=== sram_bank ===
File: src/rtl/sram_pkg.sv
// sram_pkg
// Shared types for the sram_bank slice: the two-state controller
// enumeration and the CS/WE/RD command decode used by the bank.
package sram_pkg;

  // Bank controller states: sweeping INIT_VAL into the array, or serving commands
  typedef enum logic {
    ST_CLEAR = 1'b0,
    ST_READY = 1'b1
  } state_t;

  // Decoded front-end command; CMD_COLLIDE is the illegal write+read combination
  typedef enum logic [1:0] {
    CMD_NOP     = 2'd0,
    CMD_WRITE   = 2'd1,
    CMD_READ    = 2'd2,
    CMD_COLLIDE = 2'd3
  } cmd_t;

  // Collapse the three strobes into one command; a deselected bank sees nothing
  function automatic cmd_t decodeCmd(input logic cs, input logic we, input logic rd);
    cmd_t cmd;
    cmd = CMD_NOP;
    if (cs) begin
      unique case ({we, rd})
        2'b10:   cmd = CMD_WRITE;
        2'b01:   cmd = CMD_READ;
        2'b11:   cmd = CMD_COLLIDE;
        default: cmd = CMD_NOP;
      endcase
    end
    return cmd;
  endfunction

endpackage

File: src/rtl/sram_core.sv
// sram_core
// Bare DEPTH x DATA_W storage with one shared address, a write port and a
// registered read port. The read register is the only state that resets.
// Ports:
//   Clk    - clock, rising edge
//   Rst    - synchronous active-high reset, zeroes rData only
//   we     - write mem[addr] <= wData
//   re     - load rData <= mem[addr]; rData holds otherwise
//   addr   - word address
//   wData  - write data
//   rData  - registered read data
module sram_core #(
  parameter int DATA_W = 4,
  parameter int ADDR_W = 2
) (
  input  logic              Clk,
  input  logic              Rst,
  input  logic              we,
  input  logic              re,
  input  logic [ADDR_W-1:0] addr,
  input  logic [DATA_W-1:0] wData,
  output logic [DATA_W-1:0] rData
);

  localparam int DEPTH = 2 ** ADDR_W;

  logic [DATA_W-1:0] mem [DEPTH];

  // Storage array; contents are initialised by the bank's clear sweep, not by reset
  always_ff @(posedge Clk) begin
    if (we) begin
      mem[addr] <= wData;
    end
  end

  // Read register holds the last value read until the next read or a reset
  always_ff @(posedge Clk) begin
    if (Rst) begin
      rData <= '0;
    end else if (re) begin
      rData <= mem[addr];
    end
  end

endmodule

File: src/rtl/sram_bank.sv
// sram_bank
// Single-port synchronous SRAM bank with a hardware clear sequencer,
// registered read data plus valid strobe, ready indication and a sticky
// protocol-error flag for simultaneous write and read.
// Ports:
//   Clk    - clock, rising edge
//   Rst    - synchronous active-high reset; restarts the clear sweep
//   CS     - chip select, commands ignored when low
//   WE     - write enable
//   RD     - read enable
//   ClrReq - request a full-array clear sweep (honoured only when ready)
//   Addr   - word address
//   dataIn - write data
//   Q      - registered read data, holds last read value
//   QValid - one-cycle strobe: Q was updated by a read
//   Ready  - bank accepts commands
//   Err    - sticky protocol error (WE and RD together)
module sram_bank
  import sram_pkg::*;
#(
  parameter int                DATA_W   = 4,
  parameter int                ADDR_W   = 2,
  parameter logic [DATA_W-1:0] INIT_VAL = '0
) (
  input  logic              Clk,
  input  logic              Rst,
  input  logic              CS,
  input  logic              WE,
  input  logic              RD,
  input  logic              ClrReq,
  input  logic [ADDR_W-1:0] Addr,
  input  logic [DATA_W-1:0] dataIn,
  output logic [DATA_W-1:0] Q,
  output logic              QValid,
  output logic              Ready,
  output logic              Err
);

  localparam int                DEPTH    = 2 ** ADDR_W;
  localparam logic [ADDR_W-1:0] LAST_PTR = ADDR_W'(DEPTH - 1);

  state_t            state;
  state_t            nextState;
  logic [ADDR_W-1:0] clrPtr;
  logic [ADDR_W-1:0] nextPtr;
  logic              qValidReg;
  logic              nextQValid;
  logic              errReg;
  logic              nextErr;
  logic              memWe;
  logic              memRe;
  logic [ADDR_W-1:0] memAddr;
  logic [DATA_W-1:0] memWData;

  // State, clear pointer and status flags; reset restarts the sweep from word 0
  always_ff @(posedge Clk) begin
    if (Rst) begin
      state     <= ST_CLEAR;
      clrPtr    <= '0;
      qValidReg <= 1'b0;
      errReg    <= 1'b0;
    end else begin
      state     <= nextState;
      clrPtr    <= nextPtr;
      qValidReg <= nextQValid;
      errReg    <= nextErr;
    end
  end

  // Next-state and array-port decode. The sweep owns the array port while
  // clearing; in READY a clear request outranks any coincident command.
  always_comb begin
    nextState  = state;
    nextPtr    = clrPtr;
    nextQValid = 1'b0;
    nextErr    = errReg;
    memWe      = 1'b0;
    memRe      = 1'b0;
    memAddr    = Addr;
    memWData   = dataIn;
    unique case (state)
      ST_CLEAR: begin
        memWe    = 1'b1;
        memAddr  = clrPtr;
        memWData = INIT_VAL;
        nextPtr  = clrPtr + ADDR_W'(1);
        if (clrPtr == LAST_PTR) begin
          nextState = ST_READY;
        end
      end
      ST_READY: begin
        if (ClrReq) begin
          nextState = ST_CLEAR;
          nextPtr   = '0;
        end else begin
          unique case (decodeCmd(CS, WE, RD))
            CMD_WRITE: memWe = 1'b1;
            CMD_READ: begin
              memRe      = 1'b1;
              nextQValid = 1'b1;
            end
            CMD_COLLIDE: nextErr = 1'b1;
            default: ;
          endcase
        end
      end
      default: nextState = ST_CLEAR;
    endcase
  end

  // A reset edge must not disturb the array even though the comb decode may request a write
  sram_core #(
    .DATA_W(DATA_W),
    .ADDR_W(ADDR_W)
  ) uCore (
    .Clk  (Clk),
    .Rst  (Rst),
    .we   (memWe & ~Rst),
    .re   (memRe),
    .addr (memAddr),
    .wData(memWData),
    .rData(Q)
  );

  assign QValid = qValidReg;
  assign Ready  = (state == ST_READY);
  assign Err    = errReg;

endmodule

File: config.mk
export PLATFORM = sky130hd
export DESIGN_NAME = sram_bank
export DESIGN_NICKNAME = d
export VERILOG_FILES = /design/src/rtl/sram_pkg.sv /design/src/rtl/sram_core.sv /design/src/rtl/sram_bank.sv
export SDC_FILE = /design/constraint.sdc
export NUM_CORES = 1
export LEC_CHECK = 0
export ABC_AREA = 1
export CORE_ASPECT_RATIO = 1.25
export CORE_MARGIN = 1.5
export CORE_UTILIZATION = 50
export DETAILED_ROUTE_END_ITERATION = 7
export GPL_ROUTABILITY_DRIVEN = 1
export GPL_TIMING_DRIVEN = 0
export PLACE_DENSITY = 0.76
export SLEW_MARGIN = 5
export SYNTH_ARGS = -nofsm -noshare
export SYNTH_HDL_FRONTEND = slang
export SYNTH_SLANG_ARGS = --single-unit
File: constraint.sdc
create_clock -name Clk -period 1.59 [get_ports Clk]
set_input_delay 0.159 -clock Clk [delete_from_list [all_inputs] [get_ports Clk]]
set_output_delay 0.159 -clock Clk [all_outputs]
set_load 0.005 [all_outputs]
=== control_unit_mc_flat ===
`src/rtl/control_unit_mc_if.sv`:
```
// control_unit_mc_if: instruction handshake, status and datapath control bundle for control_unit_mc
interface control_unit_mc_if #(
  parameter int DATA_W = 8,
  parameter int OP_W = 5,
  parameter int INSTR_W = 32,
  parameter int ADDR_W = 9
);
  logic instr_valid;
  logic [INSTR_W-1:0] instr;
  logic instr_ready;
  logic [3:0] sreg;
  logic [OP_W-1:0] opcode;
  logic [DATA_W-1:0] operand_a;
  logic [DATA_W-1:0] operand_b;
  logic alu_start;
  logic hold;
  logic jump_en;
  logic [ADDR_W-1:0] pc;
  logic illegal;
  logic halted;
  modport master (
    output instr_valid, instr, sreg,
    input instr_ready, opcode, operand_a, operand_b, alu_start, hold, jump_en, pc, illegal, halted
  );
  modport slave (
    input instr_valid, instr, sreg,
    output instr_ready, opcode, operand_a, operand_b, alu_start, hold, jump_en, pc, illegal, halted
  );
endinterface

```
`src/rtl/control_unit_mc.sv`:
```
// control_unit_mc: multi-cycle FETCH/EXEC/MUL_WAIT/HALT control unit owning the pc
module control_unit_mc #(
  parameter int DATA_W = 8,
  parameter int OP_W = 5,
  parameter int INSTR_W = 32,
  parameter int ADDR_W = 9,
  parameter int MUL_LAT = 3
) (
  input logic clk,
  input logic rst_n,
  control_unit_mc_if.slave bus
);
  localparam int CW = $clog2(MUL_LAT + 1);
  localparam int TW = (2 * DATA_W > ADDR_W) ? 2 * DATA_W : ADDR_W;
  localparam logic [OP_W-1:0] OP_NOP = OP_W'(5'h00);
  localparam logic [OP_W-1:0] OP_ADD = OP_W'(5'h01);
  localparam logic [OP_W-1:0] OP_SUB = OP_W'(5'h02);
  localparam logic [OP_W-1:0] OP_AND = OP_W'(5'h03);
  localparam logic [OP_W-1:0] OP_OR = OP_W'(5'h04);
  localparam logic [OP_W-1:0] OP_MUL = OP_W'(5'h0B);
  localparam logic [OP_W-1:0] OP_JMP = OP_W'(5'h10);
  localparam logic [OP_W-1:0] OP_JZ = OP_W'(5'h11);
  localparam logic [OP_W-1:0] OP_JC = OP_W'(5'h12);
  localparam logic [OP_W-1:0] OP_JN = OP_W'(5'h13);
  localparam logic [OP_W-1:0] OP_HLT = OP_W'(5'h1F);
  typedef enum logic [1:0] {FETCH, EXEC, MUL_WAIT, HALT} state_t;
  state_t state, state_nx;
  logic [CW-1:0] cnt, cnt_nx;
  logic [ADDR_W-1:0] pc_nx, target;
  logic [TW-1:0] wide;
  logic [OP_W-1:0] op;
  logic is_alu, is_mul, is_jmp, legal, take, in_exec, stay;
  always_comb begin
    op = bus.opcode;
    is_alu = op inside {OP_ADD, OP_SUB, OP_AND, OP_OR};
    is_mul = op == OP_MUL;
    is_jmp = op inside {OP_JMP, OP_JZ, OP_JC, OP_JN};
    legal = is_alu || is_mul || is_jmp || op == OP_NOP || op == OP_HLT;
    take = op == OP_JMP || (op == OP_JZ && bus.sreg[0]) || (op == OP_JC && bus.sreg[1]) || (op == OP_JN && bus.sreg[2]);
    wide = TW'({bus.operand_b, bus.operand_a});
    target = wide[ADDR_W-1:0];
    in_exec = state == EXEC;
    stay = op == OP_HLT || (is_mul && MUL_LAT > 1);
    bus.instr_ready = state == FETCH;
    bus.alu_start = in_exec && (is_alu || is_mul);
    bus.hold = (in_exec && is_mul) || state == MUL_WAIT;
    bus.jump_en = in_exec && take;
    bus.illegal = in_exec && !legal;
    bus.halted = state == HALT;
    state_nx = state;
    cnt_nx = cnt;
    pc_nx = bus.pc;
    case (state)
      FETCH: state_nx = bus.instr_valid ? EXEC : FETCH;
      EXEC: begin
        state_nx = op == OP_HLT ? HALT : (is_mul && MUL_LAT > 1) ? MUL_WAIT : FETCH;
        pc_nx = stay ? bus.pc : take ? target : bus.pc + 1'b1;
        cnt_nx = CW'(MUL_LAT - 1);
      end
      MUL_WAIT: begin
        cnt_nx = cnt - 1'b1;
        state_nx = cnt == CW'(1) ? FETCH : MUL_WAIT;
        pc_nx = cnt == CW'(1) ? bus.pc + 1'b1 : bus.pc;
      end
      default: ;
    endcase
  end
  always_ff @(posedge clk) begin
    if (!rst_n) begin
      state <= FETCH;
      cnt <= '0;
      bus.pc <= '0;
      bus.opcode <= '0;
      bus.operand_a <= '0;
      bus.operand_b <= '0;
    end else begin
      state <= state_nx;
      cnt <= cnt_nx;
      bus.pc <= pc_nx;
      if (bus.instr_ready && bus.instr_valid) begin
        bus.opcode <= bus.instr[2*DATA_W+OP_W-1:2*DATA_W];
        bus.operand_a <= bus.instr[DATA_W-1:0];
        bus.operand_b <= bus.instr[2*DATA_W-1:DATA_W];
      end
    end
  end
endmodule

```
`src/flat_wrapper.sv`:
```
// flat-port wrapper written by rule: the top's interface ports become plain ports
module control_unit_mc_flat 
#(
  parameter int DATA_W = 8,
  parameter int OP_W = 5,
  parameter int INSTR_W = 32,
  parameter int ADDR_W = 9,
  parameter int MUL_LAT = 3
)
  (clk, rst_n, bus_instr_valid, bus_instr, bus_sreg, bus_instr_ready, bus_opcode, bus_operand_a, bus_operand_b, bus_alu_start, bus_hold, bus_jump_en, bus_pc, bus_illegal, bus_halted);
  control_unit_mc_if #(.DATA_W(DATA_W), .OP_W(OP_W), .INSTR_W(INSTR_W), .ADDR_W(ADDR_W)) bus_i ();
  input logic clk;
  input logic rst_n;
  input wire logic [$bits(bus_i.instr_valid)-1:0] bus_instr_valid;
  input wire logic [$bits(bus_i.instr)-1:0] bus_instr;
  input wire logic [$bits(bus_i.sreg)-1:0] bus_sreg;
  output wire logic [$bits(bus_i.instr_ready)-1:0] bus_instr_ready;
  output wire logic [$bits(bus_i.opcode)-1:0] bus_opcode;
  output wire logic [$bits(bus_i.operand_a)-1:0] bus_operand_a;
  output wire logic [$bits(bus_i.operand_b)-1:0] bus_operand_b;
  output wire logic [$bits(bus_i.alu_start)-1:0] bus_alu_start;
  output wire logic [$bits(bus_i.hold)-1:0] bus_hold;
  output wire logic [$bits(bus_i.jump_en)-1:0] bus_jump_en;
  output wire logic [$bits(bus_i.pc)-1:0] bus_pc;
  output wire logic [$bits(bus_i.illegal)-1:0] bus_illegal;
  output wire logic [$bits(bus_i.halted)-1:0] bus_halted;
  assign bus_i.instr_valid = bus_instr_valid;
  assign bus_i.instr = bus_instr;
  assign bus_i.sreg = bus_sreg;
  assign bus_instr_ready = bus_i.instr_ready;
  assign bus_opcode = bus_i.opcode;
  assign bus_operand_a = bus_i.operand_a;
  assign bus_operand_b = bus_i.operand_b;
  assign bus_alu_start = bus_i.alu_start;
  assign bus_hold = bus_i.hold;
  assign bus_jump_en = bus_i.jump_en;
  assign bus_pc = bus_i.pc;
  assign bus_illegal = bus_i.illegal;
  assign bus_halted = bus_i.halted;
  control_unit_mc #(.DATA_W(DATA_W), .OP_W(OP_W), .INSTR_W(INSTR_W), .ADDR_W(ADDR_W), .MUL_LAT(MUL_LAT)) u_core (.clk(clk), .rst_n(rst_n), .bus(bus_i));
endmodule
```
`config.mk`:
```
export PLATFORM = sky130hd
export DESIGN_NAME = control_unit_mc_flat
export DESIGN_NICKNAME = d
export VERILOG_FILES = /design/src/rtl/control_unit_mc_if.sv /design/src/rtl/control_unit_mc.sv /design/src/flat_wrapper.sv
export SDC_FILE = /design/constraint.sdc
export NUM_CORES = 1
export LEC_CHECK = 0
export ABC_AREA = 1
export CAP_MARGIN = 20
export CORE_UTILIZATION = 55
export DETAILED_ROUTE_END_ITERATION = 10
export DONT_BUFFER_PORTS = 1
export PLACE_DENSITY_LB_ADDON = 0.15
export RECOVER_POWER = 100
export SETUP_SLACK_MARGIN = 0.3
export SYNTH_ARGS = -nofsm -noshare
export SYNTH_HDL_FRONTEND = slang
export SYNTH_SLANG_ARGS = --single-unit
```
`constraint.sdc`:
```
create_clock -name clk -period 4 [get_ports clk]
set_input_delay 0.6 -clock clk [delete_from_list [all_inputs] [get_ports clk]]
set_output_delay 0.6 -clock clk [all_outputs]
set_load 0.03 [all_outputs]
```
=== out_packer_flat ===
===== config.mk =====
export PLATFORM = sky130hd
export DESIGN_NAME = out_packer_flat
export DESIGN_NICKNAME = d
export VERILOG_FILES = /design/src/rtl/out_packer_if.sv /design/src/rtl/out_packer.sv /design/src/flat_wrapper.sv
export SDC_FILE = /design/constraint.sdc
export NUM_CORES = 1
export LEC_CHECK = 0
export CAP_MARGIN = 40
export CORE_UTILIZATION = 55
export CTS_BUF_LIST = sky130_fd_sc_hd__clkbuf_4 sky130_fd_sc_hd__clkbuf_8
export DETAILED_ROUTE_END_ITERATION = 12
export GPL_ROUTABILITY_DRIVEN = 0
export PLACE_DENSITY = 0.91
export SYNTH_ARGS = -nofsm -noshare
export SYNTH_HDL_FRONTEND = slang
export SYNTH_SLANG_ARGS = --single-unit

===== constraint.sdc =====
create_clock -name clk -period 2.67 [get_ports clk]
set_clock_uncertainty 0.1 [all_clocks]
set_input_delay 0.534 -clock clk [delete_from_list [all_inputs] [get_ports clk]]
set_output_delay 0.534 -clock clk [all_outputs]
set_load 0.02 [all_outputs]

===== src/rtl/out_packer_if.sv =====
// rtl/out_packer_if.sv - element stream in, packed-word write port out
interface out_packer_if #(
    parameter int LANES = 4
) ();
    logic                  in_valid;
    logic [31:0]           in_data;
    logic                  in_ready;
    logic                  wr_en;
    logic [7:0]            wr_addr;
    logic [16*LANES-1:0]   wr_data;

    modport master (
        output in_valid,
        output in_data,
        input  in_ready,
        input  wr_en,
        input  wr_addr,
        input  wr_data
    );

    modport slave (
        input  in_valid,
        input  in_data,
        output in_ready,
        output wr_en,
        output wr_addr,
        output wr_data
    );
endinterface


===== src/rtl/out_packer.sv =====
// rtl/out_packer.sv - packs row-major 16-bit results into wide buffer words; OUT_SAT_EN enables saturation
module out_packer #(
    parameter int LANES = 4
) (
    input  logic         clk,
    input  logic         rst,
    input  logic         start,
    input  logic [3:0]   m,
    input  logic [3:0]   n,
    out_packer_if.slave  bus,
    output logic         done
);
    localparam int LW = (LANES > 1) ? $clog2(LANES) : 1;
    localparam int WW = 16 * LANES;

    localparam logic [1:0] IDLE  = 2'd0;
    localparam logic [1:0] RUN   = 2'd1;
    localparam logic [1:0] FLUSH = 2'd2;
    localparam logic [1:0] DONE  = 2'd3;

    logic [1:0]    state_q, state_d;
    logic [3:0]    m_q, m_d;
    logic [3:0]    n_q, n_d;
    logic [3:0]    row_q, row_d;
    logic [3:0]    col_q, col_d;
    logic [LW-1:0] lane_q, lane_d;
    logic [7:0]    addr_q, addr_d;
    logic [WW-1:0] pack_q, pack_d;
    logic          wr_en_q, wr_en_d;
    logic [7:0]    wr_addr_q, wr_addr_d;
    logic [WW-1:0] wr_data_q, wr_data_d;
    logic          done_q, done_d;

    logic [15:0]   sample;
    logic [WW-1:0] merged;
    logic          accept;
    logic          last_col;
    logic          last_row;
    logic          lane_full;

`ifdef OUT_SAT_EN
    always_comb begin
        if ($signed(bus.in_data) > 32'sd32767) begin
            sample = 16'h7FFF;
        end else if ($signed(bus.in_data) < -32'sd32768) begin
            sample = 16'h8000;
        end else begin
            sample = bus.in_data[15:0];
        end
    end
`else
    assign sample = bus.in_data[15:0];
`endif

    // Upper bits only matter when saturation is compiled in.
    logic unused_hi;
    assign unused_hi = ^bus.in_data[31:16];

    assign accept    = (state_q == RUN) && bus.in_valid;
    assign last_col  = (col_q == (n_q - 4'd1));
    assign last_row  = (row_q == (m_q - 4'd1));
    assign lane_full = (lane_q == LW'(LANES - 1));

    always_comb begin
        merged = pack_q;
        for (int i = 0; i < LANES; i++) begin
            if (lane_q == LW'(i)) begin
                merged[16*i +: 16] = sample;
            end
        end
    end

    always_comb begin
        state_d   = state_q;
        m_d       = m_q;
        n_d       = n_q;
        row_d     = row_q;
        col_d     = col_q;
        lane_d    = lane_q;
        addr_d    = addr_q;
        pack_d    = pack_q;
        wr_en_d   = 1'b0;
        wr_addr_d = wr_addr_q;
        wr_data_d = wr_data_q;

        case (state_q)
            IDLE, DONE: begin
                if (start) begin
                    m_d    = m;
                    n_d    = n;
                    row_d  = 4'd0;
                    col_d  = 4'd0;
                    lane_d = '0;
                    addr_d = 8'd0;
                    pack_d = '0;
                    state_d = ((m == 4'd0) || (n == 4'd0)) ? DONE : RUN;
                end
            end
            RUN: begin
                if (accept) begin
                    // Words are issued in address order, so a running counter
                    // yields row*WPR + col/LANES without a multiplier.
                    if (lane_full || last_col) begin
                        wr_en_d   = 1'b1;
                        wr_addr_d = addr_q;
                        wr_data_d = merged;
                        pack_d    = '0;
                        addr_d    = addr_q + 8'd1;
                        lane_d    = '0;
                    end else begin
                        pack_d    = merged;
                        lane_d    = lane_q + LW'(1);
                    end
                    if (last_col) begin
                        col_d = 4'd0;
                        row_d = row_q + 4'd1;
                        if (last_row) begin
                            state_d = FLUSH;
                        end
                    end else begin
                        col_d = col_q + 4'd1;
                    end
                end
            end
            FLUSH: begin
                state_d = DONE;
            end
            default: begin
                state_d = IDLE;
            end
        endcase

        done_d = (state_d == DONE);
    end

    always_ff @(posedge clk) begin
        if (rst) begin
            state_q   <= IDLE;
            m_q       <= 4'd0;
            n_q       <= 4'd0;
            row_q     <= 4'd0;
            col_q     <= 4'd0;
            lane_q    <= '0;
            addr_q    <= 8'd0;
            pack_q    <= '0;
            wr_en_q   <= 1'b0;
            wr_addr_q <= 8'd0;
            wr_data_q <= '0;
            done_q    <= 1'b0;
        end else begin
            state_q   <= state_d;
            m_q       <= m_d;
            n_q       <= n_d;
            row_q     <= row_d;
            col_q     <= col_d;
            lane_q    <= lane_d;
            addr_q    <= addr_d;
            pack_q    <= pack_d;
            wr_en_q   <= wr_en_d;
            wr_addr_q <= wr_addr_d;
            wr_data_q <= wr_data_d;
            done_q    <= done_d;
        end
    end

    assign bus.in_ready = (state_q == RUN);
    assign bus.wr_en    = wr_en_q;
    assign bus.wr_addr  = wr_addr_q;
    assign bus.wr_data  = wr_data_q;
    assign done         = done_q;
endmodule


===== src/flat_wrapper.sv =====
// flat-port wrapper written by rule: the top's interface ports become plain ports
module out_packer_flat 
#(
    parameter int LANES = 4
)
  (clk, rst, start, m, n, done, bus_in_valid, bus_in_data, bus_in_ready, bus_wr_en, bus_wr_addr, bus_wr_data);
  out_packer_if #(.LANES(LANES)) bus_i ();
  input  logic clk;
  input  logic rst;
  input  logic start;
  input  logic [3:0] m;
  input  logic [3:0] n;
  output logic done;
  input wire logic [$bits(bus_i.in_valid)-1:0] bus_in_valid;
  input wire logic [$bits(bus_i.in_data)-1:0] bus_in_data;
  output wire logic [$bits(bus_i.in_ready)-1:0] bus_in_ready;
  output wire logic [$bits(bus_i.wr_en)-1:0] bus_wr_en;
  output wire logic [$bits(bus_i.wr_addr)-1:0] bus_wr_addr;
  output wire logic [$bits(bus_i.wr_data)-1:0] bus_wr_data;
  assign bus_i.in_valid = bus_in_valid;
  assign bus_i.in_data = bus_in_data;
  assign bus_in_ready = bus_i.in_ready;
  assign bus_wr_en = bus_i.wr_en;
  assign bus_wr_addr = bus_i.wr_addr;
  assign bus_wr_data = bus_i.wr_data;
  out_packer #(.LANES(LANES)) u_core (.clk(clk), .rst(rst), .start(start), .m(m), .n(n), .bus(bus_i), .done(done));
endmodule


==> notes/layouts.md <==
Pictures saved along the way, in no particular order.

Pin placement.
shot_01.png
Drawn at 4 px/micron. Pins as bars across the die edge, other pins in gray.
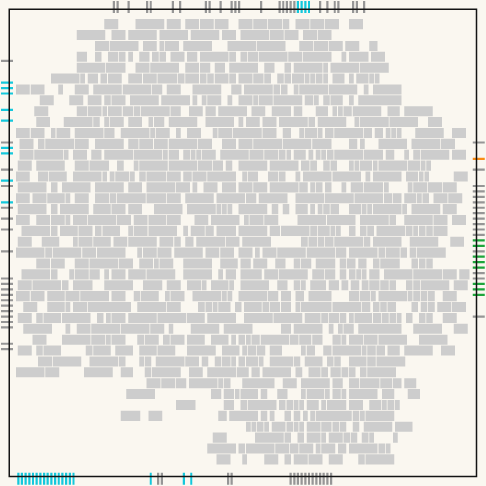
shot_02.png
Drawn at 8 px/micron. Pins as bars across the die edge, other pins in gray.
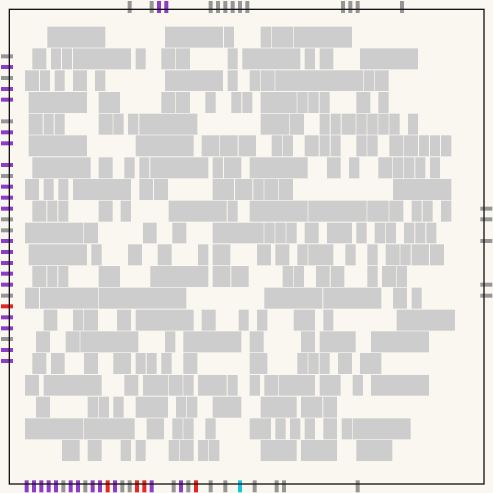
shot_03.png
Drawn at 8 px/micron. Pins as bars across the die edge, other pins in gray.
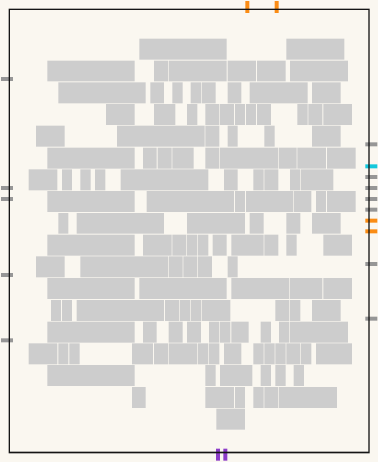
out_packer_flat is shot_01.png.
control_unit_mc_flat is shot_02.png.
sram_bank is shot_03.png.

**out_packer_flat: I/O nets highlighted**

Drawn at 2 px/micron.
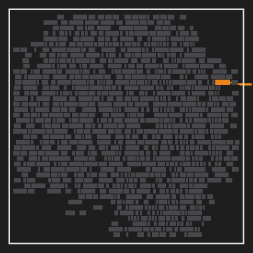
- orange: bus_wr_en (bits 1; direction output; edge east; end cells 1; buffers 1; wire 3.90 microns)

==> deck_impl_summary.md, out_packer_flat <==
Key Metrics from the Run

Clocking
  – CTS Sinks: 166
  – CTS tree: built
  – Deepest clock path buffer count: 2
  – CTS Root Buffer Type: clkbuf_8

Cells and area
  – Clkbuf count: 21
  – Nets: 901
  – Most frequent cells in the layout: dfxtp_1, clkdlybuf4s50_1, mux2i_1, a21oi_1, nand2_1
  – Reg area: 3320 sq um
  – Multi-input logic portion of the cell area: 0.403

Synthesis
  – Post-Synth XOR/XNOR Area: 0.0175
  – Mapped Area: 7200 sq um
  – Yosys Chip Area: 7200 sq um
  – Ys cells: 766
  – Mux area share: 0.135

Setup path
  – R2R Setup Slk: 0.22 ns
  – Crit path kind: reg2out
  – Crit path largest cell delay: 0.64 ns
  – Worst r2r src: u_core.n_q[0]
  – Bufs and invs on worst path: 2
  – CP cell instances: inv_1, ha_4, clkdlybuf4s50_1

Flow run
  – Log Warnings: 47
  – Max-cap violations: 0

GRT
  – All-Layer GR Usage: 0.271
  – Met2 GRT Util: 0.450
  – Met1 GRT Util: 0.333

Detailed routing
  – Drt initial violations: 449
  – DR vias/cell: 5.83
  – Top Metal Used: met4
  – DR pass1 iterations: 5

Power
  – Combinational power: 1.07 mW
  – P_leak: 2.99 nW
  – Clock power frac: 0.341
  – Switching share of power: 0.286
  – Gate power share: 0.192
  – Top pwr grp: registers
  – P per Cell Area: 632 nW/um^2

Final timing
  – Fin crit share: 0.927
  – Setup Viol. Count Final: 0

Die
  – Core footprint: 12700 sq um

Outcome
  – Status: finished clean

Placed design
  – Input/output buffers: 102
out_packer_flat: Yosys cell counts, types with 6 or more instances:
master / number
a211oi_1: 30
a211oi_2: 20
a21oi_1: 79
a41oi_1: 16
and2_1: 21
buf_2: 17
clkbuf_1: 36
dfxtp_1: 166
ha_1: 12
inv_1: 11
mux2i_1: 97
nand2_1: 72
nand3_1: 39
nor2_1: 63
o21ai_0: 18
or3_1: 6
xor2_1: 7
out_packer_flat: worst max path at each step:
stage	cells past startpoint	to	startpoint
after global placement	8	u_core.pack_q[17]	bus_in_valid
after floorplan	9	u_core.pack_q[38]	u_core.state_q[1]
after detailed placement	8	u_core.pack_q[6]	bus_in_valid
after global routing	7	u_core.pack_q[62]	u_core.state_q[0]
final	3	bus_in_ready	u_core.state_q[1]
after CTS	3	bus_in_ready	u_core.state_q[1]
out_packer_flat: through the flow:
stage	util	hold WS (ns)	setup slack, ns	power (mW)
6_report	0.698	0.367	0.194	5.59
5_1_grt	0.698	0.374	0.0721	5.80
4_1_cts	0.698	0.367	0.0535	5.60
3_5_place_dp	0.664	0.344	-0.0000333	3.72
3_3_place_gp	0.663	0.342	0.0872	3.68
2_1_floorplan	-	0.330	0.338	3.39
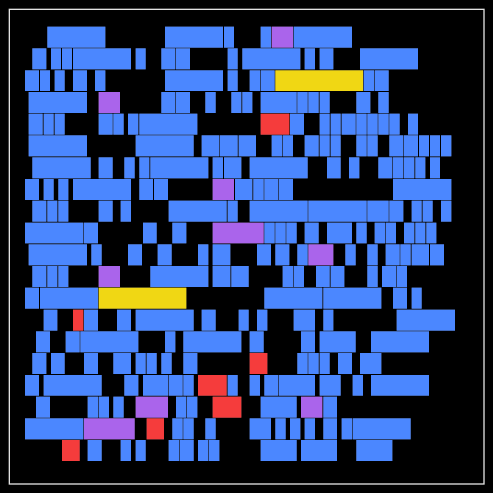
**Above:** control_unit_mc_flat (cells by drive strength).
Drawn at 8 px/micron.
- red: _2 cells (cells 7)
- yellow: _6 and larger (cells 2)
- blue: _0 and _1 cells (cells 236)
- purple: _3 and _4 cells (cells 9)

==> deck_impl_summary.md, control_unit_mc_flat <==
Key Metrics from the Run

Outcome
  – Status: finished clean

Placed design
  – Placed instance area: 1800 sq um
  – RePlAce Congestion: 0.742

Detailed routing
  – Detail Route met3 WL: 258 microns
  – WL final: 3610 microns
  – DR pass1 iterations: 4

GRT
  – Met2 GRT Util: 0.336
  – Met1 GRT Util: 0.289
  – Initial antenna violation count: 0
  – Top Usage Layer GRT: met2
  – Largest net degree at the start of global routing: 35

Synthesis
  – Mux area share: 0
  – Post-synth EDFFs: 0
  – Post-synth seq share: 0.379
  – Synthesis Warnings: 0
  – Post-synth cell types: 30

Die
  – I/O pins: 75
  – Tapcells: 44
  – DIE HEIGHT: 59.2 microns

Setup path
  – Req. time, crit path: 3.40 ns
  – Critical Path Sink Type: primary output
  – Worst setup SP type: register
  – CP arrival: 2.21 ns
  – Max Fanout on Critical Path: 11

Cells and area
  – Final instance area: 1900 sq um
  – Area Growth Syn to Fin: 5.64%
  – #MultiIn Comb: 178
  – Reg area: 681 sq um
  – Number of diodes: 0
  – Flops: 34
  – Logic area: 928 sq um
  – Non-clock buffer share: 0
  – Signal buffers: 0
  – Area-dominant class: multi-input combinational cells
  – Multi-input logic portion of the cell area: 0.489
  – Layout Utilization: 0.617

Power
  – Switching pwr: 0.266 mW
  – Design Power: 0.858 mW
  – Gate power share: 0.119
  – Seq. pwr: 0.433 mW
  – P per Cell Area: 452 nW/um^2

Final timing
  – Clk_skew: 0.0156 ns
  – RSZ-0062 raised after global routing: false
  – Max Clk Rate: 356 MHz
  – Hold Fails Final Rpt: 0

Flow run
  – Log Warnings: 42

Clocking
  – Clock latency on the worst-skew pair: 0.36 ns
  – Clock buffer count from CTS: 5
  – Deepest clock path buffer count: 2
-- control_unit_mc_flat: path summary, 6_finish.rpt --
check	start	to	slack, ns	cells after the start
worst min register to register	u_core.cnt[1]	u_core.cnt[1]	0.48	2
worst min-delay path	rst_n	u_core.bus.pc[2]	0.35	2
worst max-delay path	u_core.bus.opcode[4]	bus_jump_en	1.19	4
worst max register to register	u_core.state[0]	u_core.bus.pc[0]	1.56	8
-- control_unit_mc_flat: sequential cells by signal, indices dropped and copies added, names as in the netlist --
register / cells
u_core.bus.pc: 9
u_core.bus.operand_a: 8
u_core.bus.opcode: 5
u_core.bus.operand_b: 8
u_core.cnt: 2
u_core.state: 2
-- control_unit_mc_flat: Yosys cell counts (2+ instances only) --
library cell,instances,share of area
nand2_1,43,0.090
dfxtp_1,34,0.38
nor2_1,33,0.069
inv_1,30,0.063
a21oi_1,24,0.067
o21ai_0,23,0.064
nand3_1,16,0.045
nand4_1,10,0.035
ha_1,7,0.049
clkbuf_1,5,0.010
nand3_2,3,0.017
a211oi_1,2,0.0084
buf_6,2,0.013
clkinv_1,2,0.0042
inv_2,2,0.0042
nand2_2,2,0.0070
nand3_4,2,0.019
nor2_2,2,0.0070
o21ai_1,2,0.0056
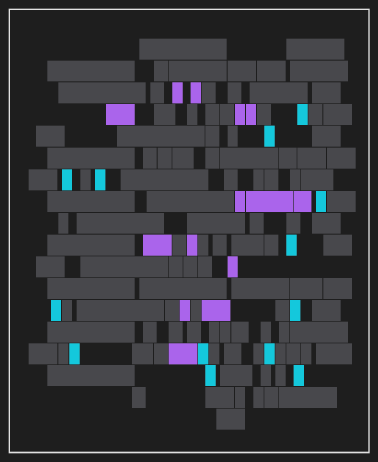
**Above:** sram_bank (selected gate families).
Drawn at 8 px/micron.
- purple: NOR gates (cells 14)
- cyan: inverters (cells 13)

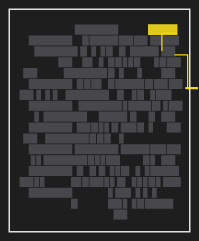
**Above:** sram_bank (I/O nets highlighted).
Drawn at 4 px/micron.
- yellow: QValid (bits 1; direction output; edge east; end cells 1; buffers 1; wire 20.8 microns)

==> deck_impl_summary.md, sram_bank <==
Key Metrics from the Run

Outcome
  – Status: finished clean

Setup path
  – Reg2reg path depth: 4
  – Crit path kind: in2reg
  – CP arrival: 1.56 ns
  – Critical Path End: uCore.mem[2][0]

Synthesis
  – Synthesis Warnings: 0
  – Post-synthesis async set-or-reset flop share: 0
  – Seq cells post-synth: 25
  – Aoi share: 0.0413
  – Ys flop type: edfxtp_1
  – Nets at Floorplan: 125
  – Top logic family: simple AND/OR/NAND/NOR gates
  – Mux area share: 0

Placed design
  – Placed Cells: 150
  – RePlAce Congestion: 0.701

Die
  – Initial Utilization: 0.538

Cells and area
  – Number of diodes: 0
  – Total of fill cells in the finished design: 171
  – Top flop regs: uCore.mem x16, uCore.rData x4, clrPtr x2

Detailed routing
  – DR vias/cell: 5.41
  – WL final: 2040 microns
  – Drt initial violations: 29

Power
  – Seq. pwr: 0.741 mW
  – Max VDD drop: 0.601 mV

Worst hold path
  – Hold/Removal Path Class: reg2reg

Final timing
  – Clk_skew: 0.00208 ns
-- sram_bank: per-layer routing --
metal	share of wire	track usage
met3	0.051	0.0392
met1	0.41	0.244
met2	0.52	0.317
met5	0	0
met4	0.018	0.0756
-- sram_bank: through the flow --
stage	setup TNS [ns]	total power, mW	hold slack, ns
after floorplan	0	0.877	0.228
after global placement	-6.15	0.940	0.442
after detailed placement	-6.57	0.946	0.451
after CTS	0	1.23	0.470
after global routing	-0.350	1.29	0.482
final	0	1.23	0.464
-- sram_bank: cells in the final DEF, fill, tap and decap left out --
master,n
clkinv_2,1
nand4_1,1
a21oi_1,4
ha_1,1
nor4_1,1
clkdlybuf4s50_1,18
buf_6,1
nand2_1,22
clkbuf_4,3
nor3_2,4
nand2_2,2
edfxtp_1,16
inv_1,13
dfxtp_1,9
nand2_4,3
nor2_1,8
o21ai_0,5
nand3_1,21
nor3_4,1
-- sram_bank: area by class of cell --
cell class	instances	area [sq um]	share of cell area
Buffer	1	11.3	0.00838
Clock buffer	3	22.5	0.0168
Clock inverter	1	5.00	0.00372
Inverter	13	48.8	0.0363
Multi-Input combinational cell	73	390	0.291
Sequential cell	25	661	0.492
Tap cell	20	25.0	0.0186
Timing Repair Buffer	18	180	0.134

=== mem_responder_flat ===
**mem_responder_flat: I/O nets highlighted**

Drawn at 1 px/micron.
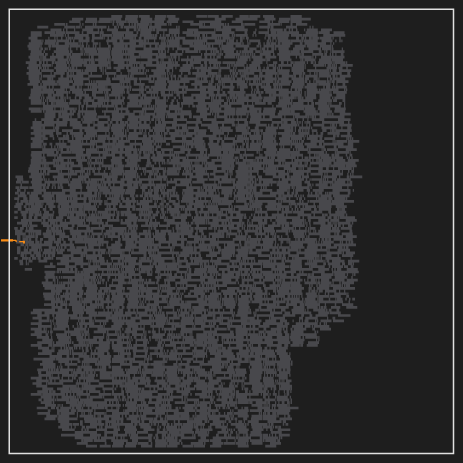

[config.mk]
export PLATFORM = sky130hd
export DESIGN_NAME = mem_responder_flat
export DESIGN_NICKNAME = d
export VERILOG_FILES = /design/src/rtl/mem_responder_if.sv /design/src/rtl/mem_responder.sv /design/src/flat_wrapper.sv
export SDC_FILE = /design/constraint.sdc
export NUM_CORES = 2
export LEC_CHECK = 0
export ABC_AREA = 1
export CAP_MARGIN = 20
export CORE_MARGIN = 4
export CORE_UTILIZATION = 47
export DETAILED_ROUTE_END_ITERATION = 8
export GPL_TIMING_DRIVEN = 1
export PLACE_DENSITY = 0.73
export SLEW_MARGIN = 10
export SYNTH_ARGS = -nofsm -noshare
export SYNTH_HDL_FRONTEND = slang
export SYNTH_SLANG_ARGS = --single-unit
[constraint.sdc]
create_clock -name clock -period 10.38 [get_ports clock]
set_input_delay 2.076 -clock clock [delete_from_list [all_inputs] [get_ports clock]]
set_output_delay 2.076 -clock clock [all_outputs]
set_load 0.02 [all_outputs]
[src/rtl/mem_responder_if.sv]
// Request/response bundle between the processor's memory strobes and the responder.
// The requester drives the strobes, address and write data; the responder returns data and a ready pulse.
interface mem_responder_if;
  logic       MemRead;
  logic       MemWrite;
  logic [7:0] Addr;
  logic [7:0] WriteData;
  logic [7:0] ReadData;
  logic       MemReady;

  modport master (
    output MemRead, MemWrite, Addr, WriteData,
    input  ReadData, MemReady
  );

  modport slave (
    input  MemRead, MemWrite, Addr, WriteData,
    output ReadData, MemReady
  );
endinterface

[src/rtl/mem_responder.sv]
// Wait-state memory responder: a 256x8 array plus an LED register and a synchronized switch port.
// Each request completes with a one-cycle MemReady pulse after WAIT_CYCLES extra cycles.
module mem_responder #(
  parameter int         WAIT_CYCLES = 1,
  parameter logic [7:0] LED_ADDR    = 8'hFE,
  parameter logic [7:0] SW_ADDR     = 8'hFF
) (
  input  logic           clock,
  input  logic           reset,
  mem_responder_if.slave bus,
  output logic [7:0]     led_out,
  input  logic [7:0]     sw_in,
  output logic           err
);
  localparam logic [1:0] IDLE = 2'd0;
  localparam logic [1:0] WAIT = 2'd1;
  localparam logic [1:0] RESP = 2'd2;
  localparam logic [2:0] WAIT_INIT = 3'(WAIT_CYCLES);

  logic [1:0] state_reg, state_next;
  logic [2:0] cnt_reg, cnt_next;
  logic       wr_lat_reg;
  logic [7:0] addr_lat_reg, wdata_lat_reg;
  logic [7:0] sw_meta_reg, sw_sync_reg;
  logic [7:0] rdata_reg, led_reg;
  logic       err_reg;
  logic [7:0] mem_array [0:255];

  logic       accept, enter_resp, op_wr;
  logic [7:0] op_addr, op_wdata;

  always_comb begin
    accept     = (state_reg == IDLE) && (bus.MemRead || bus.MemWrite);
    state_next = state_reg;
    cnt_next   = cnt_reg;
    case (state_reg)
      IDLE: begin
        if (accept) begin
          cnt_next   = WAIT_INIT;
          state_next = (WAIT_CYCLES == 0) ? RESP : WAIT;
        end
      end
      WAIT: begin
        cnt_next = cnt_reg - 3'd1;
        if (cnt_reg <= 3'd1) state_next = RESP;
      end
      RESP:    state_next = IDLE;
      default: state_next = IDLE;
    endcase
    enter_resp = (state_next == RESP) && (state_reg != RESP);
    // With zero wait states the commit edge is also the acceptance edge, so use the live bus.
    op_wr    = (state_reg == IDLE) ? bus.MemWrite  : wr_lat_reg;
    op_addr  = (state_reg == IDLE) ? bus.Addr      : addr_lat_reg;
    op_wdata = (state_reg == IDLE) ? bus.WriteData : wdata_lat_reg;
  end

  always_ff @(posedge clock) begin
    if (reset) begin
      state_reg     <= IDLE;
      cnt_reg       <= '0;
      wr_lat_reg    <= 1'b0;
      addr_lat_reg  <= '0;
      wdata_lat_reg <= '0;
      err_reg       <= 1'b0;
    end else begin
      state_reg <= state_next;
      cnt_reg   <= cnt_next;
      if (accept) begin
        wr_lat_reg    <= bus.MemWrite;
        addr_lat_reg  <= bus.Addr;
        wdata_lat_reg <= bus.WriteData;
        if (bus.MemRead && bus.MemWrite) err_reg <= 1'b1;
      end
    end
  end

  always_ff @(posedge clock) begin
    if (reset) begin
      sw_meta_reg <= '0;
      sw_sync_reg <= '0;
    end else begin
      sw_meta_reg <= sw_in;
      sw_sync_reg <= sw_meta_reg;
    end
  end

  always_ff @(posedge clock) begin
    if (reset) begin
      led_reg <= '0;
    end else if (enter_resp && op_wr && (op_addr == LED_ADDR)) begin
      led_reg <= op_wdata;
    end
  end

  // No reset on the array itself; reset only blocks a commit that would land on the same edge.
  always_ff @(posedge clock) begin
    if (!reset && enter_resp && op_wr && (op_addr != LED_ADDR) && (op_addr != SW_ADDR)) begin
      mem_array[op_addr] <= op_wdata;
    end
  end

  always_ff @(posedge clock) begin
    if (reset) begin
      rdata_reg <= '0;
    end else if (enter_resp && !op_wr) begin
      if (op_addr == LED_ADDR)     rdata_reg <= led_reg;
      else if (op_addr == SW_ADDR) rdata_reg <= sw_sync_reg;
      else                         rdata_reg <= mem_array[op_addr];
    end
  end

  assign bus.ReadData = rdata_reg;
  assign bus.MemReady = (state_reg == RESP);
  assign led_out      = led_reg;
  assign err          = err_reg;
endmodule

[src/flat_wrapper.sv]
// flat-port wrapper written by rule: the top's interface ports become plain ports
module mem_responder_flat 
#(
  parameter int         WAIT_CYCLES = 1,
  parameter logic [7:0] LED_ADDR    = 8'hFE,
  parameter logic [7:0] SW_ADDR     = 8'hFF
)
  (clock, reset, led_out, sw_in, err, bus_MemRead, bus_MemWrite, bus_Addr, bus_WriteData, bus_ReadData, bus_MemReady);
  mem_responder_if bus_i ();
  input  logic clock;
  input  logic reset;
  output logic [7:0] led_out;
  input  logic [7:0] sw_in;
  output logic err;
  input wire logic [$bits(bus_i.MemRead)-1:0] bus_MemRead;
  input wire logic [$bits(bus_i.MemWrite)-1:0] bus_MemWrite;
  input wire logic [$bits(bus_i.Addr)-1:0] bus_Addr;
  input wire logic [$bits(bus_i.WriteData)-1:0] bus_WriteData;
  output wire logic [$bits(bus_i.ReadData)-1:0] bus_ReadData;
  output wire logic [$bits(bus_i.MemReady)-1:0] bus_MemReady;
  assign bus_i.MemRead = bus_MemRead;
  assign bus_i.MemWrite = bus_MemWrite;
  assign bus_i.Addr = bus_Addr;
  assign bus_i.WriteData = bus_WriteData;
  assign bus_ReadData = bus_i.ReadData;
  assign bus_MemReady = bus_i.MemReady;
  mem_responder #(.WAIT_CYCLES(WAIT_CYCLES), .LED_ADDR(LED_ADDR), .SW_ADDR(SW_ADDR)) u_core (.clock(clock), .reset(reset), .bus(bus_i), .led_out(led_out), .sw_in(sw_in), .err(err));
endmodule
=== rng_address_gen_flat ===
File: src/rtl/rng_address_gen_pkg.sv
`default_nettype none
// ============================================================================
// Module  : rng_pkg
// Brief   : Shared constants, state encoding and LFSR step for rng_address_gen
// Revision: 1.0
// ============================================================================
package rng_pkg;

    localparam int          c_WORD_WIDTH   = 16;
    localparam logic [15:0] c_DEFAULT_SEED = 16'hACE1;

    localparam int c_TAP_A = 15;
    localparam int c_TAP_B = 13;
    localparam int c_TAP_C = 12;
    localparam int c_TAP_D = 10;

    typedef enum logic [1:0] {
        ST_IDLE = 2'd0,
        ST_DIV  = 2'd1,
        ST_DONE = 2'd2
    } state_t;

    function automatic logic [15:0] lfsr_next(input logic [15:0] q);
        logic w_fb;
        w_fb = q[c_TAP_A] ^ q[c_TAP_B] ^ q[c_TAP_C] ^ q[c_TAP_D];
        return {q[14:0], w_fb};
    endfunction

endpackage
`default_nettype wire

File: src/rtl/rng_address_gen_if.sv
`default_nettype none
// ============================================================================
// Module  : rng_address_gen_if
// Brief   : Four-phase random-neighbour-address request/response bundle
// Revision: 1.0
// ============================================================================
interface rng_address_gen_if #(
    parameter int WORD_WIDTH = 16
);
    logic                  start_rngAddress;
    logic [WORD_WIDTH-1:0] betterNeighborCount;
    logic [WORD_WIDTH-1:0] rng_address;
    logic                  done_rng_address;
    logic                  busy;
    logic                  zero_count;

    modport master (
        output start_rngAddress,
        output betterNeighborCount,
        input  rng_address,
        input  done_rng_address,
        input  busy,
        input  zero_count
    );

    modport slave (
        input  start_rngAddress,
        input  betterNeighborCount,
        output rng_address,
        output done_rng_address,
        output busy,
        output zero_count
    );
endinterface
`default_nettype wire

File: src/rtl/rng_address_gen_lfsr16.sv
`default_nettype none
// ============================================================================
// Module  : lfsr16
// Brief   : 16-bit Fibonacci LFSR with advance enable; zero seed maps to default
// Revision: 1.0
// ============================================================================
module lfsr16
    import rng_pkg::*;
#(
    parameter logic [15:0] SEED = c_DEFAULT_SEED
) (
    input  wire logic        clk,
    input  wire logic        rst,
    input  wire logic        i_advance,
    output logic [15:0]      o_q,
    output logic [15:0]      o_q_next
);
    // An all-zero state would lock up the register.
    localparam logic [15:0] c_SEED_EFF = (SEED == 16'h0000) ? c_DEFAULT_SEED : SEED;

    logic [15:0] r_q;

    always_ff @(posedge clk or posedge rst) begin
        if (rst) begin
            r_q <= c_SEED_EFF;
        end else if (i_advance) begin
            r_q <= lfsr_next(r_q);
        end
    end

    assign o_q      = r_q;
    assign o_q_next = lfsr_next(r_q);
endmodule
`default_nettype wire

File: src/rtl/rng_address_gen.sv
`default_nettype none
// ============================================================================
// Module  : rng_address_gen
// Brief   : LFSR index generator reduced modulo a count by a bit-serial divider
// Revision: 1.0
// ============================================================================
module rng_address_gen
    import rng_pkg::*;
#(
    parameter int          WORD_WIDTH = c_WORD_WIDTH,
    parameter logic [15:0] SEED       = c_DEFAULT_SEED
) (
    input  wire logic          clock,
    input  wire logic          reset,
    rng_address_gen_if.slave   bus
);
    localparam int c_BIT_W = $clog2(WORD_WIDTH);

    state_t                r_state;
    logic [WORD_WIDTH-1:0] r_count;
    logic [WORD_WIDTH:0]   r_rem;
    logic [c_BIT_W-1:0]    r_bit;
    logic [WORD_WIDTH-1:0] r_address;
    logic                  r_done;
    logic                  r_busy;
    logic                  r_zero;

    logic                  w_advance;
    logic [15:0]           w_lfsr_q;
    logic [15:0]           w_unused_q_next;
    logic [WORD_WIDTH-1:0] w_dividend;
    logic [WORD_WIDTH:0]   w_shift;
    logic [WORD_WIDTH:0]   w_rem_next;

    assign w_advance = (r_state == ST_IDLE) && bus.start_rngAddress && !r_done;

    lfsr16 #(
        .SEED (SEED)
    ) u_lfsr (
        .clk       (clock),
        .rst       (reset),
        .i_advance (w_advance),
        .o_q       (w_lfsr_q),
        .o_q_next  (w_unused_q_next)
    );

    // The LFSR is frozen during DIV, so its current value is the dividend.
    assign w_dividend = WORD_WIDTH'(w_lfsr_q);
    assign w_shift    = {r_rem[WORD_WIDTH-1:0], w_dividend[r_bit]};
    assign w_rem_next = (w_shift >= {1'b0, r_count}) ? (w_shift - {1'b0, r_count}) : w_shift;

    always_ff @(posedge clock or posedge reset) begin
        if (reset) begin
            r_state   <= ST_IDLE;
            r_count   <= '0;
            r_rem     <= '0;
            r_bit     <= '0;
            r_address <= '0;
            r_done    <= 1'b0;
            r_busy    <= 1'b0;
            r_zero    <= 1'b0;
        end else begin
            case (r_state)
                ST_IDLE: begin
                    if (bus.start_rngAddress && !r_done) begin
                        r_count <= bus.betterNeighborCount;
                        r_rem   <= '0;
                        r_bit   <= c_BIT_W'(WORD_WIDTH - 1);
                        if (bus.betterNeighborCount == '0) begin
                            r_address <= '0;
                            r_zero    <= 1'b1;
                            r_done    <= 1'b1;
                            r_busy    <= 1'b0;
                            r_state   <= ST_DONE;
                        end else begin
                            r_zero    <= 1'b0;
                            r_busy    <= 1'b1;
                            r_state   <= ST_DIV;
                        end
                    end
                end
                ST_DIV: begin
                    r_rem <= w_rem_next;
                    if (r_bit == '0) begin
                        r_address <= w_rem_next[WORD_WIDTH-1:0];
                        r_done    <= 1'b1;
                        r_busy    <= 1'b0;
                        r_state   <= ST_DONE;
                    end else begin
                        r_bit <= r_bit - 1'b1;
                    end
                end
                ST_DONE: begin
                    if (!bus.start_rngAddress) begin
                        r_done  <= 1'b0;
                        r_state <= ST_IDLE;
                    end
                end
                default: begin
                    r_state <= ST_IDLE;
                end
            endcase
        end
    end

    assign bus.rng_address      = r_address;
    assign bus.done_rng_address = r_done;
    assign bus.busy             = r_busy;
    assign bus.zero_count       = r_zero;
endmodule
`default_nettype wire

File: src/flat_wrapper.sv
// flat-port wrapper written by rule: the top's interface ports become plain ports
module rng_address_gen_flat import rng_pkg::*;
#(
    parameter int          WORD_WIDTH = c_WORD_WIDTH,
    parameter logic [15:0] SEED       = c_DEFAULT_SEED
)
  (clock, reset, bus_start_rngAddress, bus_betterNeighborCount, bus_rng_address, bus_done_rng_address, bus_busy, bus_zero_count);
  rng_address_gen_if #(.WORD_WIDTH(WORD_WIDTH)) bus_i ();
  input  wire logic clock;
  input  wire logic reset;
  input wire logic [$bits(bus_i.start_rngAddress)-1:0] bus_start_rngAddress;
  input wire logic [$bits(bus_i.betterNeighborCount)-1:0] bus_betterNeighborCount;
  output wire logic [$bits(bus_i.rng_address)-1:0] bus_rng_address;
  output wire logic [$bits(bus_i.done_rng_address)-1:0] bus_done_rng_address;
  output wire logic [$bits(bus_i.busy)-1:0] bus_busy;
  output wire logic [$bits(bus_i.zero_count)-1:0] bus_zero_count;
  assign bus_i.start_rngAddress = bus_start_rngAddress;
  assign bus_i.betterNeighborCount = bus_betterNeighborCount;
  assign bus_rng_address = bus_i.rng_address;
  assign bus_done_rng_address = bus_i.done_rng_address;
  assign bus_busy = bus_i.busy;
  assign bus_zero_count = bus_i.zero_count;
  rng_address_gen #(.WORD_WIDTH(WORD_WIDTH), .SEED(SEED)) u_core (.clock(clock), .reset(reset), .bus(bus_i));
endmodule
File: config.mk
export PLATFORM = sky130hd
export DESIGN_NAME = rng_address_gen_flat
export DESIGN_NICKNAME = d
export VERILOG_FILES = /design/src/rtl/rng_address_gen_pkg.sv /design/src/rtl/rng_address_gen_if.sv /design/src/rtl/rng_address_gen_lfsr16.sv /design/src/rtl/rng_address_gen.sv /design/src/flat_wrapper.sv
export SDC_FILE = /design/constraint.sdc
export NUM_CORES = 1
export LEC_CHECK = 0
export CAP_MARGIN = 20
export CORE_MARGIN = 2
export CORE_UTILIZATION = 52
export CTS_CLUSTER_DIAMETER = 50
export DETAILED_ROUTE_END_ITERATION = 16
export GPL_ROUTABILITY_DRIVEN = 1
export GPL_TIMING_DRIVEN = 0
export PLACE_DENSITY = 0.79
export SLEW_MARGIN = 10
export SYNTH_ARGS = -nofsm -noshare
export SYNTH_HDL_FRONTEND = slang
export SYNTH_SLANG_ARGS = --single-unit
File: constraint.sdc
create_clock -name clock -period 3.3 [get_ports clock]
set_input_delay 0.66 -clock clock [delete_from_list [all_inputs] [get_ports clock]]
set_output_delay 0.66 -clock clock [all_outputs]
set_load 0.03 [all_outputs]
=== clic_irq_arbiter ===
$ cat src/rtl/clic_irq_arbiter.sv
// CLIC-style interrupt arbiter: per-source config, level/edge pending,
// {mode,level} priority with lowest-id tie-break, registered offer/claim FSM.
module clic_irq_arbiter #(
    parameter int unsigned NUM_IRQ = 16,
    parameter bit          SYNC_IN = 1'b1
) (
    input  logic               clock,
    input  logic               reset_n,
    input  logic [NUM_IRQ-1:0] irq_in,
    input  logic               cfg_we,
    input  logic [7:0]         cfg_idx,
    input  logic               cfg_ie,
    input  logic               cfg_edge,
    input  logic               cfg_shv,
    input  logic [1:0]         cfg_mode,
    input  logic [7:0]         cfg_level,
    input  logic [7:0]         thresh,
    input  logic               irq_ack,
    output logic               irq_valid,
    output logic [1:0]         mode,
    output logic [7:0]         level,
    output logic               is_vectored,
    output logic [7:0]         id
);

    typedef enum logic [1:0] {IDLE, OFFER, CLAIM} state_t;

    state_t state_q, state_d;

    logic [NUM_IRQ-1:0] ie_q, edge_q, shv_q;
    logic [1:0]         cmode_q  [NUM_IRQ];
    logic [7:0]         clevel_q [NUM_IRQ];

    logic [NUM_IRQ-1:0] irq_s, irq_p_q, rise;
    logic [NUM_IRQ-1:0] epend_q, epend_d, pend, cand;

    logic       found, qualify, claim;
    logic [9:0] best_key;
    logic [7:0] best_idx;
    logic       best_shv;

    logic       valid_q, valid_d;
    logic [1:0] omode_q, omode_d;
    logic [7:0] olevel_q, olevel_d;
    logic       oshv_q, oshv_d;
    logic [7:0] oid_q, oid_d;

    // Optional input sampling stage ahead of the pending logic
    generate
        if (SYNC_IN) begin : g_sync
            logic [NUM_IRQ-1:0] sync_q;
            // Register raw lines once
            always_ff @(posedge clock or negedge reset_n) begin
                if (!reset_n) sync_q <= '0;
                else          sync_q <= irq_in;
            end
            assign irq_s = sync_q;
        end else begin : g_nosync
            assign irq_s = irq_in;
        end
    endgenerate

    // Per-source configuration; indices beyond NUM_IRQ never match
    always_ff @(posedge clock or negedge reset_n) begin
        if (!reset_n) begin
            ie_q   <= '0;
            edge_q <= '0;
            shv_q  <= '0;
            for (int i = 0; i < NUM_IRQ; i++) begin
                cmode_q[i]  <= 2'd0;
                clevel_q[i] <= 8'd0;
            end
        end else if (cfg_we) begin
            for (int i = 0; i < NUM_IRQ; i++) begin
                if (cfg_idx == 8'(i)) begin
                    ie_q[i]     <= cfg_ie;
                    edge_q[i]   <= cfg_edge;
                    shv_q[i]    <= cfg_shv;
                    cmode_q[i]  <= cfg_mode;
                    clevel_q[i] <= cfg_level;
                end
            end
        end
    end

    // Pending: level follows the sample, edge latches until claimed (set wins)
    always_comb begin
        rise    = irq_s & ~irq_p_q;
        epend_d = '0;
        pend    = '0;
        for (int i = 0; i < NUM_IRQ; i++) begin
            epend_d[i] = edge_q[i] & (rise[i] |
                         (epend_q[i] & ~(claim && oid_q == 8'(i))));
            pend[i]    = edge_q[i] ? epend_q[i] : irq_s[i];
        end
        cand = pend & ie_q;
    end

    // Priority search: strictly greater key replaces, so ties keep lowest id
    always_comb begin
        found    = 1'b0;
        best_key = 10'd0;
        best_idx = 8'd0;
        best_shv = 1'b0;
        for (int i = 0; i < NUM_IRQ; i++) begin
            if (cand[i] && (!found || {cmode_q[i], clevel_q[i]} > best_key)) begin
                found    = 1'b1;
                best_key = {cmode_q[i], clevel_q[i]};
                best_idx = 8'(i);
                best_shv = shv_q[i];
            end
        end
        qualify = found && (best_key[7:0] > thresh);
    end

    // Offer FSM next state and next registered outputs
    always_comb begin
        state_d  = state_q;
        claim    = 1'b0;
        valid_d  = 1'b0;
        omode_d  = 2'd0;
        olevel_d = 8'd0;
        oshv_d   = 1'b0;
        oid_d    = 8'd0;
        unique case (state_q)
            IDLE: begin
                if (qualify) state_d = OFFER;
            end
            OFFER: begin
                if (irq_ack) begin
                    claim   = 1'b1;
                    state_d = CLAIM;
                end else if (!qualify) begin
                    state_d = IDLE;
                end
            end
            CLAIM: state_d = IDLE;
            default: state_d = IDLE;
        endcase
        if (state_d == OFFER) begin
            valid_d  = 1'b1;
            omode_d  = best_key[9:8];
            olevel_d = best_key[7:0];
            oshv_d   = best_shv;
            oid_d    = best_idx;
        end
    end

    // State, output, pending and edge-history registers
    always_ff @(posedge clock or negedge reset_n) begin
        if (!reset_n) begin
            state_q  <= IDLE;
            valid_q  <= 1'b0;
            omode_q  <= 2'd0;
            olevel_q <= 8'd0;
            oshv_q   <= 1'b0;
            oid_q    <= 8'd0;
            epend_q  <= '0;
            irq_p_q  <= '0;
        end else begin
            state_q  <= state_d;
            valid_q  <= valid_d;
            omode_q  <= omode_d;
            olevel_q <= olevel_d;
            oshv_q   <= oshv_d;
            oid_q    <= oid_d;
            epend_q  <= epend_d;
            irq_p_q  <= irq_s;
        end
    end

    assign irq_valid   = valid_q;
    assign mode        = omode_q;
    assign level       = olevel_q;
    assign is_vectored = oshv_q;
    assign id          = oid_q;

endmodule

$ cat config.mk
export PLATFORM = sky130hd
export DESIGN_NAME = clic_irq_arbiter
export DESIGN_NICKNAME = d
export VERILOG_FILES = /design/src/rtl/clic_irq_arbiter.sv
export SDC_FILE = /design/constraint.sdc
export NUM_CORES = 1
export LEC_CHECK = 0
export ABC_CLOCK_PERIOD_IN_PS = 69600
export CAP_MARGIN = 15
export CORE_ASPECT_RATIO = 1.4
export CORE_MARGIN = 2
export CORE_UTILIZATION = 30
export CTS_BUF_LIST = sky130_fd_sc_hd__clkbuf_8
export DETAILED_ROUTE_END_ITERATION = 10
export DONT_BUFFER_PORTS = 1
export PLACE_DENSITY = 0.5
export SETUP_SLACK_MARGIN = 0.3
export SKIP_CTS_REPAIR_TIMING = 1
export SLEW_MARGIN = 20
export SYNTH_ARGS = -nofsm -noshare
export SYNTH_HDL_FRONTEND = slang
export SYNTH_SLANG_ARGS = --single-unit
$ cat constraint.sdc
create_clock -name clock -period 69.6 [get_ports clock]
set_input_delay 13.92 -clock clock [delete_from_list [all_inputs] [get_ports clock]]
set_output_delay 13.92 -clock clock [all_outputs]
set_load 0.01 [all_outputs]
**mem_responder_flat: pin placement**

Drawn at 1 px/micron. Pins as bars across the die edge, other pins in gray.
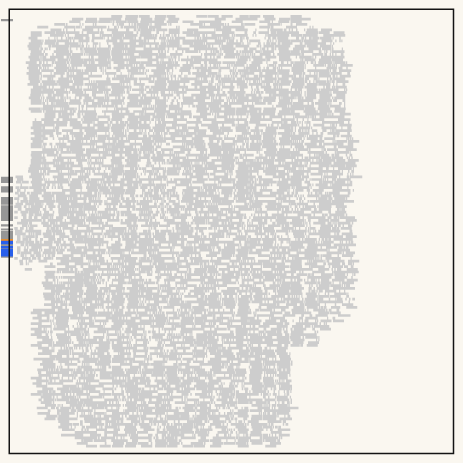
- orange: bus_MemWrite (pins 1; direction input; edge west)
- blue: bus_WriteData (pins 8; direction input; edge west)

About 'I/O nets highlighted' of mem_responder_flat:
- orange: bus_MemWrite (bits 1; direction input; edge west; end cells 1; buffers 1; wire 11.9 microns)

==> deck_impl_summary.md, mem_responder_flat <==
Key Metrics from the Run

Outcome
  – Status: finished clean

Detailed routing
  – Drt initial violations: 8291
  – Drt drc: 0
  – DR pass1 iterations: 8
  – DR WL/cell: 21.1 microns

Placed design
  – Dpl hpwl: 130000 microns

Cells and area
  – Inverters: 61
  – Max reg flops: 2048
  – Clock buf/inv share: 0.0630

Die
  – DIE HEIGHT: 443 microns
  – Initial Utilization: 0.473

Clocking
  – CTS tree: built
  – Clock latency on the worst-skew pair: 0.83 ns

Setup path
  – Slowest CP cell: buf_4

Flow run
  – Log Warnings: 64

Power
  – Clk pwr: 6.97 mW

GRT
  – Met1 GRT Util: 0.326

Final timing
  – TNS Setup: 0 ns

Synthesis
  – Post-synth EDFFs: 2048
[mem_responder_flat: placed cells by master (no fill, tap or decap), drive strengths merged, types with 30 or more instances in the layout]
| cell | synthesis | layout |
|---|---|---|
| nand2 | 5228 | 5228 |
| edfxtp | 2048 | 2048 |
| nor2 | 403 | 403 |
| nand3 | 271 | 271 |
| clkbuf | 115 | 239 |
| o21ai | 164 | 164 |
| clkinv | 1 | 99 |
| buf | 356 | 90 |
| inv | 60 | 66 |
| dfxtp | 55 | 55 |
| clkdlybuf4s50 | 0 | 45 |
| a21oi | 30 | 30 |
[mem_responder_flat: tightest hold or removal path: cells and delay by family, from the launching register on]
kind / cells / cell delay [ns]
buffers and inverters: 1 / 0.04
DFF: 1 / 0.30
and+or+nand+nor: 1 / 0.03
[mem_responder_flat: metrics by stage]
| stage | hold slack, ns | utilization | total power, mW | worst slack, ns |
|---|---|---|---|---|
| CTS | 0.412 | 0.518 | 26.1 | 4.24 |
| global route | 0.436 | 0.518 | 27.4 | 3.83 |
| detailed placement | 0.399 | 0.485 | 19.2 | 3.36 |
| finish | 0.408 | 0.518 | 26.2 | 4.05 |
| floorplan | 0.388 | - | 16.4 | 4.44 |
| global placement | 0.399 | 0.485 | 19.1 | 3.37 |
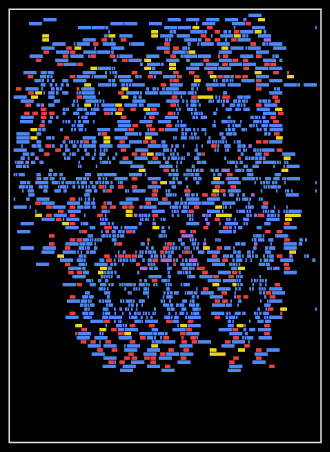
**Above:** clic_irq_arbiter (cells by drive strength).
Drawn at 1.5 px/micron.
- yellow: _6 and larger (cells 72)
- red: _2 cells (cells 261)
- purple: _3 and _4 cells (cells 21)
- blue: _0 and _1 cells (cells 1369)

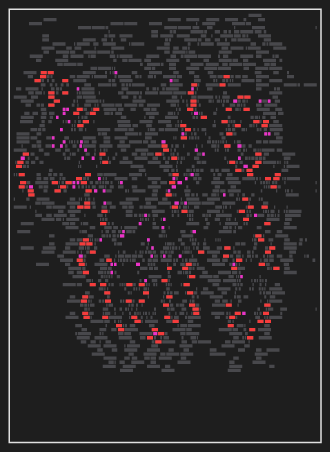
**Above:** clic_irq_arbiter (selected gate families).
Drawn at 1.5 px/micron.
- magenta: AND and OR gates (cells 75)
- red: adder and majority cells (cells 152)

==> deck_impl_summary.md, clic_irq_arbiter <==
Key Metrics from the Run

Placed design
  – Placed Cells: 2375
  – DP Worst Slack: 32.20 ns
  – Input/output buffers: 0

Cells and area
  – Reg area: 6860 sq um
  – Most used logic cell in the final layout: dfrtp_1
  – Max reg flops: 128
  – Area Growth Syn to Fin: 10.8%

Die
  – Core footprint: 57300 sq um
  – Chip area: 59500 sq um
  – Die width: 207 microns
  – Initial Utilization: 0.302

Power
  – Max VDD drop: 0.0134 mV
  – Switching pwr: 0.135 mW
  – P per Cell Area: 23.2 nW/um^2
  – Gate power share: 0.219
  – Design Power: 0.444 mW

Synthesis
  – Post-synth top cells: dfrtp_1, mux2_2, ha_1
  – Post-synth EDFFs: 0
  – Cell area leaders: dfrtp_1, mux2_2, ha_1
  – Cells after synthesis: 1691
  – Post-synthesis async set-or-reset flop share: 1.00
  – Ys flop type: dfrtp_1
  – Yosys Chip Area: 17300 sq um
  – Cell with the most instances after synthesis: dfrtp_1
  – Ys cells: 1691

Detailed routing
  – DR vias: 13100
  – Met2 routed WL: 28700 microns
  – Met1 wire length: 21800 microns

Final timing
  – Setup Viol. Count Final: 0
  – RSZ-0062 raised after global routing: false

Worst hold path
  – Worst hold path startpoint: g_sync.sync_q[4]

GRT
  – Met2 GRT Util: 0.342
  – First-pass GRT wire length: 82700 microns
  – All-Layer GR Usage: 0.187

Clocking
  – CTS tree: built
  – H-tree depth: 2
  – CTS Sinks: 274
  – Deepest clock path buffer count: 3

Setup path
  – Slowest CP cell: o31ai_2
  – Cell mode on critical path: ha_1
  – Crit path largest cell delay: 0.66 ns

Outcome
  – Status: finished clean
-- clic_irq_arbiter: power groups by stage --
stage / Combinational, mW / Sequential (mW) / Clock, mW
finish: 0.0973 / 0.174 / 0.172
global route: 0.109 / 0.175 / 0.185
CTS: 0.0968 / 0.174 / 0.178
detailed placement: 0.0962 / 0.177 / 0
global placement: 0.0947 / 0.177 / 0
floorplan: 0.0744 / 0.174 / 0
-- clic_irq_arbiter: cell type report --
cell class / instances / share of cell area
Clock inverter: 24 / 0.0118
Antenna cell: 2 / 0.000262
Timing Repair Buffer: 12 / 0.00471
Tap cell: 742 / 0.0485
Multi-Input combinational cell: 1239 / 0.508
Inverter: 108 / 0.0212
Sequential cell: 274 / 0.358
Clock buffer: 66 / 0.0475
-- clic_irq_arbiter: critical path: cells and delay by family (launching register included) --
family | cells | cell delay (ns)
flops | 1 | 0.40
mux | 7 | 2.22
buf+inv | 17 | 2.85
compound gates | 71 | 16.14
fa+ha+maj | 18 | 5.26
simple gates | 49 | 10.57
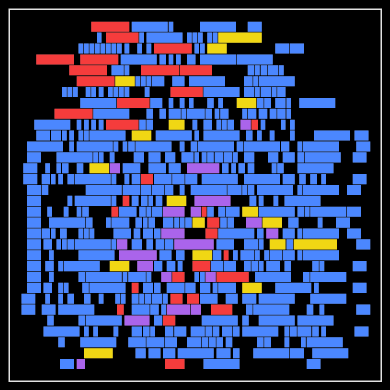
**Above:** rng_address_gen_flat (cells by drive strength).
Drawn at 4 px/micron.
- yellow: _6 and larger (cells 17)
- purple: _3 and _4 cells (cells 19)
- blue: _0 and _1 cells (cells 435)
- red: _2 cells (cells 31)

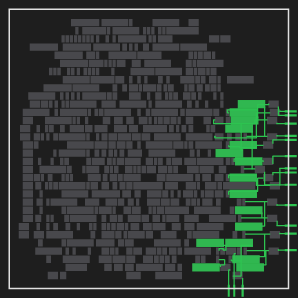
**Above:** rng_address_gen_flat (I/O nets highlighted).
Drawn at 3 px/micron.
- green: bus_rng_address (bits 16; direction output; edge 13 east, 3 south; end cells 16; buffers 16; wire 344 microns)

==> deck_impl_summary.md, rng_address_gen_flat <==
Key Metrics from the Run

Cells and area
  – Number of diodes: 0
  – Clock buf/inv share: 0.0458
  – Final instance area: 4940 sq um
  – Non-clock buffer share: 0.111
  – Flops: 73
  – Multi-input logic portion of the cell area: 0.429

Worst hold path
  – Hold/Removal Path Class: reg2reg

Clocking
  – CTS Sinks: 73
  – Deepest clock path buffer count: 2

Die
  – I/O pins: 38

Setup path
  – Slowest CP cell: mux4_2

Detailed routing
  – Drt initial violations: 231
  – WL final: 9390 microns

Power
  – Max VDD drop: 0.428 mV

GRT
  – Met3 Track Usage GR: 0.0537
  – Met1 GRT Util: 0.331

Outcome
  – Status: finished clean
[rng_address_gen_flat: cell usage after synthesis, types with 7 or more instances]
cell      count  area [sq um]
a21oi_1      18          90.1
nand2_1     101           379
ha_1         17           213
mux2i_1       9          90.1
nand3_1      16          80.1
inv_1        21          78.8
o21ai_1      23           115
dfrtp_1      65          1630
nor3_1        7          35.0
dfstp_2       8           210
nand4_1       7          43.8
nor2_1       15          56.3
xnor2_1      12           105
clkbuf_1     19          71.3
o21ai_0      24           120
[rng_address_gen_flat: final timing paths]
path | to | slack [ns] | cells after the start
worst min register to register | u_core.u_lfsr.o_q[6] | 0.47 | 2
max in group asynchronous | u_core.u_lfsr.o_q[13] | 2.03 | 3
min in group asynchronous | u_core.r_rem[6] | 0.66 | 2
worst min-delay path | u_core.u_lfsr.o_q[6] | 0.47 | 2
worst max register to register | u_core.r_rem[10] | 0.02 | 14
worst max-delay path | u_core.r_rem[10] | 0.02 | 14
[rng_address_gen_flat: metal layers]
metal	up-vias	share of wire
li1	1655	-
met1	1625	0.46
met2	126	0.46
met3	21	0.061
met4	0	0.019
met5	-	0

==> layout pictures side by side <==
Placed standard cells.
Plate I
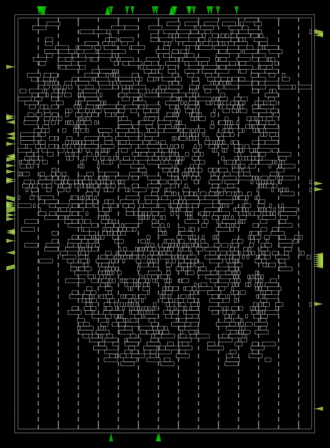
Plate II
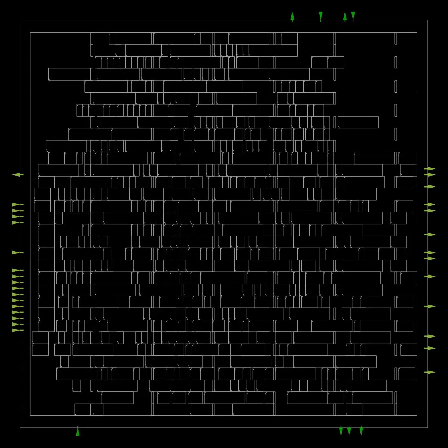
Plate III
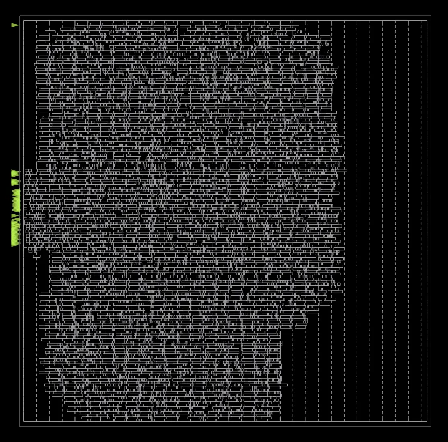
For mem_responder_flat, see Plate III.
For rng_address_gen_flat, see Plate II.
For clic_irq_arbiter, see Plate I.
The one with the highest utilization is Plate II.


=== alu_check_queue ===
**alu_check_queue: selected gate families**

Drawn at 2 px/micron.
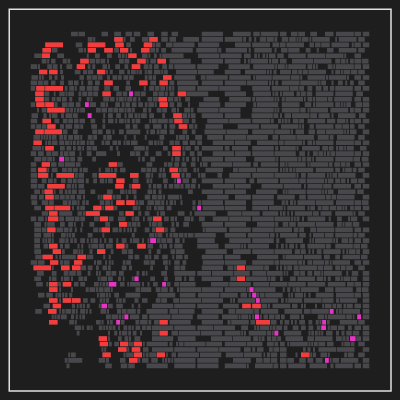

[src/rtl/alu_pkg.sv]
// rtl/alu_pkg.sv - shared opcode definitions for the datapath ALU and its checkers
// Contents: ALUOP_W opcode width and OP_* opcode encodings.
package alu_pkg;

    localparam int ALUOP_W = 3;

    localparam logic [ALUOP_W-1:0] OP_PASS = 3'd0;
    localparam logic [ALUOP_W-1:0] OP_NOT  = 3'd1;
    localparam logic [ALUOP_W-1:0] OP_ADD  = 3'd2;
    localparam logic [ALUOP_W-1:0] OP_SUB  = 3'd3;
    localparam logic [ALUOP_W-1:0] OP_OR   = 3'd4;
    localparam logic [ALUOP_W-1:0] OP_AND  = 3'd5;
    localparam logic [ALUOP_W-1:0] OP_SLT  = 3'd6;
    localparam logic [ALUOP_W-1:0] OP_SLTU = 3'd7;

endpackage

[src/rtl/alu_ideal.sv]
// rtl/alu_ideal.sv - combinational golden ALU used as the reference model
// Ports:
//   alu_op  in  ALUOP_W    opcode
//   r2, r3  in  WORD_SIZE  operands
//   result  out WORD_SIZE  ideal result, truncated to WORD_SIZE
module alu_ideal
    import alu_pkg::*;
#(
    parameter int WORD_SIZE = 32
) (
    input  logic [ALUOP_W-1:0]   alu_op,
    input  logic [WORD_SIZE-1:0] r2,
    input  logic [WORD_SIZE-1:0] r3,
    output logic [WORD_SIZE-1:0] result
);

    logic lt_signed;
    logic lt_unsigned;

    assign lt_signed   = $signed(r2) < $signed(r3);
    assign lt_unsigned = r2 < r3;

    always_comb begin
        result = '0;
        case (alu_op)
            OP_PASS: result = r2;
            OP_NOT:  result = ~r2;
            OP_ADD:  result = r2 + r3;
            OP_SUB:  result = r2 - r3;
            OP_OR:   result = r2 | r3;
            OP_AND:  result = r2 & r3;
            OP_SLT:  result = {{(WORD_SIZE-1){1'b0}}, lt_signed};
            OP_SLTU: result = {{(WORD_SIZE-1){1'b0}}, lt_unsigned};
            default: result = '0;
        endcase
    end

endmodule

[src/rtl/alu_check_queue.sv]
// rtl/alu_check_queue.sv - scoreboard comparing ALU-under-test results against a golden ALU
// Ports:
//   clk, rst_n                 clock, asynchronous active-low reset
//   clear                      synchronous flush of queue, counters, flags, capture
//   in_valid, alu_op, r2, r3   issued operation
//   dut_valid, dut_result      result returned by the ALU under test
//   chk_valid, error_bits, error_flag, expected_out   per-comparison report
//   err_count                  saturating failure count
//   first_err_valid/op/bits    first failure capture
//   overflow, underflow        sticky queue misuse flags
//   level                      expected-queue occupancy
module alu_check_queue
    import alu_pkg::*;
#(
    parameter int WORD_SIZE = 32,
    parameter int DEPTH     = 4,
    parameter int CNT_W     = 16
) (
    input  logic                       clk,
    input  logic                       rst_n,
    input  logic                       clear,
    input  logic                       in_valid,
    input  logic [ALUOP_W-1:0]         alu_op,
    input  logic [WORD_SIZE-1:0]       r2,
    input  logic [WORD_SIZE-1:0]       r3,
    input  logic                       dut_valid,
    input  logic [WORD_SIZE-1:0]       dut_result,
    output logic                       chk_valid,
    output logic [WORD_SIZE-1:0]       error_bits,
    output logic                       error_flag,
    output logic [WORD_SIZE-1:0]       expected_out,
    output logic [CNT_W-1:0]           err_count,
    output logic                       first_err_valid,
    output logic [ALUOP_W-1:0]         first_err_op,
    output logic [WORD_SIZE-1:0]       first_err_bits,
    output logic                       overflow,
    output logic                       underflow,
    output logic [$clog2(DEPTH):0]     level
);

    localparam int PTR_W = $clog2(DEPTH);
    localparam int LVL_W = PTR_W + 1;
    localparam logic [LVL_W-1:0] FULL_LVL = LVL_W'(DEPTH);

    typedef struct packed {
        logic [ALUOP_W-1:0]   op;
        logic [WORD_SIZE-1:0] val;
    } entry_t;

    entry_t               mem [DEPTH];
    entry_t               head;
    logic [PTR_W-1:0]     wr_ptr;
    logic [PTR_W-1:0]     rd_ptr;
    logic [WORD_SIZE-1:0] golden;
    logic [WORD_SIZE-1:0] cmp_bits;
    logic                 full;
    logic                 empty;
    logic                 push;
    logic                 pop;
    logic                 drop;
    logic                 cmp_fail;

    alu_ideal #(.WORD_SIZE(WORD_SIZE)) u_ideal (
        .alu_op (alu_op),
        .r2     (r2),
        .r3     (r3),
        .result (golden)
    );

    assign full  = (level == FULL_LVL);
    assign empty = (level == '0);
    // Popping frees the head slot this cycle, so a full queue can still accept.
    assign pop   = dut_valid && !empty;
    assign push  = in_valid && (!full || pop);
    assign drop  = in_valid && full && !pop;

    assign head     = mem[rd_ptr];
    assign cmp_bits = head.val ^ dut_result;
    assign cmp_fail = pop && (|cmp_bits);

    assign error_flag = chk_valid && (|error_bits);

    // Queue storage is not reset; occupancy alone decides what is valid.
    always_ff @(posedge clk) begin
        if (push && !clear) begin
            mem[wr_ptr] <= '{op: alu_op, val: golden};
        end
    end

    always_ff @(posedge clk or negedge rst_n) begin
        if (!rst_n) begin
            wr_ptr          <= '0;
            rd_ptr          <= '0;
            level           <= '0;
            chk_valid       <= 1'b0;
            error_bits      <= '0;
            expected_out    <= '0;
            err_count       <= '0;
            first_err_valid <= 1'b0;
            first_err_op    <= '0;
            first_err_bits  <= '0;
            overflow        <= 1'b0;
            underflow       <= 1'b0;
        end else if (clear) begin
            wr_ptr          <= '0;
            rd_ptr          <= '0;
            level           <= '0;
            chk_valid       <= 1'b0;
            error_bits      <= '0;
            expected_out    <= '0;
            err_count       <= '0;
            first_err_valid <= 1'b0;
            first_err_op    <= '0;
            first_err_bits  <= '0;
            overflow        <= 1'b0;
            underflow       <= 1'b0;
        end else begin
            chk_valid <= pop;
            if (pop) begin
                error_bits   <= cmp_bits;
                expected_out <= head.val;
                rd_ptr       <= rd_ptr + 1'b1;
            end
            if (push) begin
                wr_ptr <= wr_ptr + 1'b1;
            end
            if (push && !pop) begin
                level <= level + 1'b1;
            end else if (pop && !push) begin
                level <= level - 1'b1;
            end
            if (drop) begin
                overflow <= 1'b1;
            end
            if (dut_valid && empty) begin
                underflow <= 1'b1;
            end
            if (cmp_fail) begin
                if (err_count != '1) begin
                    err_count <= err_count + 1'b1;
                end
                if (!first_err_valid) begin
                    first_err_valid <= 1'b1;
                    first_err_op    <= head.op;
                    first_err_bits  <= cmp_bits;
                end
            end
        end
    end

endmodule
[config.mk]
export PLATFORM = sky130hd
export DESIGN_NAME = alu_check_queue
export DESIGN_NICKNAME = d
export VERILOG_FILES = /design/src/rtl/alu_pkg.sv /design/src/rtl/alu_ideal.sv /design/src/rtl/alu_check_queue.sv
export SDC_FILE = /design/constraint.sdc
export NUM_CORES = 1
export LEC_CHECK = 0
export CAP_MARGIN = 20
export CORE_MARGIN = 10
export CORE_UTILIZATION = 56
export DETAILED_ROUTE_END_ITERATION = 10
export GPL_TIMING_DRIVEN = 1
export HOLD_SLACK_MARGIN = 0.06
export PLACE_DENSITY = 0.81
export SETUP_SLACK_MARGIN = 0.3
export SLEW_MARGIN = 20
export SYNTH_ARGS = -nofsm -noshare
export SYNTH_HDL_FRONTEND = slang
export SYNTH_SLANG_ARGS = --single-unit
export TNS_END_PERCENT = 1
[constraint.sdc]
create_clock -name clk -period 3.8 [get_ports clk]
set_clock_uncertainty 0.05 [all_clocks]
set_input_delay 0.76 -clock clk [delete_from_list [all_inputs] [get_ports clk]]
set_output_delay 0.76 -clock clk [all_outputs]
set_load 0.01 [all_outputs]
=== i2c_tx_sched_flat ===
File: src/rtl/i2c_tx_sched_pkg.sv
// i2c_pkg: shared op codes, sequencer state encoding and word geometry for the I2C TX path
package i2c_pkg;
  typedef enum logic [1:0] {OP_START = 2'b00, OP_WRITE = 2'b01, OP_STOP = 2'b10} i2c_op_e;
  typedef enum logic [2:0] {TX_IDLE, TX_START, TX_ADDR, TX_LOAD, TX_WAITW, TX_DATA, TX_STOP, TX_FIN} tx_state_e;
  localparam int BYTES_PER_WORD = 4;
endpackage

File: src/rtl/i2c_tx_sched_if.sv
// i2c_tx_sched_if: CPU control/status, TX FIFO pop port and byte-engine cmd/rsp handshake; master = sequencer, slave = environment
interface i2c_tx_sched_if #(parameter int LEN_W = 8, parameter int WORD_W = 32);
  logic go;
  logic [6:0] slv_addr;
  logic [LEN_W-1:0] byte_len;
  logic busy;
  logic done;
  logic nack_err;
  logic fifo_rd_en;
  logic fifo_empty;
  logic [WORD_W-1:0] fifo_rdata;
  logic cmd_valid;
  logic cmd_ready;
  logic [1:0] cmd_op;
  logic [7:0] cmd_byte;
  logic rsp_valid;
  logic rsp_nack;
  modport master(input go, slv_addr, byte_len, fifo_empty, fifo_rdata, cmd_ready, rsp_valid, rsp_nack,
                 output busy, done, nack_err, fifo_rd_en, cmd_valid, cmd_op, cmd_byte);
  modport slave(output go, slv_addr, byte_len, fifo_empty, fifo_rdata, cmd_ready, rsp_valid, rsp_nack,
                input busy, done, nack_err, fifo_rd_en, cmd_valid, cmd_op, cmd_byte);
endinterface

File: src/rtl/i2c_tx_sched_word_unpack.sv
// i2c_word_unpack: holds a popped FIFO word and serves its bytes MSB first (load_i captures, adv_i steps, last_o flags byte 3)
module i2c_word_unpack
  import i2c_pkg::*;
(
  input  logic                          clk,
  input  logic                          rst,
  input  logic                          load_i,
  input  logic                          adv_i,
  input  logic [BYTES_PER_WORD*8-1:0]   word_i,
  output logic [7:0]                    byte_o,
  output logic                          last_o
);
  logic [BYTES_PER_WORD*8-1:0] word_q;
  logic [1:0] bidx_q;
  logic [1:0] sel;
  always_ff @(posedge clk) begin
    if (rst) begin
      word_q <= '0;
      bidx_q <= '0;
    end else if (load_i) begin
      word_q <= word_i;
      bidx_q <= '0;
    end else if (adv_i) begin
      bidx_q <= bidx_q + 2'd1;
    end
  end
  assign sel = ~bidx_q;
  assign byte_o = word_q[{sel, 3'b000} +: 8];
  assign last_o = bidx_q == 2'(BYTES_PER_WORD - 1);
endmodule

File: src/rtl/i2c_tx_sched.sv
// i2c_tx_sched: sequences START, addr+W, FIFO data bytes, STOP to the byte engine and reports done/nack (ports: clk, rst, bus master modport)
module i2c_tx_sched
  import i2c_pkg::*;
#(
  parameter int LEN_W  = 8,
  parameter int WORD_W = 32
) (
  input logic           clk,
  input logic           rst,
  i2c_tx_sched_if.master bus
);
  localparam logic [2:0] IDLE  = TX_IDLE;
  localparam logic [2:0] START = TX_START;
  localparam logic [2:0] ADDR  = TX_ADDR;
  localparam logic [2:0] LOAD  = TX_LOAD;
  localparam logic [2:0] WAITW = TX_WAITW;
  localparam logic [2:0] DATA  = TX_DATA;
  localparam logic [2:0] STOP  = TX_STOP;
  localparam logic [2:0] FIN   = TX_FIN;
  logic [2:0] state_q, state_d;
  logic wait_q, wait_d;
  logic nack_q, nack_d;
  logic [6:0] addr_q, addr_d;
  logic [LEN_W-1:0] rem_q, rem_d;
  logic issue, rsp, data_byte_ok;
  logic [7:0] cur_byte;
  logic last_byte;
  // wait_q splits each command state into an issue phase and a wait-for-response phase
  assign issue = state_q == START || state_q == ADDR || state_q == DATA || state_q == STOP;
  assign rsp = wait_q && bus.rsp_valid;
  assign data_byte_ok = state_q == DATA && rsp && !bus.rsp_nack;
  assign bus.cmd_valid = issue && !wait_q;
  assign bus.cmd_op = !bus.cmd_valid ? 2'b00 : state_q == START ? OP_START : state_q == STOP ? OP_STOP : OP_WRITE;
  assign bus.cmd_byte = !bus.cmd_valid ? 8'h00 : state_q == ADDR ? {addr_q, 1'b0} : state_q == DATA ? cur_byte : 8'h00;
  assign bus.fifo_rd_en = state_q == LOAD && !bus.fifo_empty;
  assign bus.busy = state_q != IDLE && state_q != FIN;
  assign bus.done = state_q == FIN;
  assign bus.nack_err = bus.done && nack_q;
  assign wait_d = rsp ? 1'b0 : (bus.cmd_valid && bus.cmd_ready) ? 1'b1 : wait_q;
  i2c_word_unpack u_unpack (
    .clk   (clk),
    .rst   (rst),
    .load_i(state_q == WAITW),
    .adv_i (data_byte_ok),
    .word_i(bus.fifo_rdata[BYTES_PER_WORD*8-1:0]),
    .byte_o(cur_byte),
    .last_o(last_byte)
  );
  always_comb begin
    state_d = state_q;
    nack_d = nack_q;
    addr_d = addr_q;
    rem_d = rem_q;
    case (state_q)
      IDLE: if (bus.go) begin
        addr_d = bus.slv_addr;
        rem_d = bus.byte_len;
        nack_d = 1'b0;
        state_d = START;
      end
      START: state_d = rsp ? ADDR : START;
      ADDR: if (rsp) begin
        nack_d = bus.rsp_nack;
        state_d = (bus.rsp_nack || rem_q == '0) ? STOP : LOAD;
      end
      LOAD: state_d = bus.fifo_empty ? LOAD : WAITW;
      WAITW: state_d = DATA;
      DATA: if (rsp) begin
        nack_d = bus.rsp_nack;
        rem_d = bus.rsp_nack ? rem_q : rem_q - 1'b1;
        state_d = (bus.rsp_nack || rem_q == LEN_W'(1)) ? STOP : last_byte ? LOAD : DATA;
      end
      STOP: state_d = rsp ? FIN : STOP;
      FIN: state_d = IDLE;
      default: state_d = IDLE;
    endcase
  end
  always_ff @(posedge clk) begin
    if (rst) begin
      state_q <= IDLE;
      wait_q <= 1'b0;
      nack_q <= 1'b0;
      addr_q <= '0;
      rem_q <= '0;
    end else begin
      state_q <= state_d;
      wait_q <= wait_d;
      nack_q <= nack_d;
      addr_q <= addr_d;
      rem_q <= rem_d;
    end
  end
endmodule

File: src/flat_wrapper.sv
// flat-port wrapper written by rule: the top's interface ports become plain ports
module i2c_tx_sched_flat import i2c_pkg::*;
#(
  parameter int LEN_W  = 8,
  parameter int WORD_W = 32
)
  (clk, rst, bus_go, bus_slv_addr, bus_byte_len, bus_fifo_empty, bus_fifo_rdata, bus_cmd_ready, bus_rsp_valid, bus_rsp_nack, bus_busy, bus_done, bus_nack_err, bus_fifo_rd_en, bus_cmd_valid, bus_cmd_op, bus_cmd_byte);
  i2c_tx_sched_if #(.LEN_W(LEN_W), .WORD_W(WORD_W)) bus_i ();
  input logic clk;
  input logic rst;
  input wire logic [$bits(bus_i.go)-1:0] bus_go;
  input wire logic [$bits(bus_i.slv_addr)-1:0] bus_slv_addr;
  input wire logic [$bits(bus_i.byte_len)-1:0] bus_byte_len;
  input wire logic [$bits(bus_i.fifo_empty)-1:0] bus_fifo_empty;
  input wire logic [$bits(bus_i.fifo_rdata)-1:0] bus_fifo_rdata;
  input wire logic [$bits(bus_i.cmd_ready)-1:0] bus_cmd_ready;
  input wire logic [$bits(bus_i.rsp_valid)-1:0] bus_rsp_valid;
  input wire logic [$bits(bus_i.rsp_nack)-1:0] bus_rsp_nack;
  output wire logic [$bits(bus_i.busy)-1:0] bus_busy;
  output wire logic [$bits(bus_i.done)-1:0] bus_done;
  output wire logic [$bits(bus_i.nack_err)-1:0] bus_nack_err;
  output wire logic [$bits(bus_i.fifo_rd_en)-1:0] bus_fifo_rd_en;
  output wire logic [$bits(bus_i.cmd_valid)-1:0] bus_cmd_valid;
  output wire logic [$bits(bus_i.cmd_op)-1:0] bus_cmd_op;
  output wire logic [$bits(bus_i.cmd_byte)-1:0] bus_cmd_byte;
  assign bus_i.go = bus_go;
  assign bus_i.slv_addr = bus_slv_addr;
  assign bus_i.byte_len = bus_byte_len;
  assign bus_i.fifo_empty = bus_fifo_empty;
  assign bus_i.fifo_rdata = bus_fifo_rdata;
  assign bus_i.cmd_ready = bus_cmd_ready;
  assign bus_i.rsp_valid = bus_rsp_valid;
  assign bus_i.rsp_nack = bus_rsp_nack;
  assign bus_busy = bus_i.busy;
  assign bus_done = bus_i.done;
  assign bus_nack_err = bus_i.nack_err;
  assign bus_fifo_rd_en = bus_i.fifo_rd_en;
  assign bus_cmd_valid = bus_i.cmd_valid;
  assign bus_cmd_op = bus_i.cmd_op;
  assign bus_cmd_byte = bus_i.cmd_byte;
  i2c_tx_sched #(.LEN_W(LEN_W), .WORD_W(WORD_W)) u_core (.clk(clk), .rst(rst), .bus(bus_i));
endmodule
File: config.mk
export PLATFORM = sky130hd
export DESIGN_NAME = i2c_tx_sched_flat
export DESIGN_NICKNAME = d
export VERILOG_FILES = /design/src/rtl/i2c_tx_sched_pkg.sv /design/src/rtl/i2c_tx_sched_if.sv /design/src/rtl/i2c_tx_sched_word_unpack.sv /design/src/rtl/i2c_tx_sched.sv /design/src/flat_wrapper.sv
export SDC_FILE = /design/constraint.sdc
export NUM_CORES = 1
export LEC_CHECK = 0
export ABC_AREA = 0
export ABC_CLOCK_PERIOD_IN_PS = 2450
export CAP_MARGIN = 10
export CORE_UTILIZATION = 44
export CTS_CLUSTER_SIZE = 10
export DETAILED_ROUTE_END_ITERATION = 8
export PLACE_DENSITY = 0.75
export SLEW_MARGIN = 40
export SYNTH_ARGS = -nofsm -noshare
export SYNTH_HDL_FRONTEND = slang
export SYNTH_SLANG_ARGS = --single-unit
File: constraint.sdc
create_clock -name clk -period 2.45 [get_ports clk]
set_clock_uncertainty 0.2 [all_clocks]
set_input_delay 0.245 -clock clk [delete_from_list [all_inputs] [get_ports clk]]
set_output_delay 0.245 -clock clk [all_outputs]
set_load 0.03 [all_outputs]
=== read_master_scheduler ===
`src/rtl/read_master_sched_pkg.sv`:
```
// Shared types and helpers for the read master scheduler: FSM state encoding
// and the byte-to-word shift derived from the read master's word size.
package read_master_sched_pkg;

  localparam int STATE_W = 2;

  typedef enum logic [STATE_W-1:0] {
    S_IDLE  = 2'd0,
    S_START = 2'd1,
    S_RUN   = 2'd2,
    S_DONE  = 2'd3
  } rms_state_e;

  // log2 of a power-of-two word size; evaluated at elaboration only.
  function automatic int addr_shift(input int inc);
    int s;
    s = 0;
    for (int i = 0; i < 32; i++) begin
      if ((1 << i) == inc) s = i;
    end
    return s;
  endfunction

endpackage

```
`src/rtl/read_master_scheduler_rr_arbiter.sv`:
```
// Combinational round-robin arbiter: searches ptr_i, ptr_i+1, ... (wrapping)
// and returns the first requester as a one-hot grant plus its index.
module rr_arbiter #(
  parameter int NUM_REQ = 4,
  localparam int IDX_W  = (NUM_REQ > 1) ? $clog2(NUM_REQ) : 1
) (
  input  logic [NUM_REQ-1:0] req_i,
  input  logic [IDX_W-1:0]   ptr_i,
  output logic [NUM_REQ-1:0] grant_o,
  output logic [IDX_W-1:0]   idx_o,
  output logic               valid_o
);

  always_comb begin : p_search
    int               s;
    logic [IDX_W-1:0] c;
    // NOTE: every output gets a default before the search so no path leaves
    // a value held over from a previous evaluation, which would infer a latch.
    grant_o = '0;
    idx_o   = '0;
    valid_o = 1'b0;
    s       = 0;
    c       = '0;
    for (int k = 0; k < NUM_REQ; k++) begin
      s = int'(ptr_i) + k;
      if (s >= NUM_REQ) s = s - NUM_REQ;
      c = IDX_W'(s);
      if (!valid_o && req_i[c]) begin
        valid_o    = 1'b1;
        grant_o[c] = 1'b1;
        idx_o      = c;
      end
    end
  end

endmodule

```
`src/rtl/read_master_scheduler.sv`:
```
// Round-robin scheduler sharing one burst read master between NUM_REQ requesters.
// Optional rejection of lengths that are not whole bursts: RMS_LENGTH_CHECK_EN.
module read_master_scheduler
  import read_master_sched_pkg::*;
#(
  parameter int NUM_REQ     = 4,
  parameter int ADDRESS_INC = 4,
  parameter int BURST_BYTES = 256
) (
  input  logic                 iClk,
  input  logic                 iReset,
  input  logic [NUM_REQ-1:0]   iReq,
  input  logic [NUM_REQ*32-1:0] iReq_address,
  input  logic [NUM_REQ*32-1:0] iReq_length,
  output logic [NUM_REQ-1:0]   oGrant,
  output logic [NUM_REQ-1:0]   oDone,
  output logic                 oError,
  output logic                 oBusy,
  output logic                 oStart,
  output logic [31:0]          oStart_read_address,
  output logic [31:0]          oLength,
  input  logic                 iRM_pop
);

  localparam int IDX_W = (NUM_REQ > 1) ? $clog2(NUM_REQ) : 1;
  localparam int SHIFT = addr_shift(ADDRESS_INC);

  rms_state_e         state_q, state_d;
  logic [IDX_W-1:0]   ptr_q, ptr_d;
  logic [IDX_W-1:0]   idx_q, idx_d;
  logic [NUM_REQ-1:0] grant_q, grant_d;
  logic [NUM_REQ-1:0] done_q, done_d;
  logic               error_q, error_d;
  logic [31:0]        addr_q, addr_d;
  logic [31:0]        len_q, len_d;
  logic [29:0]        cnt_q, cnt_d;
  logic [29:0]        tgt_q, tgt_d;

  logic [NUM_REQ-1:0] win_onehot;
  logic [IDX_W-1:0]   win_idx;
  logic               win_valid;
  logic [31:0]        win_addr;
  logic [31:0]        win_len;
  logic [29:0]        win_tgt;
  logic               len_bad;
  logic               finish;

  rr_arbiter #(.NUM_REQ(NUM_REQ)) u_arb (
    .req_i   (iReq),
    .ptr_i   (ptr_q),
    .grant_o (win_onehot),
    .idx_o   (win_idx),
    .valid_o (win_valid)
  );

  always_comb begin
    win_addr = '0;
    win_len  = '0;
    for (int i = 0; i < NUM_REQ; i++) begin
      if (win_onehot[i]) begin
        win_addr = iReq_address[32*i +: 32];
        win_len  = iReq_length[32*i +: 32];
      end
    end
  end

  assign win_tgt = 30'(win_len >> SHIFT);

`ifdef RMS_LENGTH_CHECK_EN
  assign len_bad = (win_len == 32'd0) || ((win_len % 32'(BURST_BYTES)) != 32'd0);
`else
  assign len_bad = 1'b0;
`endif

  function automatic logic [IDX_W-1:0] wrap_inc(input logic [IDX_W-1:0] i);
    return (int'(i) == NUM_REQ - 1) ? '0 : i + 1'b1;
  endfunction

  // A zero target completes straight from START; otherwise the pop that
  // brings the count to the target ends the transfer (START pops included).
  assign finish = ((state_q == S_START) && (tgt_q == '0)) ||
                  (iRM_pop && (cnt_q == tgt_q - 30'd1));

  always_comb begin
    state_d = state_q;
    ptr_d   = ptr_q;
    idx_d   = idx_q;
    grant_d = grant_q;
    done_d  = '0;
    error_d = 1'b0;
    addr_d  = addr_q;
    len_d   = len_q;
    cnt_d   = cnt_q;
    tgt_d   = tgt_q;
    unique case (state_q)
      S_IDLE: begin
        if (win_valid) begin
          addr_d = win_addr;
          len_d  = win_len;
          tgt_d  = win_tgt;
          cnt_d  = '0;
          idx_d  = win_idx;
          if (len_bad) begin
            done_d  = win_onehot;
            error_d = 1'b1;
            ptr_d   = wrap_inc(win_idx);
            state_d = S_DONE;
          end else begin
            grant_d = win_onehot;
            state_d = S_START;
          end
        end
      end
      S_START, S_RUN: begin
        if (iRM_pop) cnt_d = cnt_q + 30'd1;
        if (finish) begin
          done_d  = grant_q;
          grant_d = '0;
          ptr_d   = wrap_inc(idx_q);
          state_d = S_DONE;
        end else begin
          state_d = S_RUN;
        end
      end
      S_DONE:  state_d = S_IDLE;
      default: state_d = S_IDLE;
    endcase
  end

  // NOTE: state registers use non-blocking assignments so every flop samples
  // the pre-edge value of every other flop, independent of statement order.
  always_ff @(posedge iClk) begin
    if (iReset) begin
      state_q <= S_IDLE;
      ptr_q   <= '0;
      idx_q   <= '0;
      grant_q <= '0;
      done_q  <= '0;
      error_q <= 1'b0;
      addr_q  <= '0;
      len_q   <= '0;
      cnt_q   <= '0;
      tgt_q   <= '0;
    end else begin
      state_q <= state_d;
      ptr_q   <= ptr_d;
      idx_q   <= idx_d;
      grant_q <= grant_d;
      done_q  <= done_d;
      error_q <= error_d;
      addr_q  <= addr_d;
      len_q   <= len_d;
      cnt_q   <= cnt_d;
      tgt_q   <= tgt_d;
    end
  end

  assign oGrant              = grant_q;
  assign oDone               = done_q;
  assign oError              = error_q;
  assign oBusy               = (state_q != S_IDLE);
  assign oStart              = (state_q == S_START);
  assign oStart_read_address = addr_q;
  assign oLength             = len_q;

endmodule

```
`config.mk`:
```
export PLATFORM = sky130hd
export DESIGN_NAME = read_master_scheduler
export DESIGN_NICKNAME = d
export VERILOG_FILES = /design/src/rtl/read_master_sched_pkg.sv /design/src/rtl/read_master_scheduler_rr_arbiter.sv /design/src/rtl/read_master_scheduler.sv
export SDC_FILE = /design/constraint.sdc
export NUM_CORES = 1
export LEC_CHECK = 0
export CAP_MARGIN = 10
export CORE_MARGIN = 5
export CORE_UTILIZATION = 46
export DETAILED_ROUTE_END_ITERATION = 8
export HOLD_SLACK_MARGIN = 0.05
export PLACE_DENSITY_LB_ADDON = 0.3
export SETUP_SLACK_MARGIN = 0.1
export SYNTH_ARGS = -nofsm -noshare
export SYNTH_HDL_FRONTEND = slang
export SYNTH_HIERARCHICAL = 1
export SYNTH_SLANG_ARGS = --single-unit
```
`constraint.sdc`:
```
create_clock -name iClk -period 7.3 [get_ports iClk]
set_input_delay 1.46 -clock iClk [delete_from_list [all_inputs] [get_ports iClk]]
set_output_delay 1.46 -clock iClk [all_outputs]
set_load 0.02 [all_outputs]
```
=== serial_host_ctrl ===
--- src/rtl/serial_host_pkg.sv ---
// Shared types and constants for the serial peripheral host sequencer.
package serial_host_pkg;

    localparam int unsigned BYTE_W = 8;

    typedef enum logic [3:0] {
        IDLE,
        STAT_RD,
        STAT_W1,
        STAT_W2,
        DATA_WR,
        DATA_RD,
        DATA_W1,
        DATA_W2,
        DONE
    } state_t;

    // Status register bit positions
    localparam int unsigned ST_TX_OVW   = 0;
    localparam int unsigned ST_RX_OVW   = 1;
    localparam int unsigned ST_TX_RDY   = 2;
    localparam int unsigned ST_RX_RDY   = 3;
    localparam int unsigned ST_TX_EMPTY = 4;
    localparam int unsigned ST_RX_FULL  = 5;
    localparam int unsigned ST_BUSY     = 7;

    localparam logic OP_WR = 1'b0;
    localparam logic OP_RD = 1'b1;

    localparam int unsigned READ_LAT = 2;

endpackage

--- src/rtl/serial_host_ctrl_rr_arb2.sv ---
// Two-client round-robin arbiter; the priority pointer moves past the client
// whose transaction just completed.
module rr_arb2 (
    input  logic       clk,
    input  logic       reset_n,
    input  logic [1:0] i_req,
    input  logic       i_done,
    input  logic       i_done_idx,
    output logic       o_gnt_c,
    output logic       o_valid_c
);

    logic r_prio;

    always_comb begin
        o_valid_c = |i_req;
        o_gnt_c   = i_req[r_prio] ? r_prio : ~r_prio;
    end

    always_ff @(posedge clk or negedge reset_n) begin
        if (!reset_n) begin
            r_prio <= 1'b0;
        end else if (i_done) begin
            r_prio <= ~i_done_idx;
        end
    end

endmodule

--- src/rtl/serial_host_ctrl.sv ---
// Register-bus sequencer for the buffered serial peripheral: arbitrates two byte
// clients, polls status until ready, then moves exactly one byte.
module serial_host_ctrl
    import serial_host_pkg::*;
#(
    parameter int unsigned POLL_LIMIT = 255,
    parameter int unsigned CNT_W      = 8
) (
    input  logic              clk,
    input  logic              reset_n,
    input  logic [1:0]        req,
    input  logic [1:0]        op,
    input  logic [BYTE_W-1:0] wdata0,
    input  logic [BYTE_W-1:0] wdata1,
    output logic [1:0]        ack,
    output logic              timeout,
    output logic [BYTE_W-1:0] rdata,
    output logic              ser_A,
    output logic              ser_CE,
    output logic              ser_WREN,
    output logic              ser_REN,
    output logic [BYTE_W-1:0] ser_wdata,
    input  logic [BYTE_W-1:0] ser_rdata,
    output logic              err_tx_ovw,
    output logic              err_rx_ovw,
    input  logic              err_clr
);

    state_t            r_state;
    state_t            w_state_next;
    logic              r_gnt;
    logic              r_op;
    logic [BYTE_W-1:0] r_wbyte;
    logic [CNT_W-1:0]  r_cnt;
    logic [CNT_W-1:0]  w_cnt_inc;
    logic              w_to_hit;
    logic              w_ce_n;
    logic              w_ren_n;
    logic              w_wren_n;
    logic              w_a_n;
    logic              w_gnt;
    logic              w_gnt_valid;
    logic              w_done;
    logic              w_sample;

    logic [1:0]        r_ack;
    logic              r_timeout;
    logic [BYTE_W-1:0] r_rdata;
    logic              r_ser_A;
    logic              r_ser_CE;
    logic              r_ser_WREN;
    logic              r_ser_REN;
    logic [BYTE_W-1:0] r_ser_wdata;
    logic              r_err_tx;
    logic              r_err_rx;

    assign w_done   = (r_state == DONE);
    assign w_sample = (r_state == STAT_W2);

    rr_arb2 u_arb (
        .clk        (clk),
        .reset_n    (reset_n),
        .i_req      (req),
        .i_done     (w_done),
        .i_done_idx (r_gnt),
        .o_gnt_c    (w_gnt),
        .o_valid_c  (w_gnt_valid)
    );

    // Next state plus the bus strobes of that next state, so outputs register in step
    always_comb begin
        w_state_next = r_state;
        w_to_hit     = 1'b0;
        w_cnt_inc    = r_cnt + CNT_W'(1);
        w_ce_n       = 1'b0;
        w_ren_n      = 1'b0;
        w_wren_n     = 1'b0;
        w_a_n        = 1'b1;

        unique case (r_state)
            IDLE:    if (w_gnt_valid) w_state_next = STAT_RD;
            STAT_RD: w_state_next = STAT_W1;
            STAT_W1: w_state_next = STAT_W2;
            STAT_W2: begin
                if (r_op == OP_WR && ser_rdata[ST_TX_RDY]) begin
                    w_state_next = DATA_WR;
                end else if (r_op == OP_RD && ser_rdata[ST_RX_RDY]) begin
                    w_state_next = DATA_RD;
                end else if (w_cnt_inc == CNT_W'(POLL_LIMIT)) begin
                    w_state_next = DONE;
                    w_to_hit     = 1'b1;
                end else begin
                    w_state_next = STAT_RD;
                end
            end
            DATA_WR: w_state_next = DONE;
            DATA_RD: w_state_next = DATA_W1;
            DATA_W1: w_state_next = DATA_W2;
            DATA_W2: w_state_next = DONE;
            DONE:    w_state_next = IDLE;
            default: w_state_next = IDLE;
        endcase

        case (w_state_next)
            STAT_RD: begin
                w_ce_n  = 1'b1;
                w_ren_n = 1'b1;
            end
            DATA_WR: begin
                w_ce_n   = 1'b1;
                w_wren_n = 1'b1;
                w_a_n    = 1'b0;
            end
            DATA_RD: begin
                w_ce_n  = 1'b1;
                w_ren_n = 1'b1;
                w_a_n   = 1'b0;
            end
            DATA_W1, DATA_W2: w_a_n = 1'b0;
            default: ;
        endcase
    end

    always_ff @(posedge clk or negedge reset_n) begin
        if (!reset_n) begin
            r_state     <= IDLE;
            r_gnt       <= 1'b0;
            r_op        <= OP_WR;
            r_wbyte     <= '0;
            r_cnt       <= '0;
            r_ack       <= '0;
            r_timeout   <= 1'b0;
            r_rdata     <= '0;
            r_ser_A     <= 1'b1;
            r_ser_CE    <= 1'b0;
            r_ser_WREN  <= 1'b0;
            r_ser_REN   <= 1'b0;
            r_ser_wdata <= '0;
            r_err_tx    <= 1'b0;
            r_err_rx    <= 1'b0;
        end else begin
            r_state     <= w_state_next;
            r_ser_A     <= w_a_n;
            r_ser_CE    <= w_ce_n;
            r_ser_WREN  <= w_wren_n;
            r_ser_REN   <= w_ren_n;
            r_ser_wdata <= (w_state_next == DATA_WR) ? r_wbyte : '0;
            r_ack       <= (w_state_next == DONE) ? {r_gnt, ~r_gnt} : 2'b00;
            r_timeout   <= w_to_hit;

            if (r_state == IDLE && w_gnt_valid) begin
                r_gnt   <= w_gnt;
                r_op    <= op[w_gnt];
                r_wbyte <= w_gnt ? wdata1 : wdata0;
                r_cnt   <= '0;
            end
            if (w_sample) begin
                r_cnt <= w_cnt_inc;
            end
            if (r_state == DATA_W2) begin
                r_rdata <= ser_rdata;
            end

            // A fresh status sample takes precedence over a simultaneous clear
            r_err_tx <= (r_err_tx & ~err_clr) | (w_sample & ser_rdata[ST_TX_OVW]);
            r_err_rx <= (r_err_rx & ~err_clr) | (w_sample & ser_rdata[ST_RX_OVW]);
        end
    end

    assign ack        = r_ack;
    assign timeout    = r_timeout;
    assign rdata      = r_rdata;
    assign ser_A      = r_ser_A;
    assign ser_CE     = r_ser_CE;
    assign ser_WREN   = r_ser_WREN;
    assign ser_REN    = r_ser_REN;
    assign ser_wdata  = r_ser_wdata;
    assign err_tx_ovw = r_err_tx;
    assign err_rx_ovw = r_err_rx;

endmodule

--- config.mk ---
export PLATFORM = sky130hd
export DESIGN_NAME = serial_host_ctrl
export DESIGN_NICKNAME = d
export VERILOG_FILES = /design/src/rtl/serial_host_pkg.sv /design/src/rtl/serial_host_ctrl_rr_arb2.sv /design/src/rtl/serial_host_ctrl.sv
export SDC_FILE = /design/constraint.sdc
export NUM_CORES = 1
export LEC_CHECK = 0
export ABC_AREA = 1
export CORE_AREA = 10 10 76 78
export DETAILED_ROUTE_END_ITERATION = 12
export DIE_AREA = 0 0 86 88
export DONT_BUFFER_PORTS = 1
export SYNTH_ARGS = -nofsm -noshare
export SYNTH_HDL_FRONTEND = slang
export SYNTH_SLANG_ARGS = --single-unit
--- constraint.sdc ---
create_clock -name clk -period 2.1 [get_ports clk]
set_input_delay 0.42 -clock clk [delete_from_list [all_inputs] [get_ports clk]]
set_output_delay 0.42 -clock clk [all_outputs]
set_load 0.005 [all_outputs]
**i2c_tx_sched_flat: selected gate families**

Drawn at 6 px/micron.
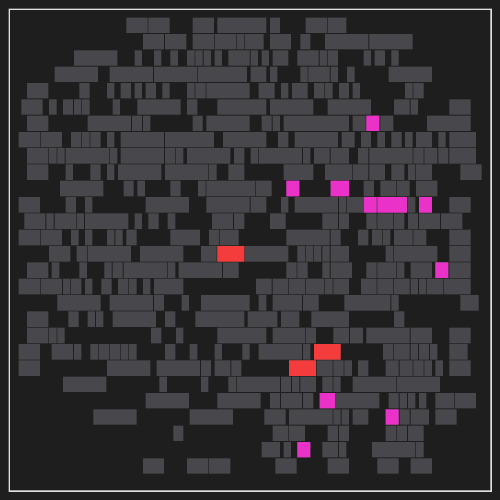
- magenta: AND and OR gates (cells 10)
- red: adder and majority cells (cells 3)

==> deck_impl_summary.md, i2c_tx_sched_flat <==
Key Metrics from the Run

Outcome
  – Status: finished clean

Placed design
  – Dpl hpwl: 4930 microns
  – Placed Cells: 468
  – RePlAce Congestion: 0.868

Synthesis
  – Post-synth top cells: nand2_1, a21oi_1, dfxtp_1
  – Mapped Area: 2680 sq um
  – Mean Syn Cell Area: 8.01 sq um
  – Synthesis Warnings: 0
  – Aoi share: 0.216
  – Cell with the most instances after synthesis: nand2_1
  – Cell area leaders: dfxtp_1, nand2_1, a21oi_1
  – Mux area share: 0.0709

Cells and area
  – Logic area: 1470 sq um
  – Layout Cells excl Fill: 476
  – Total of fill cells in the finished design: 542
  – Flops: 54
  – Multi-input logic portion of the cell area: 0.415
  – Final instance area: 3550 sq um

Power
  – P per Cell Area: 492 nW/um^2
  – Gate power share: 0.131
  – Max VDD drop: 0.288 mV
  – Switching pwr: 0.419 mW
  – Seq. pwr: 0.911 mW
  – Flop pwr share: 0.521
  – Combinational power: 0.228 mW

Setup path
  – Max Fanout on Critical Path: 14
  – Req. time, crit path: 2.01 ns
  – Worst setup SP type: register

Die
  – # rows: 28
  – Die width: 80.1 microns
  – I/O pins: 69

Detailed routing
  – Drt initial violations: 139
  – WL final: 6750 microns

Final timing
  – TNS Setup: 0 ns
  – Slew Viols, Final: 0
  – Fin Hold WS: 0.148 ns

Clocking
  – CTS tree: built

GRT
  – Largest net degree at the start of global routing: 37
  – All-Layer GR Usage: 0.218
==> i2c_tx_sched_flat: sequential cells by signal, summed over array words and instances (netlist names) <==
register,flops
u_core.addr_q,7
u_core.nack_q,1
u_core.rem_q,8
u_core.state_q,3
u_core.u_unpack.bidx_q,2
u_core.u_unpack.word_q,32
u_core.wait_q,1
==> i2c_tx_sched_flat: final timing paths <==
check,startpoint,endpoint,slack [ns],cells after the start
hold / removal,rst,u_core.wait_q,0.15,2
hold reg to reg,u_core.u_unpack.word_q[8],u_core.u_unpack.word_q[8],0.26,2
setup reg to reg,u_core.state_q[0],u_core.rem_q[7],0.37,5
setup / recovery,u_core.state_q[2],bus_nack_err,0.11,4
==> i2c_tx_sched_flat: critical path: stages (launching register included) <==
cell             delay [ns]
dfxtp_1                0.39
buf_4                  0.20
and3_1                 0.21
and2_1                 0.13
clkdlybuf4s50_1        0.66
==> i2c_tx_sched_flat: metal layers <==
layer  GRT usage  vias up  wire [microns]
li1            -     1291               -
met1       0.315     1169            3250
met2       0.331       79            3060
met3      0.0330        7             364
met4      0.0750        0              68
met5           0        -               0
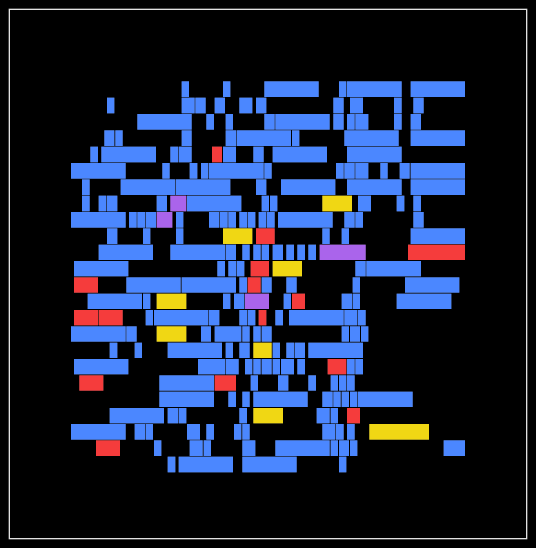
**Above:** serial_host_ctrl (cells by drive strength).
Drawn at 6 px/micron.
- purple: _3 and _4 cells (cells 4)
- blue: _0 and _1 cells (cells 208)
- yellow: _6 and larger (cells 8)
- red: _2 cells (cells 15)

==> deck_impl_summary.md, serial_host_ctrl <==
Key Metrics from the Run

Setup path
  – Bufs and invs on worst path: 0
  – R2R Setup Slk: 0.27 ns
  – Critical Path End: ser_CE
  – Critical Path Sink Type: register
  – CP cell instances: ha_1, nand3_1, nand2_1, nand2_1, nand3_1, nor2_1, nand2_1, nand2_2, nand2_1, nor2_1, a21oi_1
  – Req. time, crit path: 2.27 ns
  – CP arrival: 2.00 ns
  – Cell mode on critical path: nand2_1
  – Worst path depth: 11

Synthesis
  – Yosys Chip Area: 2090 sq um
  – Post-synth cell types: 25
  – Mux area share: 0.0269

Power
  – Seq. pwr: 1.46 mW
  – Max VDD drop: 0.726 mV
  – P_leak: 1.07 nW
  – Total internal power: 1.87 mW

Detailed routing
  – WL final: 4310 microns
  – Top Metal Used: met4
  – DR pass1 iterations: 4
  – Detail Route met3 WL: 436 microns
  – DR vias: 1468

Clocking
  – H-tree depth: 2
  – CTS Sinks: 48
  – Hold-fix buffers, CTS: 2
  – Deepest clock path buffer count: 2

GRT
  – Initial antenna violation count: 0
  – First-pass GRT wire length: 6910 microns
  – Met2 GRT Util: 0.173
  – Vias in the first global route: 1462

Cells and area
  – Nets: 267
  – Area Growth Syn to Fin: 8.86%
  – Most frequent cells in the layout: dfrtp_1, inv_1, nand2_1, nor2_1, o21ai_0

Worst hold path
  – Worst hold path startpoint: err_clr
  – Hold Path Sink: err_tx_ovw

Final timing
  – Fin crit share: 0.871
  – RSZ-0062 raised after global routing: false
  – Hold Fails Final Rpt: 0
  – Setup Viol. Count Final: 0
  – Max Clk Rate: 547 MHz
  – Max-slew headroom at the worst pin: 0.652

Die
  – DIE HEIGHT: 88 microns
  – I/O pins: 56
  – Initial Utilization: 0.487

Placed design
  – Dpl hpwl: 3170 microns

Outcome
  – Status: finished clean
==> serial_host_ctrl: per-stage QoR <==
stage / utilization / hold WS (ns) / setup slack (ns) / power, mW / instances
final: 0.530 / 0.207 / 0.271 / 3.05 / 287
after global routing: 0.530 / 0.200 / 0.0837 / 3.31 / 287
after CTS: 0.529 / 0.197 / 0.182 / 3.09 / 287
after detailed placement: 0.498 / 0.127 / 0.198 / 2.48 / 277
after global placement: 0.498 / 0.127 / 0.276 / 2.45 / 277
after floorplan: - / 0.124 / 0.513 / 2.23 / 229
==> serial_host_ctrl: area by class of cell <==
class                           instances  area, sq um
Timing Repair Buffer                    4         52.6
Inverter                               38          143
Clock buffer                            6         82.6
Clock inverter                          2         13.8
Sequential cell                        48         1200
Multi-Input combinational cell        137          716
Tap cell                               52         65.1
Fill cell                             418         2020
==> serial_host_ctrl: worst register-to-register path, stage by stage, from the launching register on <==
cell,delay (ns)
dfrtp_1,0.44
ha_1,0.25
nand3_1,0.14
nand2_1,0.07
nand2_1,0.08
nand3_1,0.12
nor2_1,0.10
nand2_1,0.09
nand2_2,0.10
nand2_1,0.05
nor2_1,0.17
a21oi_1,0.09
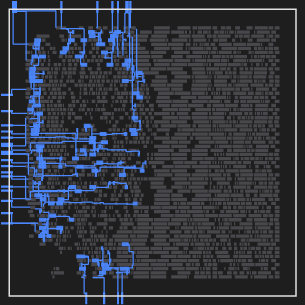
**Above:** alu_check_queue (I/O nets highlighted).
Drawn at 1.5 px/micron.
- blue: r2 (bits 32; direction input; edge 18 west, 10 north, 4 south; end cells 151; buffers 57; wire 2090 microns)

Notes on 'selected gate families' of alu_check_queue above:
- red: adder and majority cells (cells 118)
- magenta: AND and OR gates (cells 24)

==> deck_impl_summary.md, alu_check_queue <==
Key Metrics from the Run

Detailed routing
  – Drt drc: 0
  – DR pass1 iterations: 5
  – DR vias: 14500
  – Post-route antenna net violation count: 0

Die
  – Core footprint: 28600 sq um

Synthesis
  – Cells after synthesis: 1580
  – Cell area leaders: edfxtp_1, dfrtp_1, ha_1
  – Adder Share, Synth: 0.0925
  – Synthesis Warnings: 0
  – Post-synth seq share: 0.454
  – Simple-Gate Fraction of Synth Area: 0.115

Setup path
  – Worst r2r src: rd_ptr[0]

Final timing
  – Tmin final: 3.64 ns

Power
  – Top pwr grp: combinational cells
  – Flop pwr share: 0.348
  – Switching pwr: 3.98 mW

Placed design
  – DP Worst Slack: -0.668 ns

Clocking
  – Deepest clock path buffer count: 3

Outcome
  – Status: finished clean
-- alu_check_queue: routing by layer --
| layer | track usage | vias up |
|---|---|---|
| met4 | 0.0812 | 0 |
| met3 | 0.0394 | 77 |
| met5 | 0 | - |
| li1 | - | 6624 |
| met2 | 0.453 | 748 |
| met1 | 0.372 | 7052 |
-- alu_check_queue: worst max-delay path by stage --
stage | start | endpoint | slack (ns)
2_1_floorplan | r2[4] | mem[0][28] | 0.32
3_3_place_gp | r2[2] | mem[0][26] | -0.60
3_5_place_dp | r2[2] | mem[3][26] | -0.67
4_1_cts | r2[17] | mem[3][28] | 0.21
5_1_grt | rd_ptr[0] | first_err_bits[3] | 0.14
6_report | r2[15] | mem[3][28] | 0.16
-- alu_check_queue: flip-flops by register name (all words and copies together) (netlist names) --
name	cells
chk_valid	1
level	3
wr_ptr	2
error_bits	32
first_err_bits	32
underflow	1
expected_out	32
err_count	16
rd_ptr	2
first_err_op	3
overflow	1
mem	140
first_err_valid	1
-- alu_check_queue: area by class of cell --
class,instances,area share
Inverter,103,0.0178
Multi-Input combinational cell,1110,0.386
Clock inverter,16,0.00852
Tap cell,384,0.0221
Sequential cell,266,0.339
Clock buffer,28,0.0293
Timing Repair Buffer,485,0.198
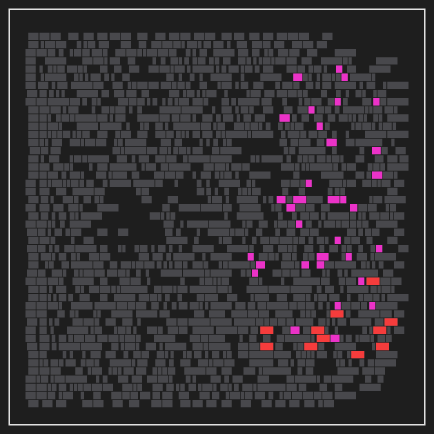
**Above:** read_master_scheduler (selected gate families).
Drawn at 3 px/micron.
- magenta: AND and OR gates (cells 33)
- red: adder and majority cells (cells 11; where south-east)

==> deck_impl_summary.md, read_master_scheduler <==
Key Metrics from the Run

Setup path
  – Crit path largest cell delay: 0.69 ns
  – Worst r2r src: ptr_q[0]

Synthesis
  – Post-Synth XOR/XNOR Area: 0.0651
  – Mean Syn Cell Area: 7.30 sq um
  – Ys flop type: dfxtp_1
  – Top area contributor share: 0.287
  – Post-synthesis async set-or-reset flop share: 0
  – Synthesis Warnings: 6
  – Leading area contributor after synthesis: dfxtp_1

Detailed routing
  – Post-route antenna net violation count: 0
  – WL final: 30200 microns
  – DR vias: 8733
  – DR pass1 iterations: 6

Die
  – # rows: 46

GRT
  – Vias in the first global route: 8284
  – Met3 Track Usage GR: 0.0897

Clocking
  – CTS tree: built
  – CTS Root Buffer Type: clkbuf_16
  – H-tree depth: 3
  – Clock latency on the worst-skew pair: 0.36 ns

Cells and area
  – Inverters: 16
  – Area Growth Syn to Fin: 48.8%
  – Layout cell share with drive strength beyond 1: 0.0459
  – Non-clock buffer share: 0.305
  – Fraction of area in registers: 0.193
  – Signal buffers: 344

Outcome
  – Status: finished clean

Worst hold path
  – Worst hold path startpoint: idx_q[1]
  – Hold Path Sink: idx_q[1]
  – Hold/Removal Path Class: reg2reg

Final timing
  – TNS Setup: 0 ns

Flow run
  – Log Warnings: 38

Placed design
  – Dpl hpwl: 23600 microns
read_master_scheduler: synthesized netlist by cell type, types with 7 or more instances:
library cell,n
nand4_1,15
ha_1,11
xor2_1,29
a21oi_1,83
o211ai_1,61
inv_1,16
buf_1,10
clkbuf_1,71
nand3_1,26
nand2_1,90
a22oi_1,72
xnor2_1,27
nor2_1,173
nor3_1,21
nor4_1,10
or3_1,7
a211oi_1,11
dfxtp_1,108
nand2b_1,9
nor2b_1,7
o21ai_0,78
read_master_scheduler: power breakdown:
group          internal (mW)  switching, mW
Combinational          0.538          0.628
Clock                  0.247          0.246
Sequential             0.680          0.124
read_master_scheduler: registers in the layout, indices dropped and copies added (netlist names):
name and cells:
oGrant 4, cnt_q 30, oDone 4, oLength 32
idx_q 2, ptr_q 2, state_q 2, oStart_read_address 32
read_master_scheduler: metrics by stage:
stage	utilization	setup slack, ns	hold slack, ns	instance area (sq um)	instances
global placement	0.683	2.06	0.449	10900	1506
floorplan	-	3.41	0.440	7540	1033
finish	0.701	2.31	0.460	11200	1523
CTS	0.701	2.36	0.463	11200	1522
global route	0.701	2.02	0.481	11200	1522
detailed placement	0.683	2.00	0.453	10900	1506


==> notes/layouts.md <==
Pictures saved along the way, in no particular order.

Cells by drive strength.
image #1
Drawn at 3 px/micron.
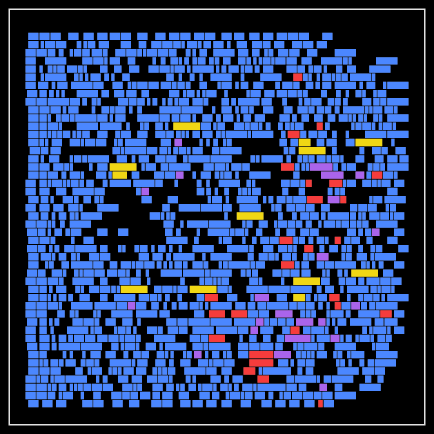
image #2
Drawn at 2 px/micron.
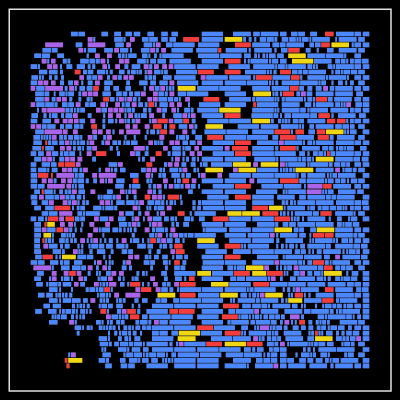
image #3
Drawn at 8 px/micron.
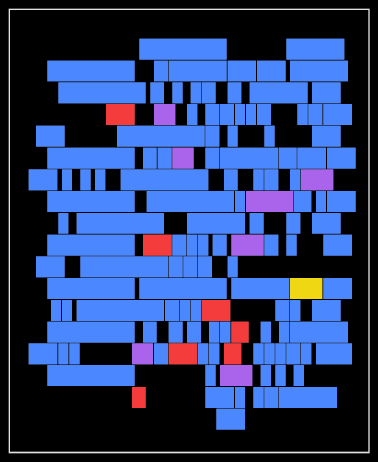
image #4
Drawn at 6 px/micron.
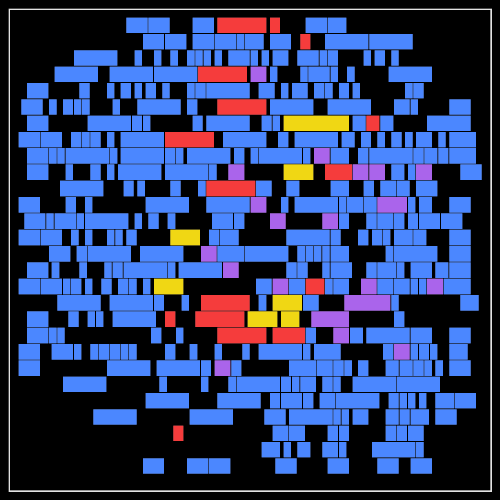
image #5
Drawn at 4 px/micron.
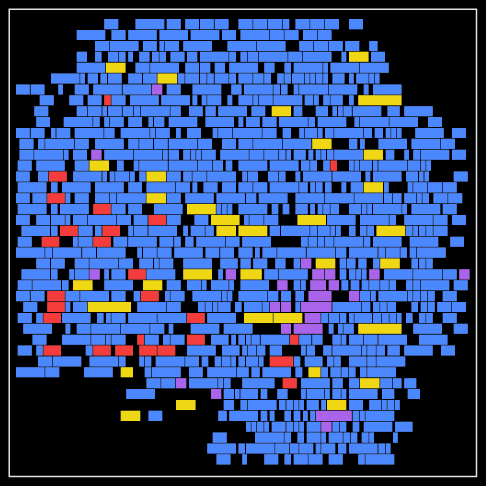
- image #2 = alu_check_queue
- image #3 = sram_bank
- image #1 = read_master_scheduler
- image #5 = out_packer_flat
- image #4 = i2c_tx_sched_flat
Of these, largest die: image #2
Of these, fewest cells: image #3


==> gallery <==
Selected gate families.
(a)
Drawn at 6 px/micron.
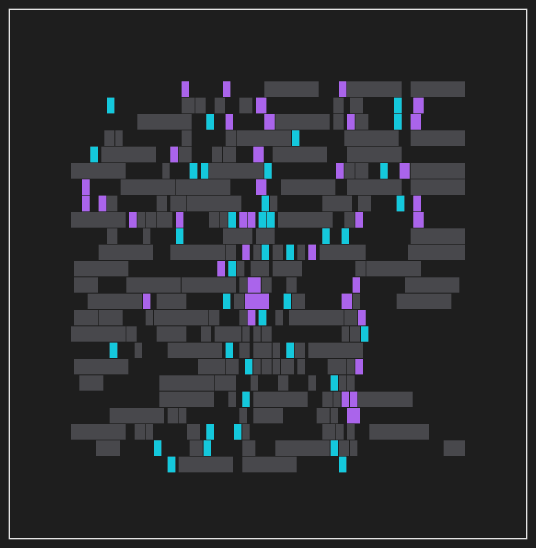
(b)
Drawn at 4 px/micron.
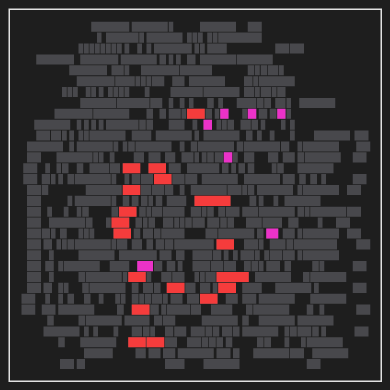
(c)
Drawn at 8 px/micron.
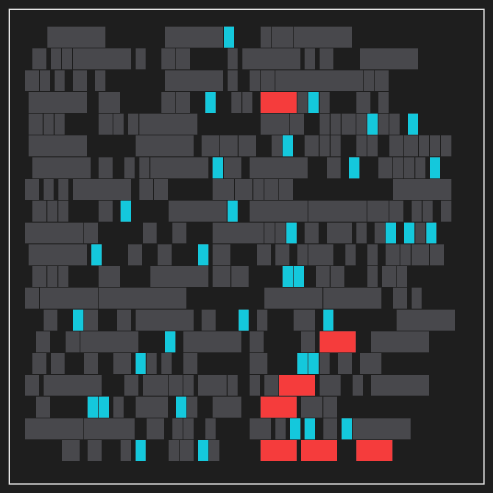
(d)
Drawn at 4 px/micron.
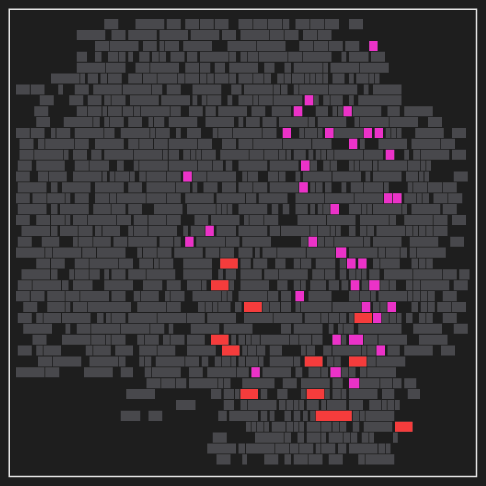
(b): rng_address_gen_flat
(d): out_packer_flat
(c): control_unit_mc_flat
(a): serial_host_ctrl
Of these, smallest die: (c)
Of these, largest die: (d)

Power figures rest on the tool's default switching activity, not on a simulated workload.
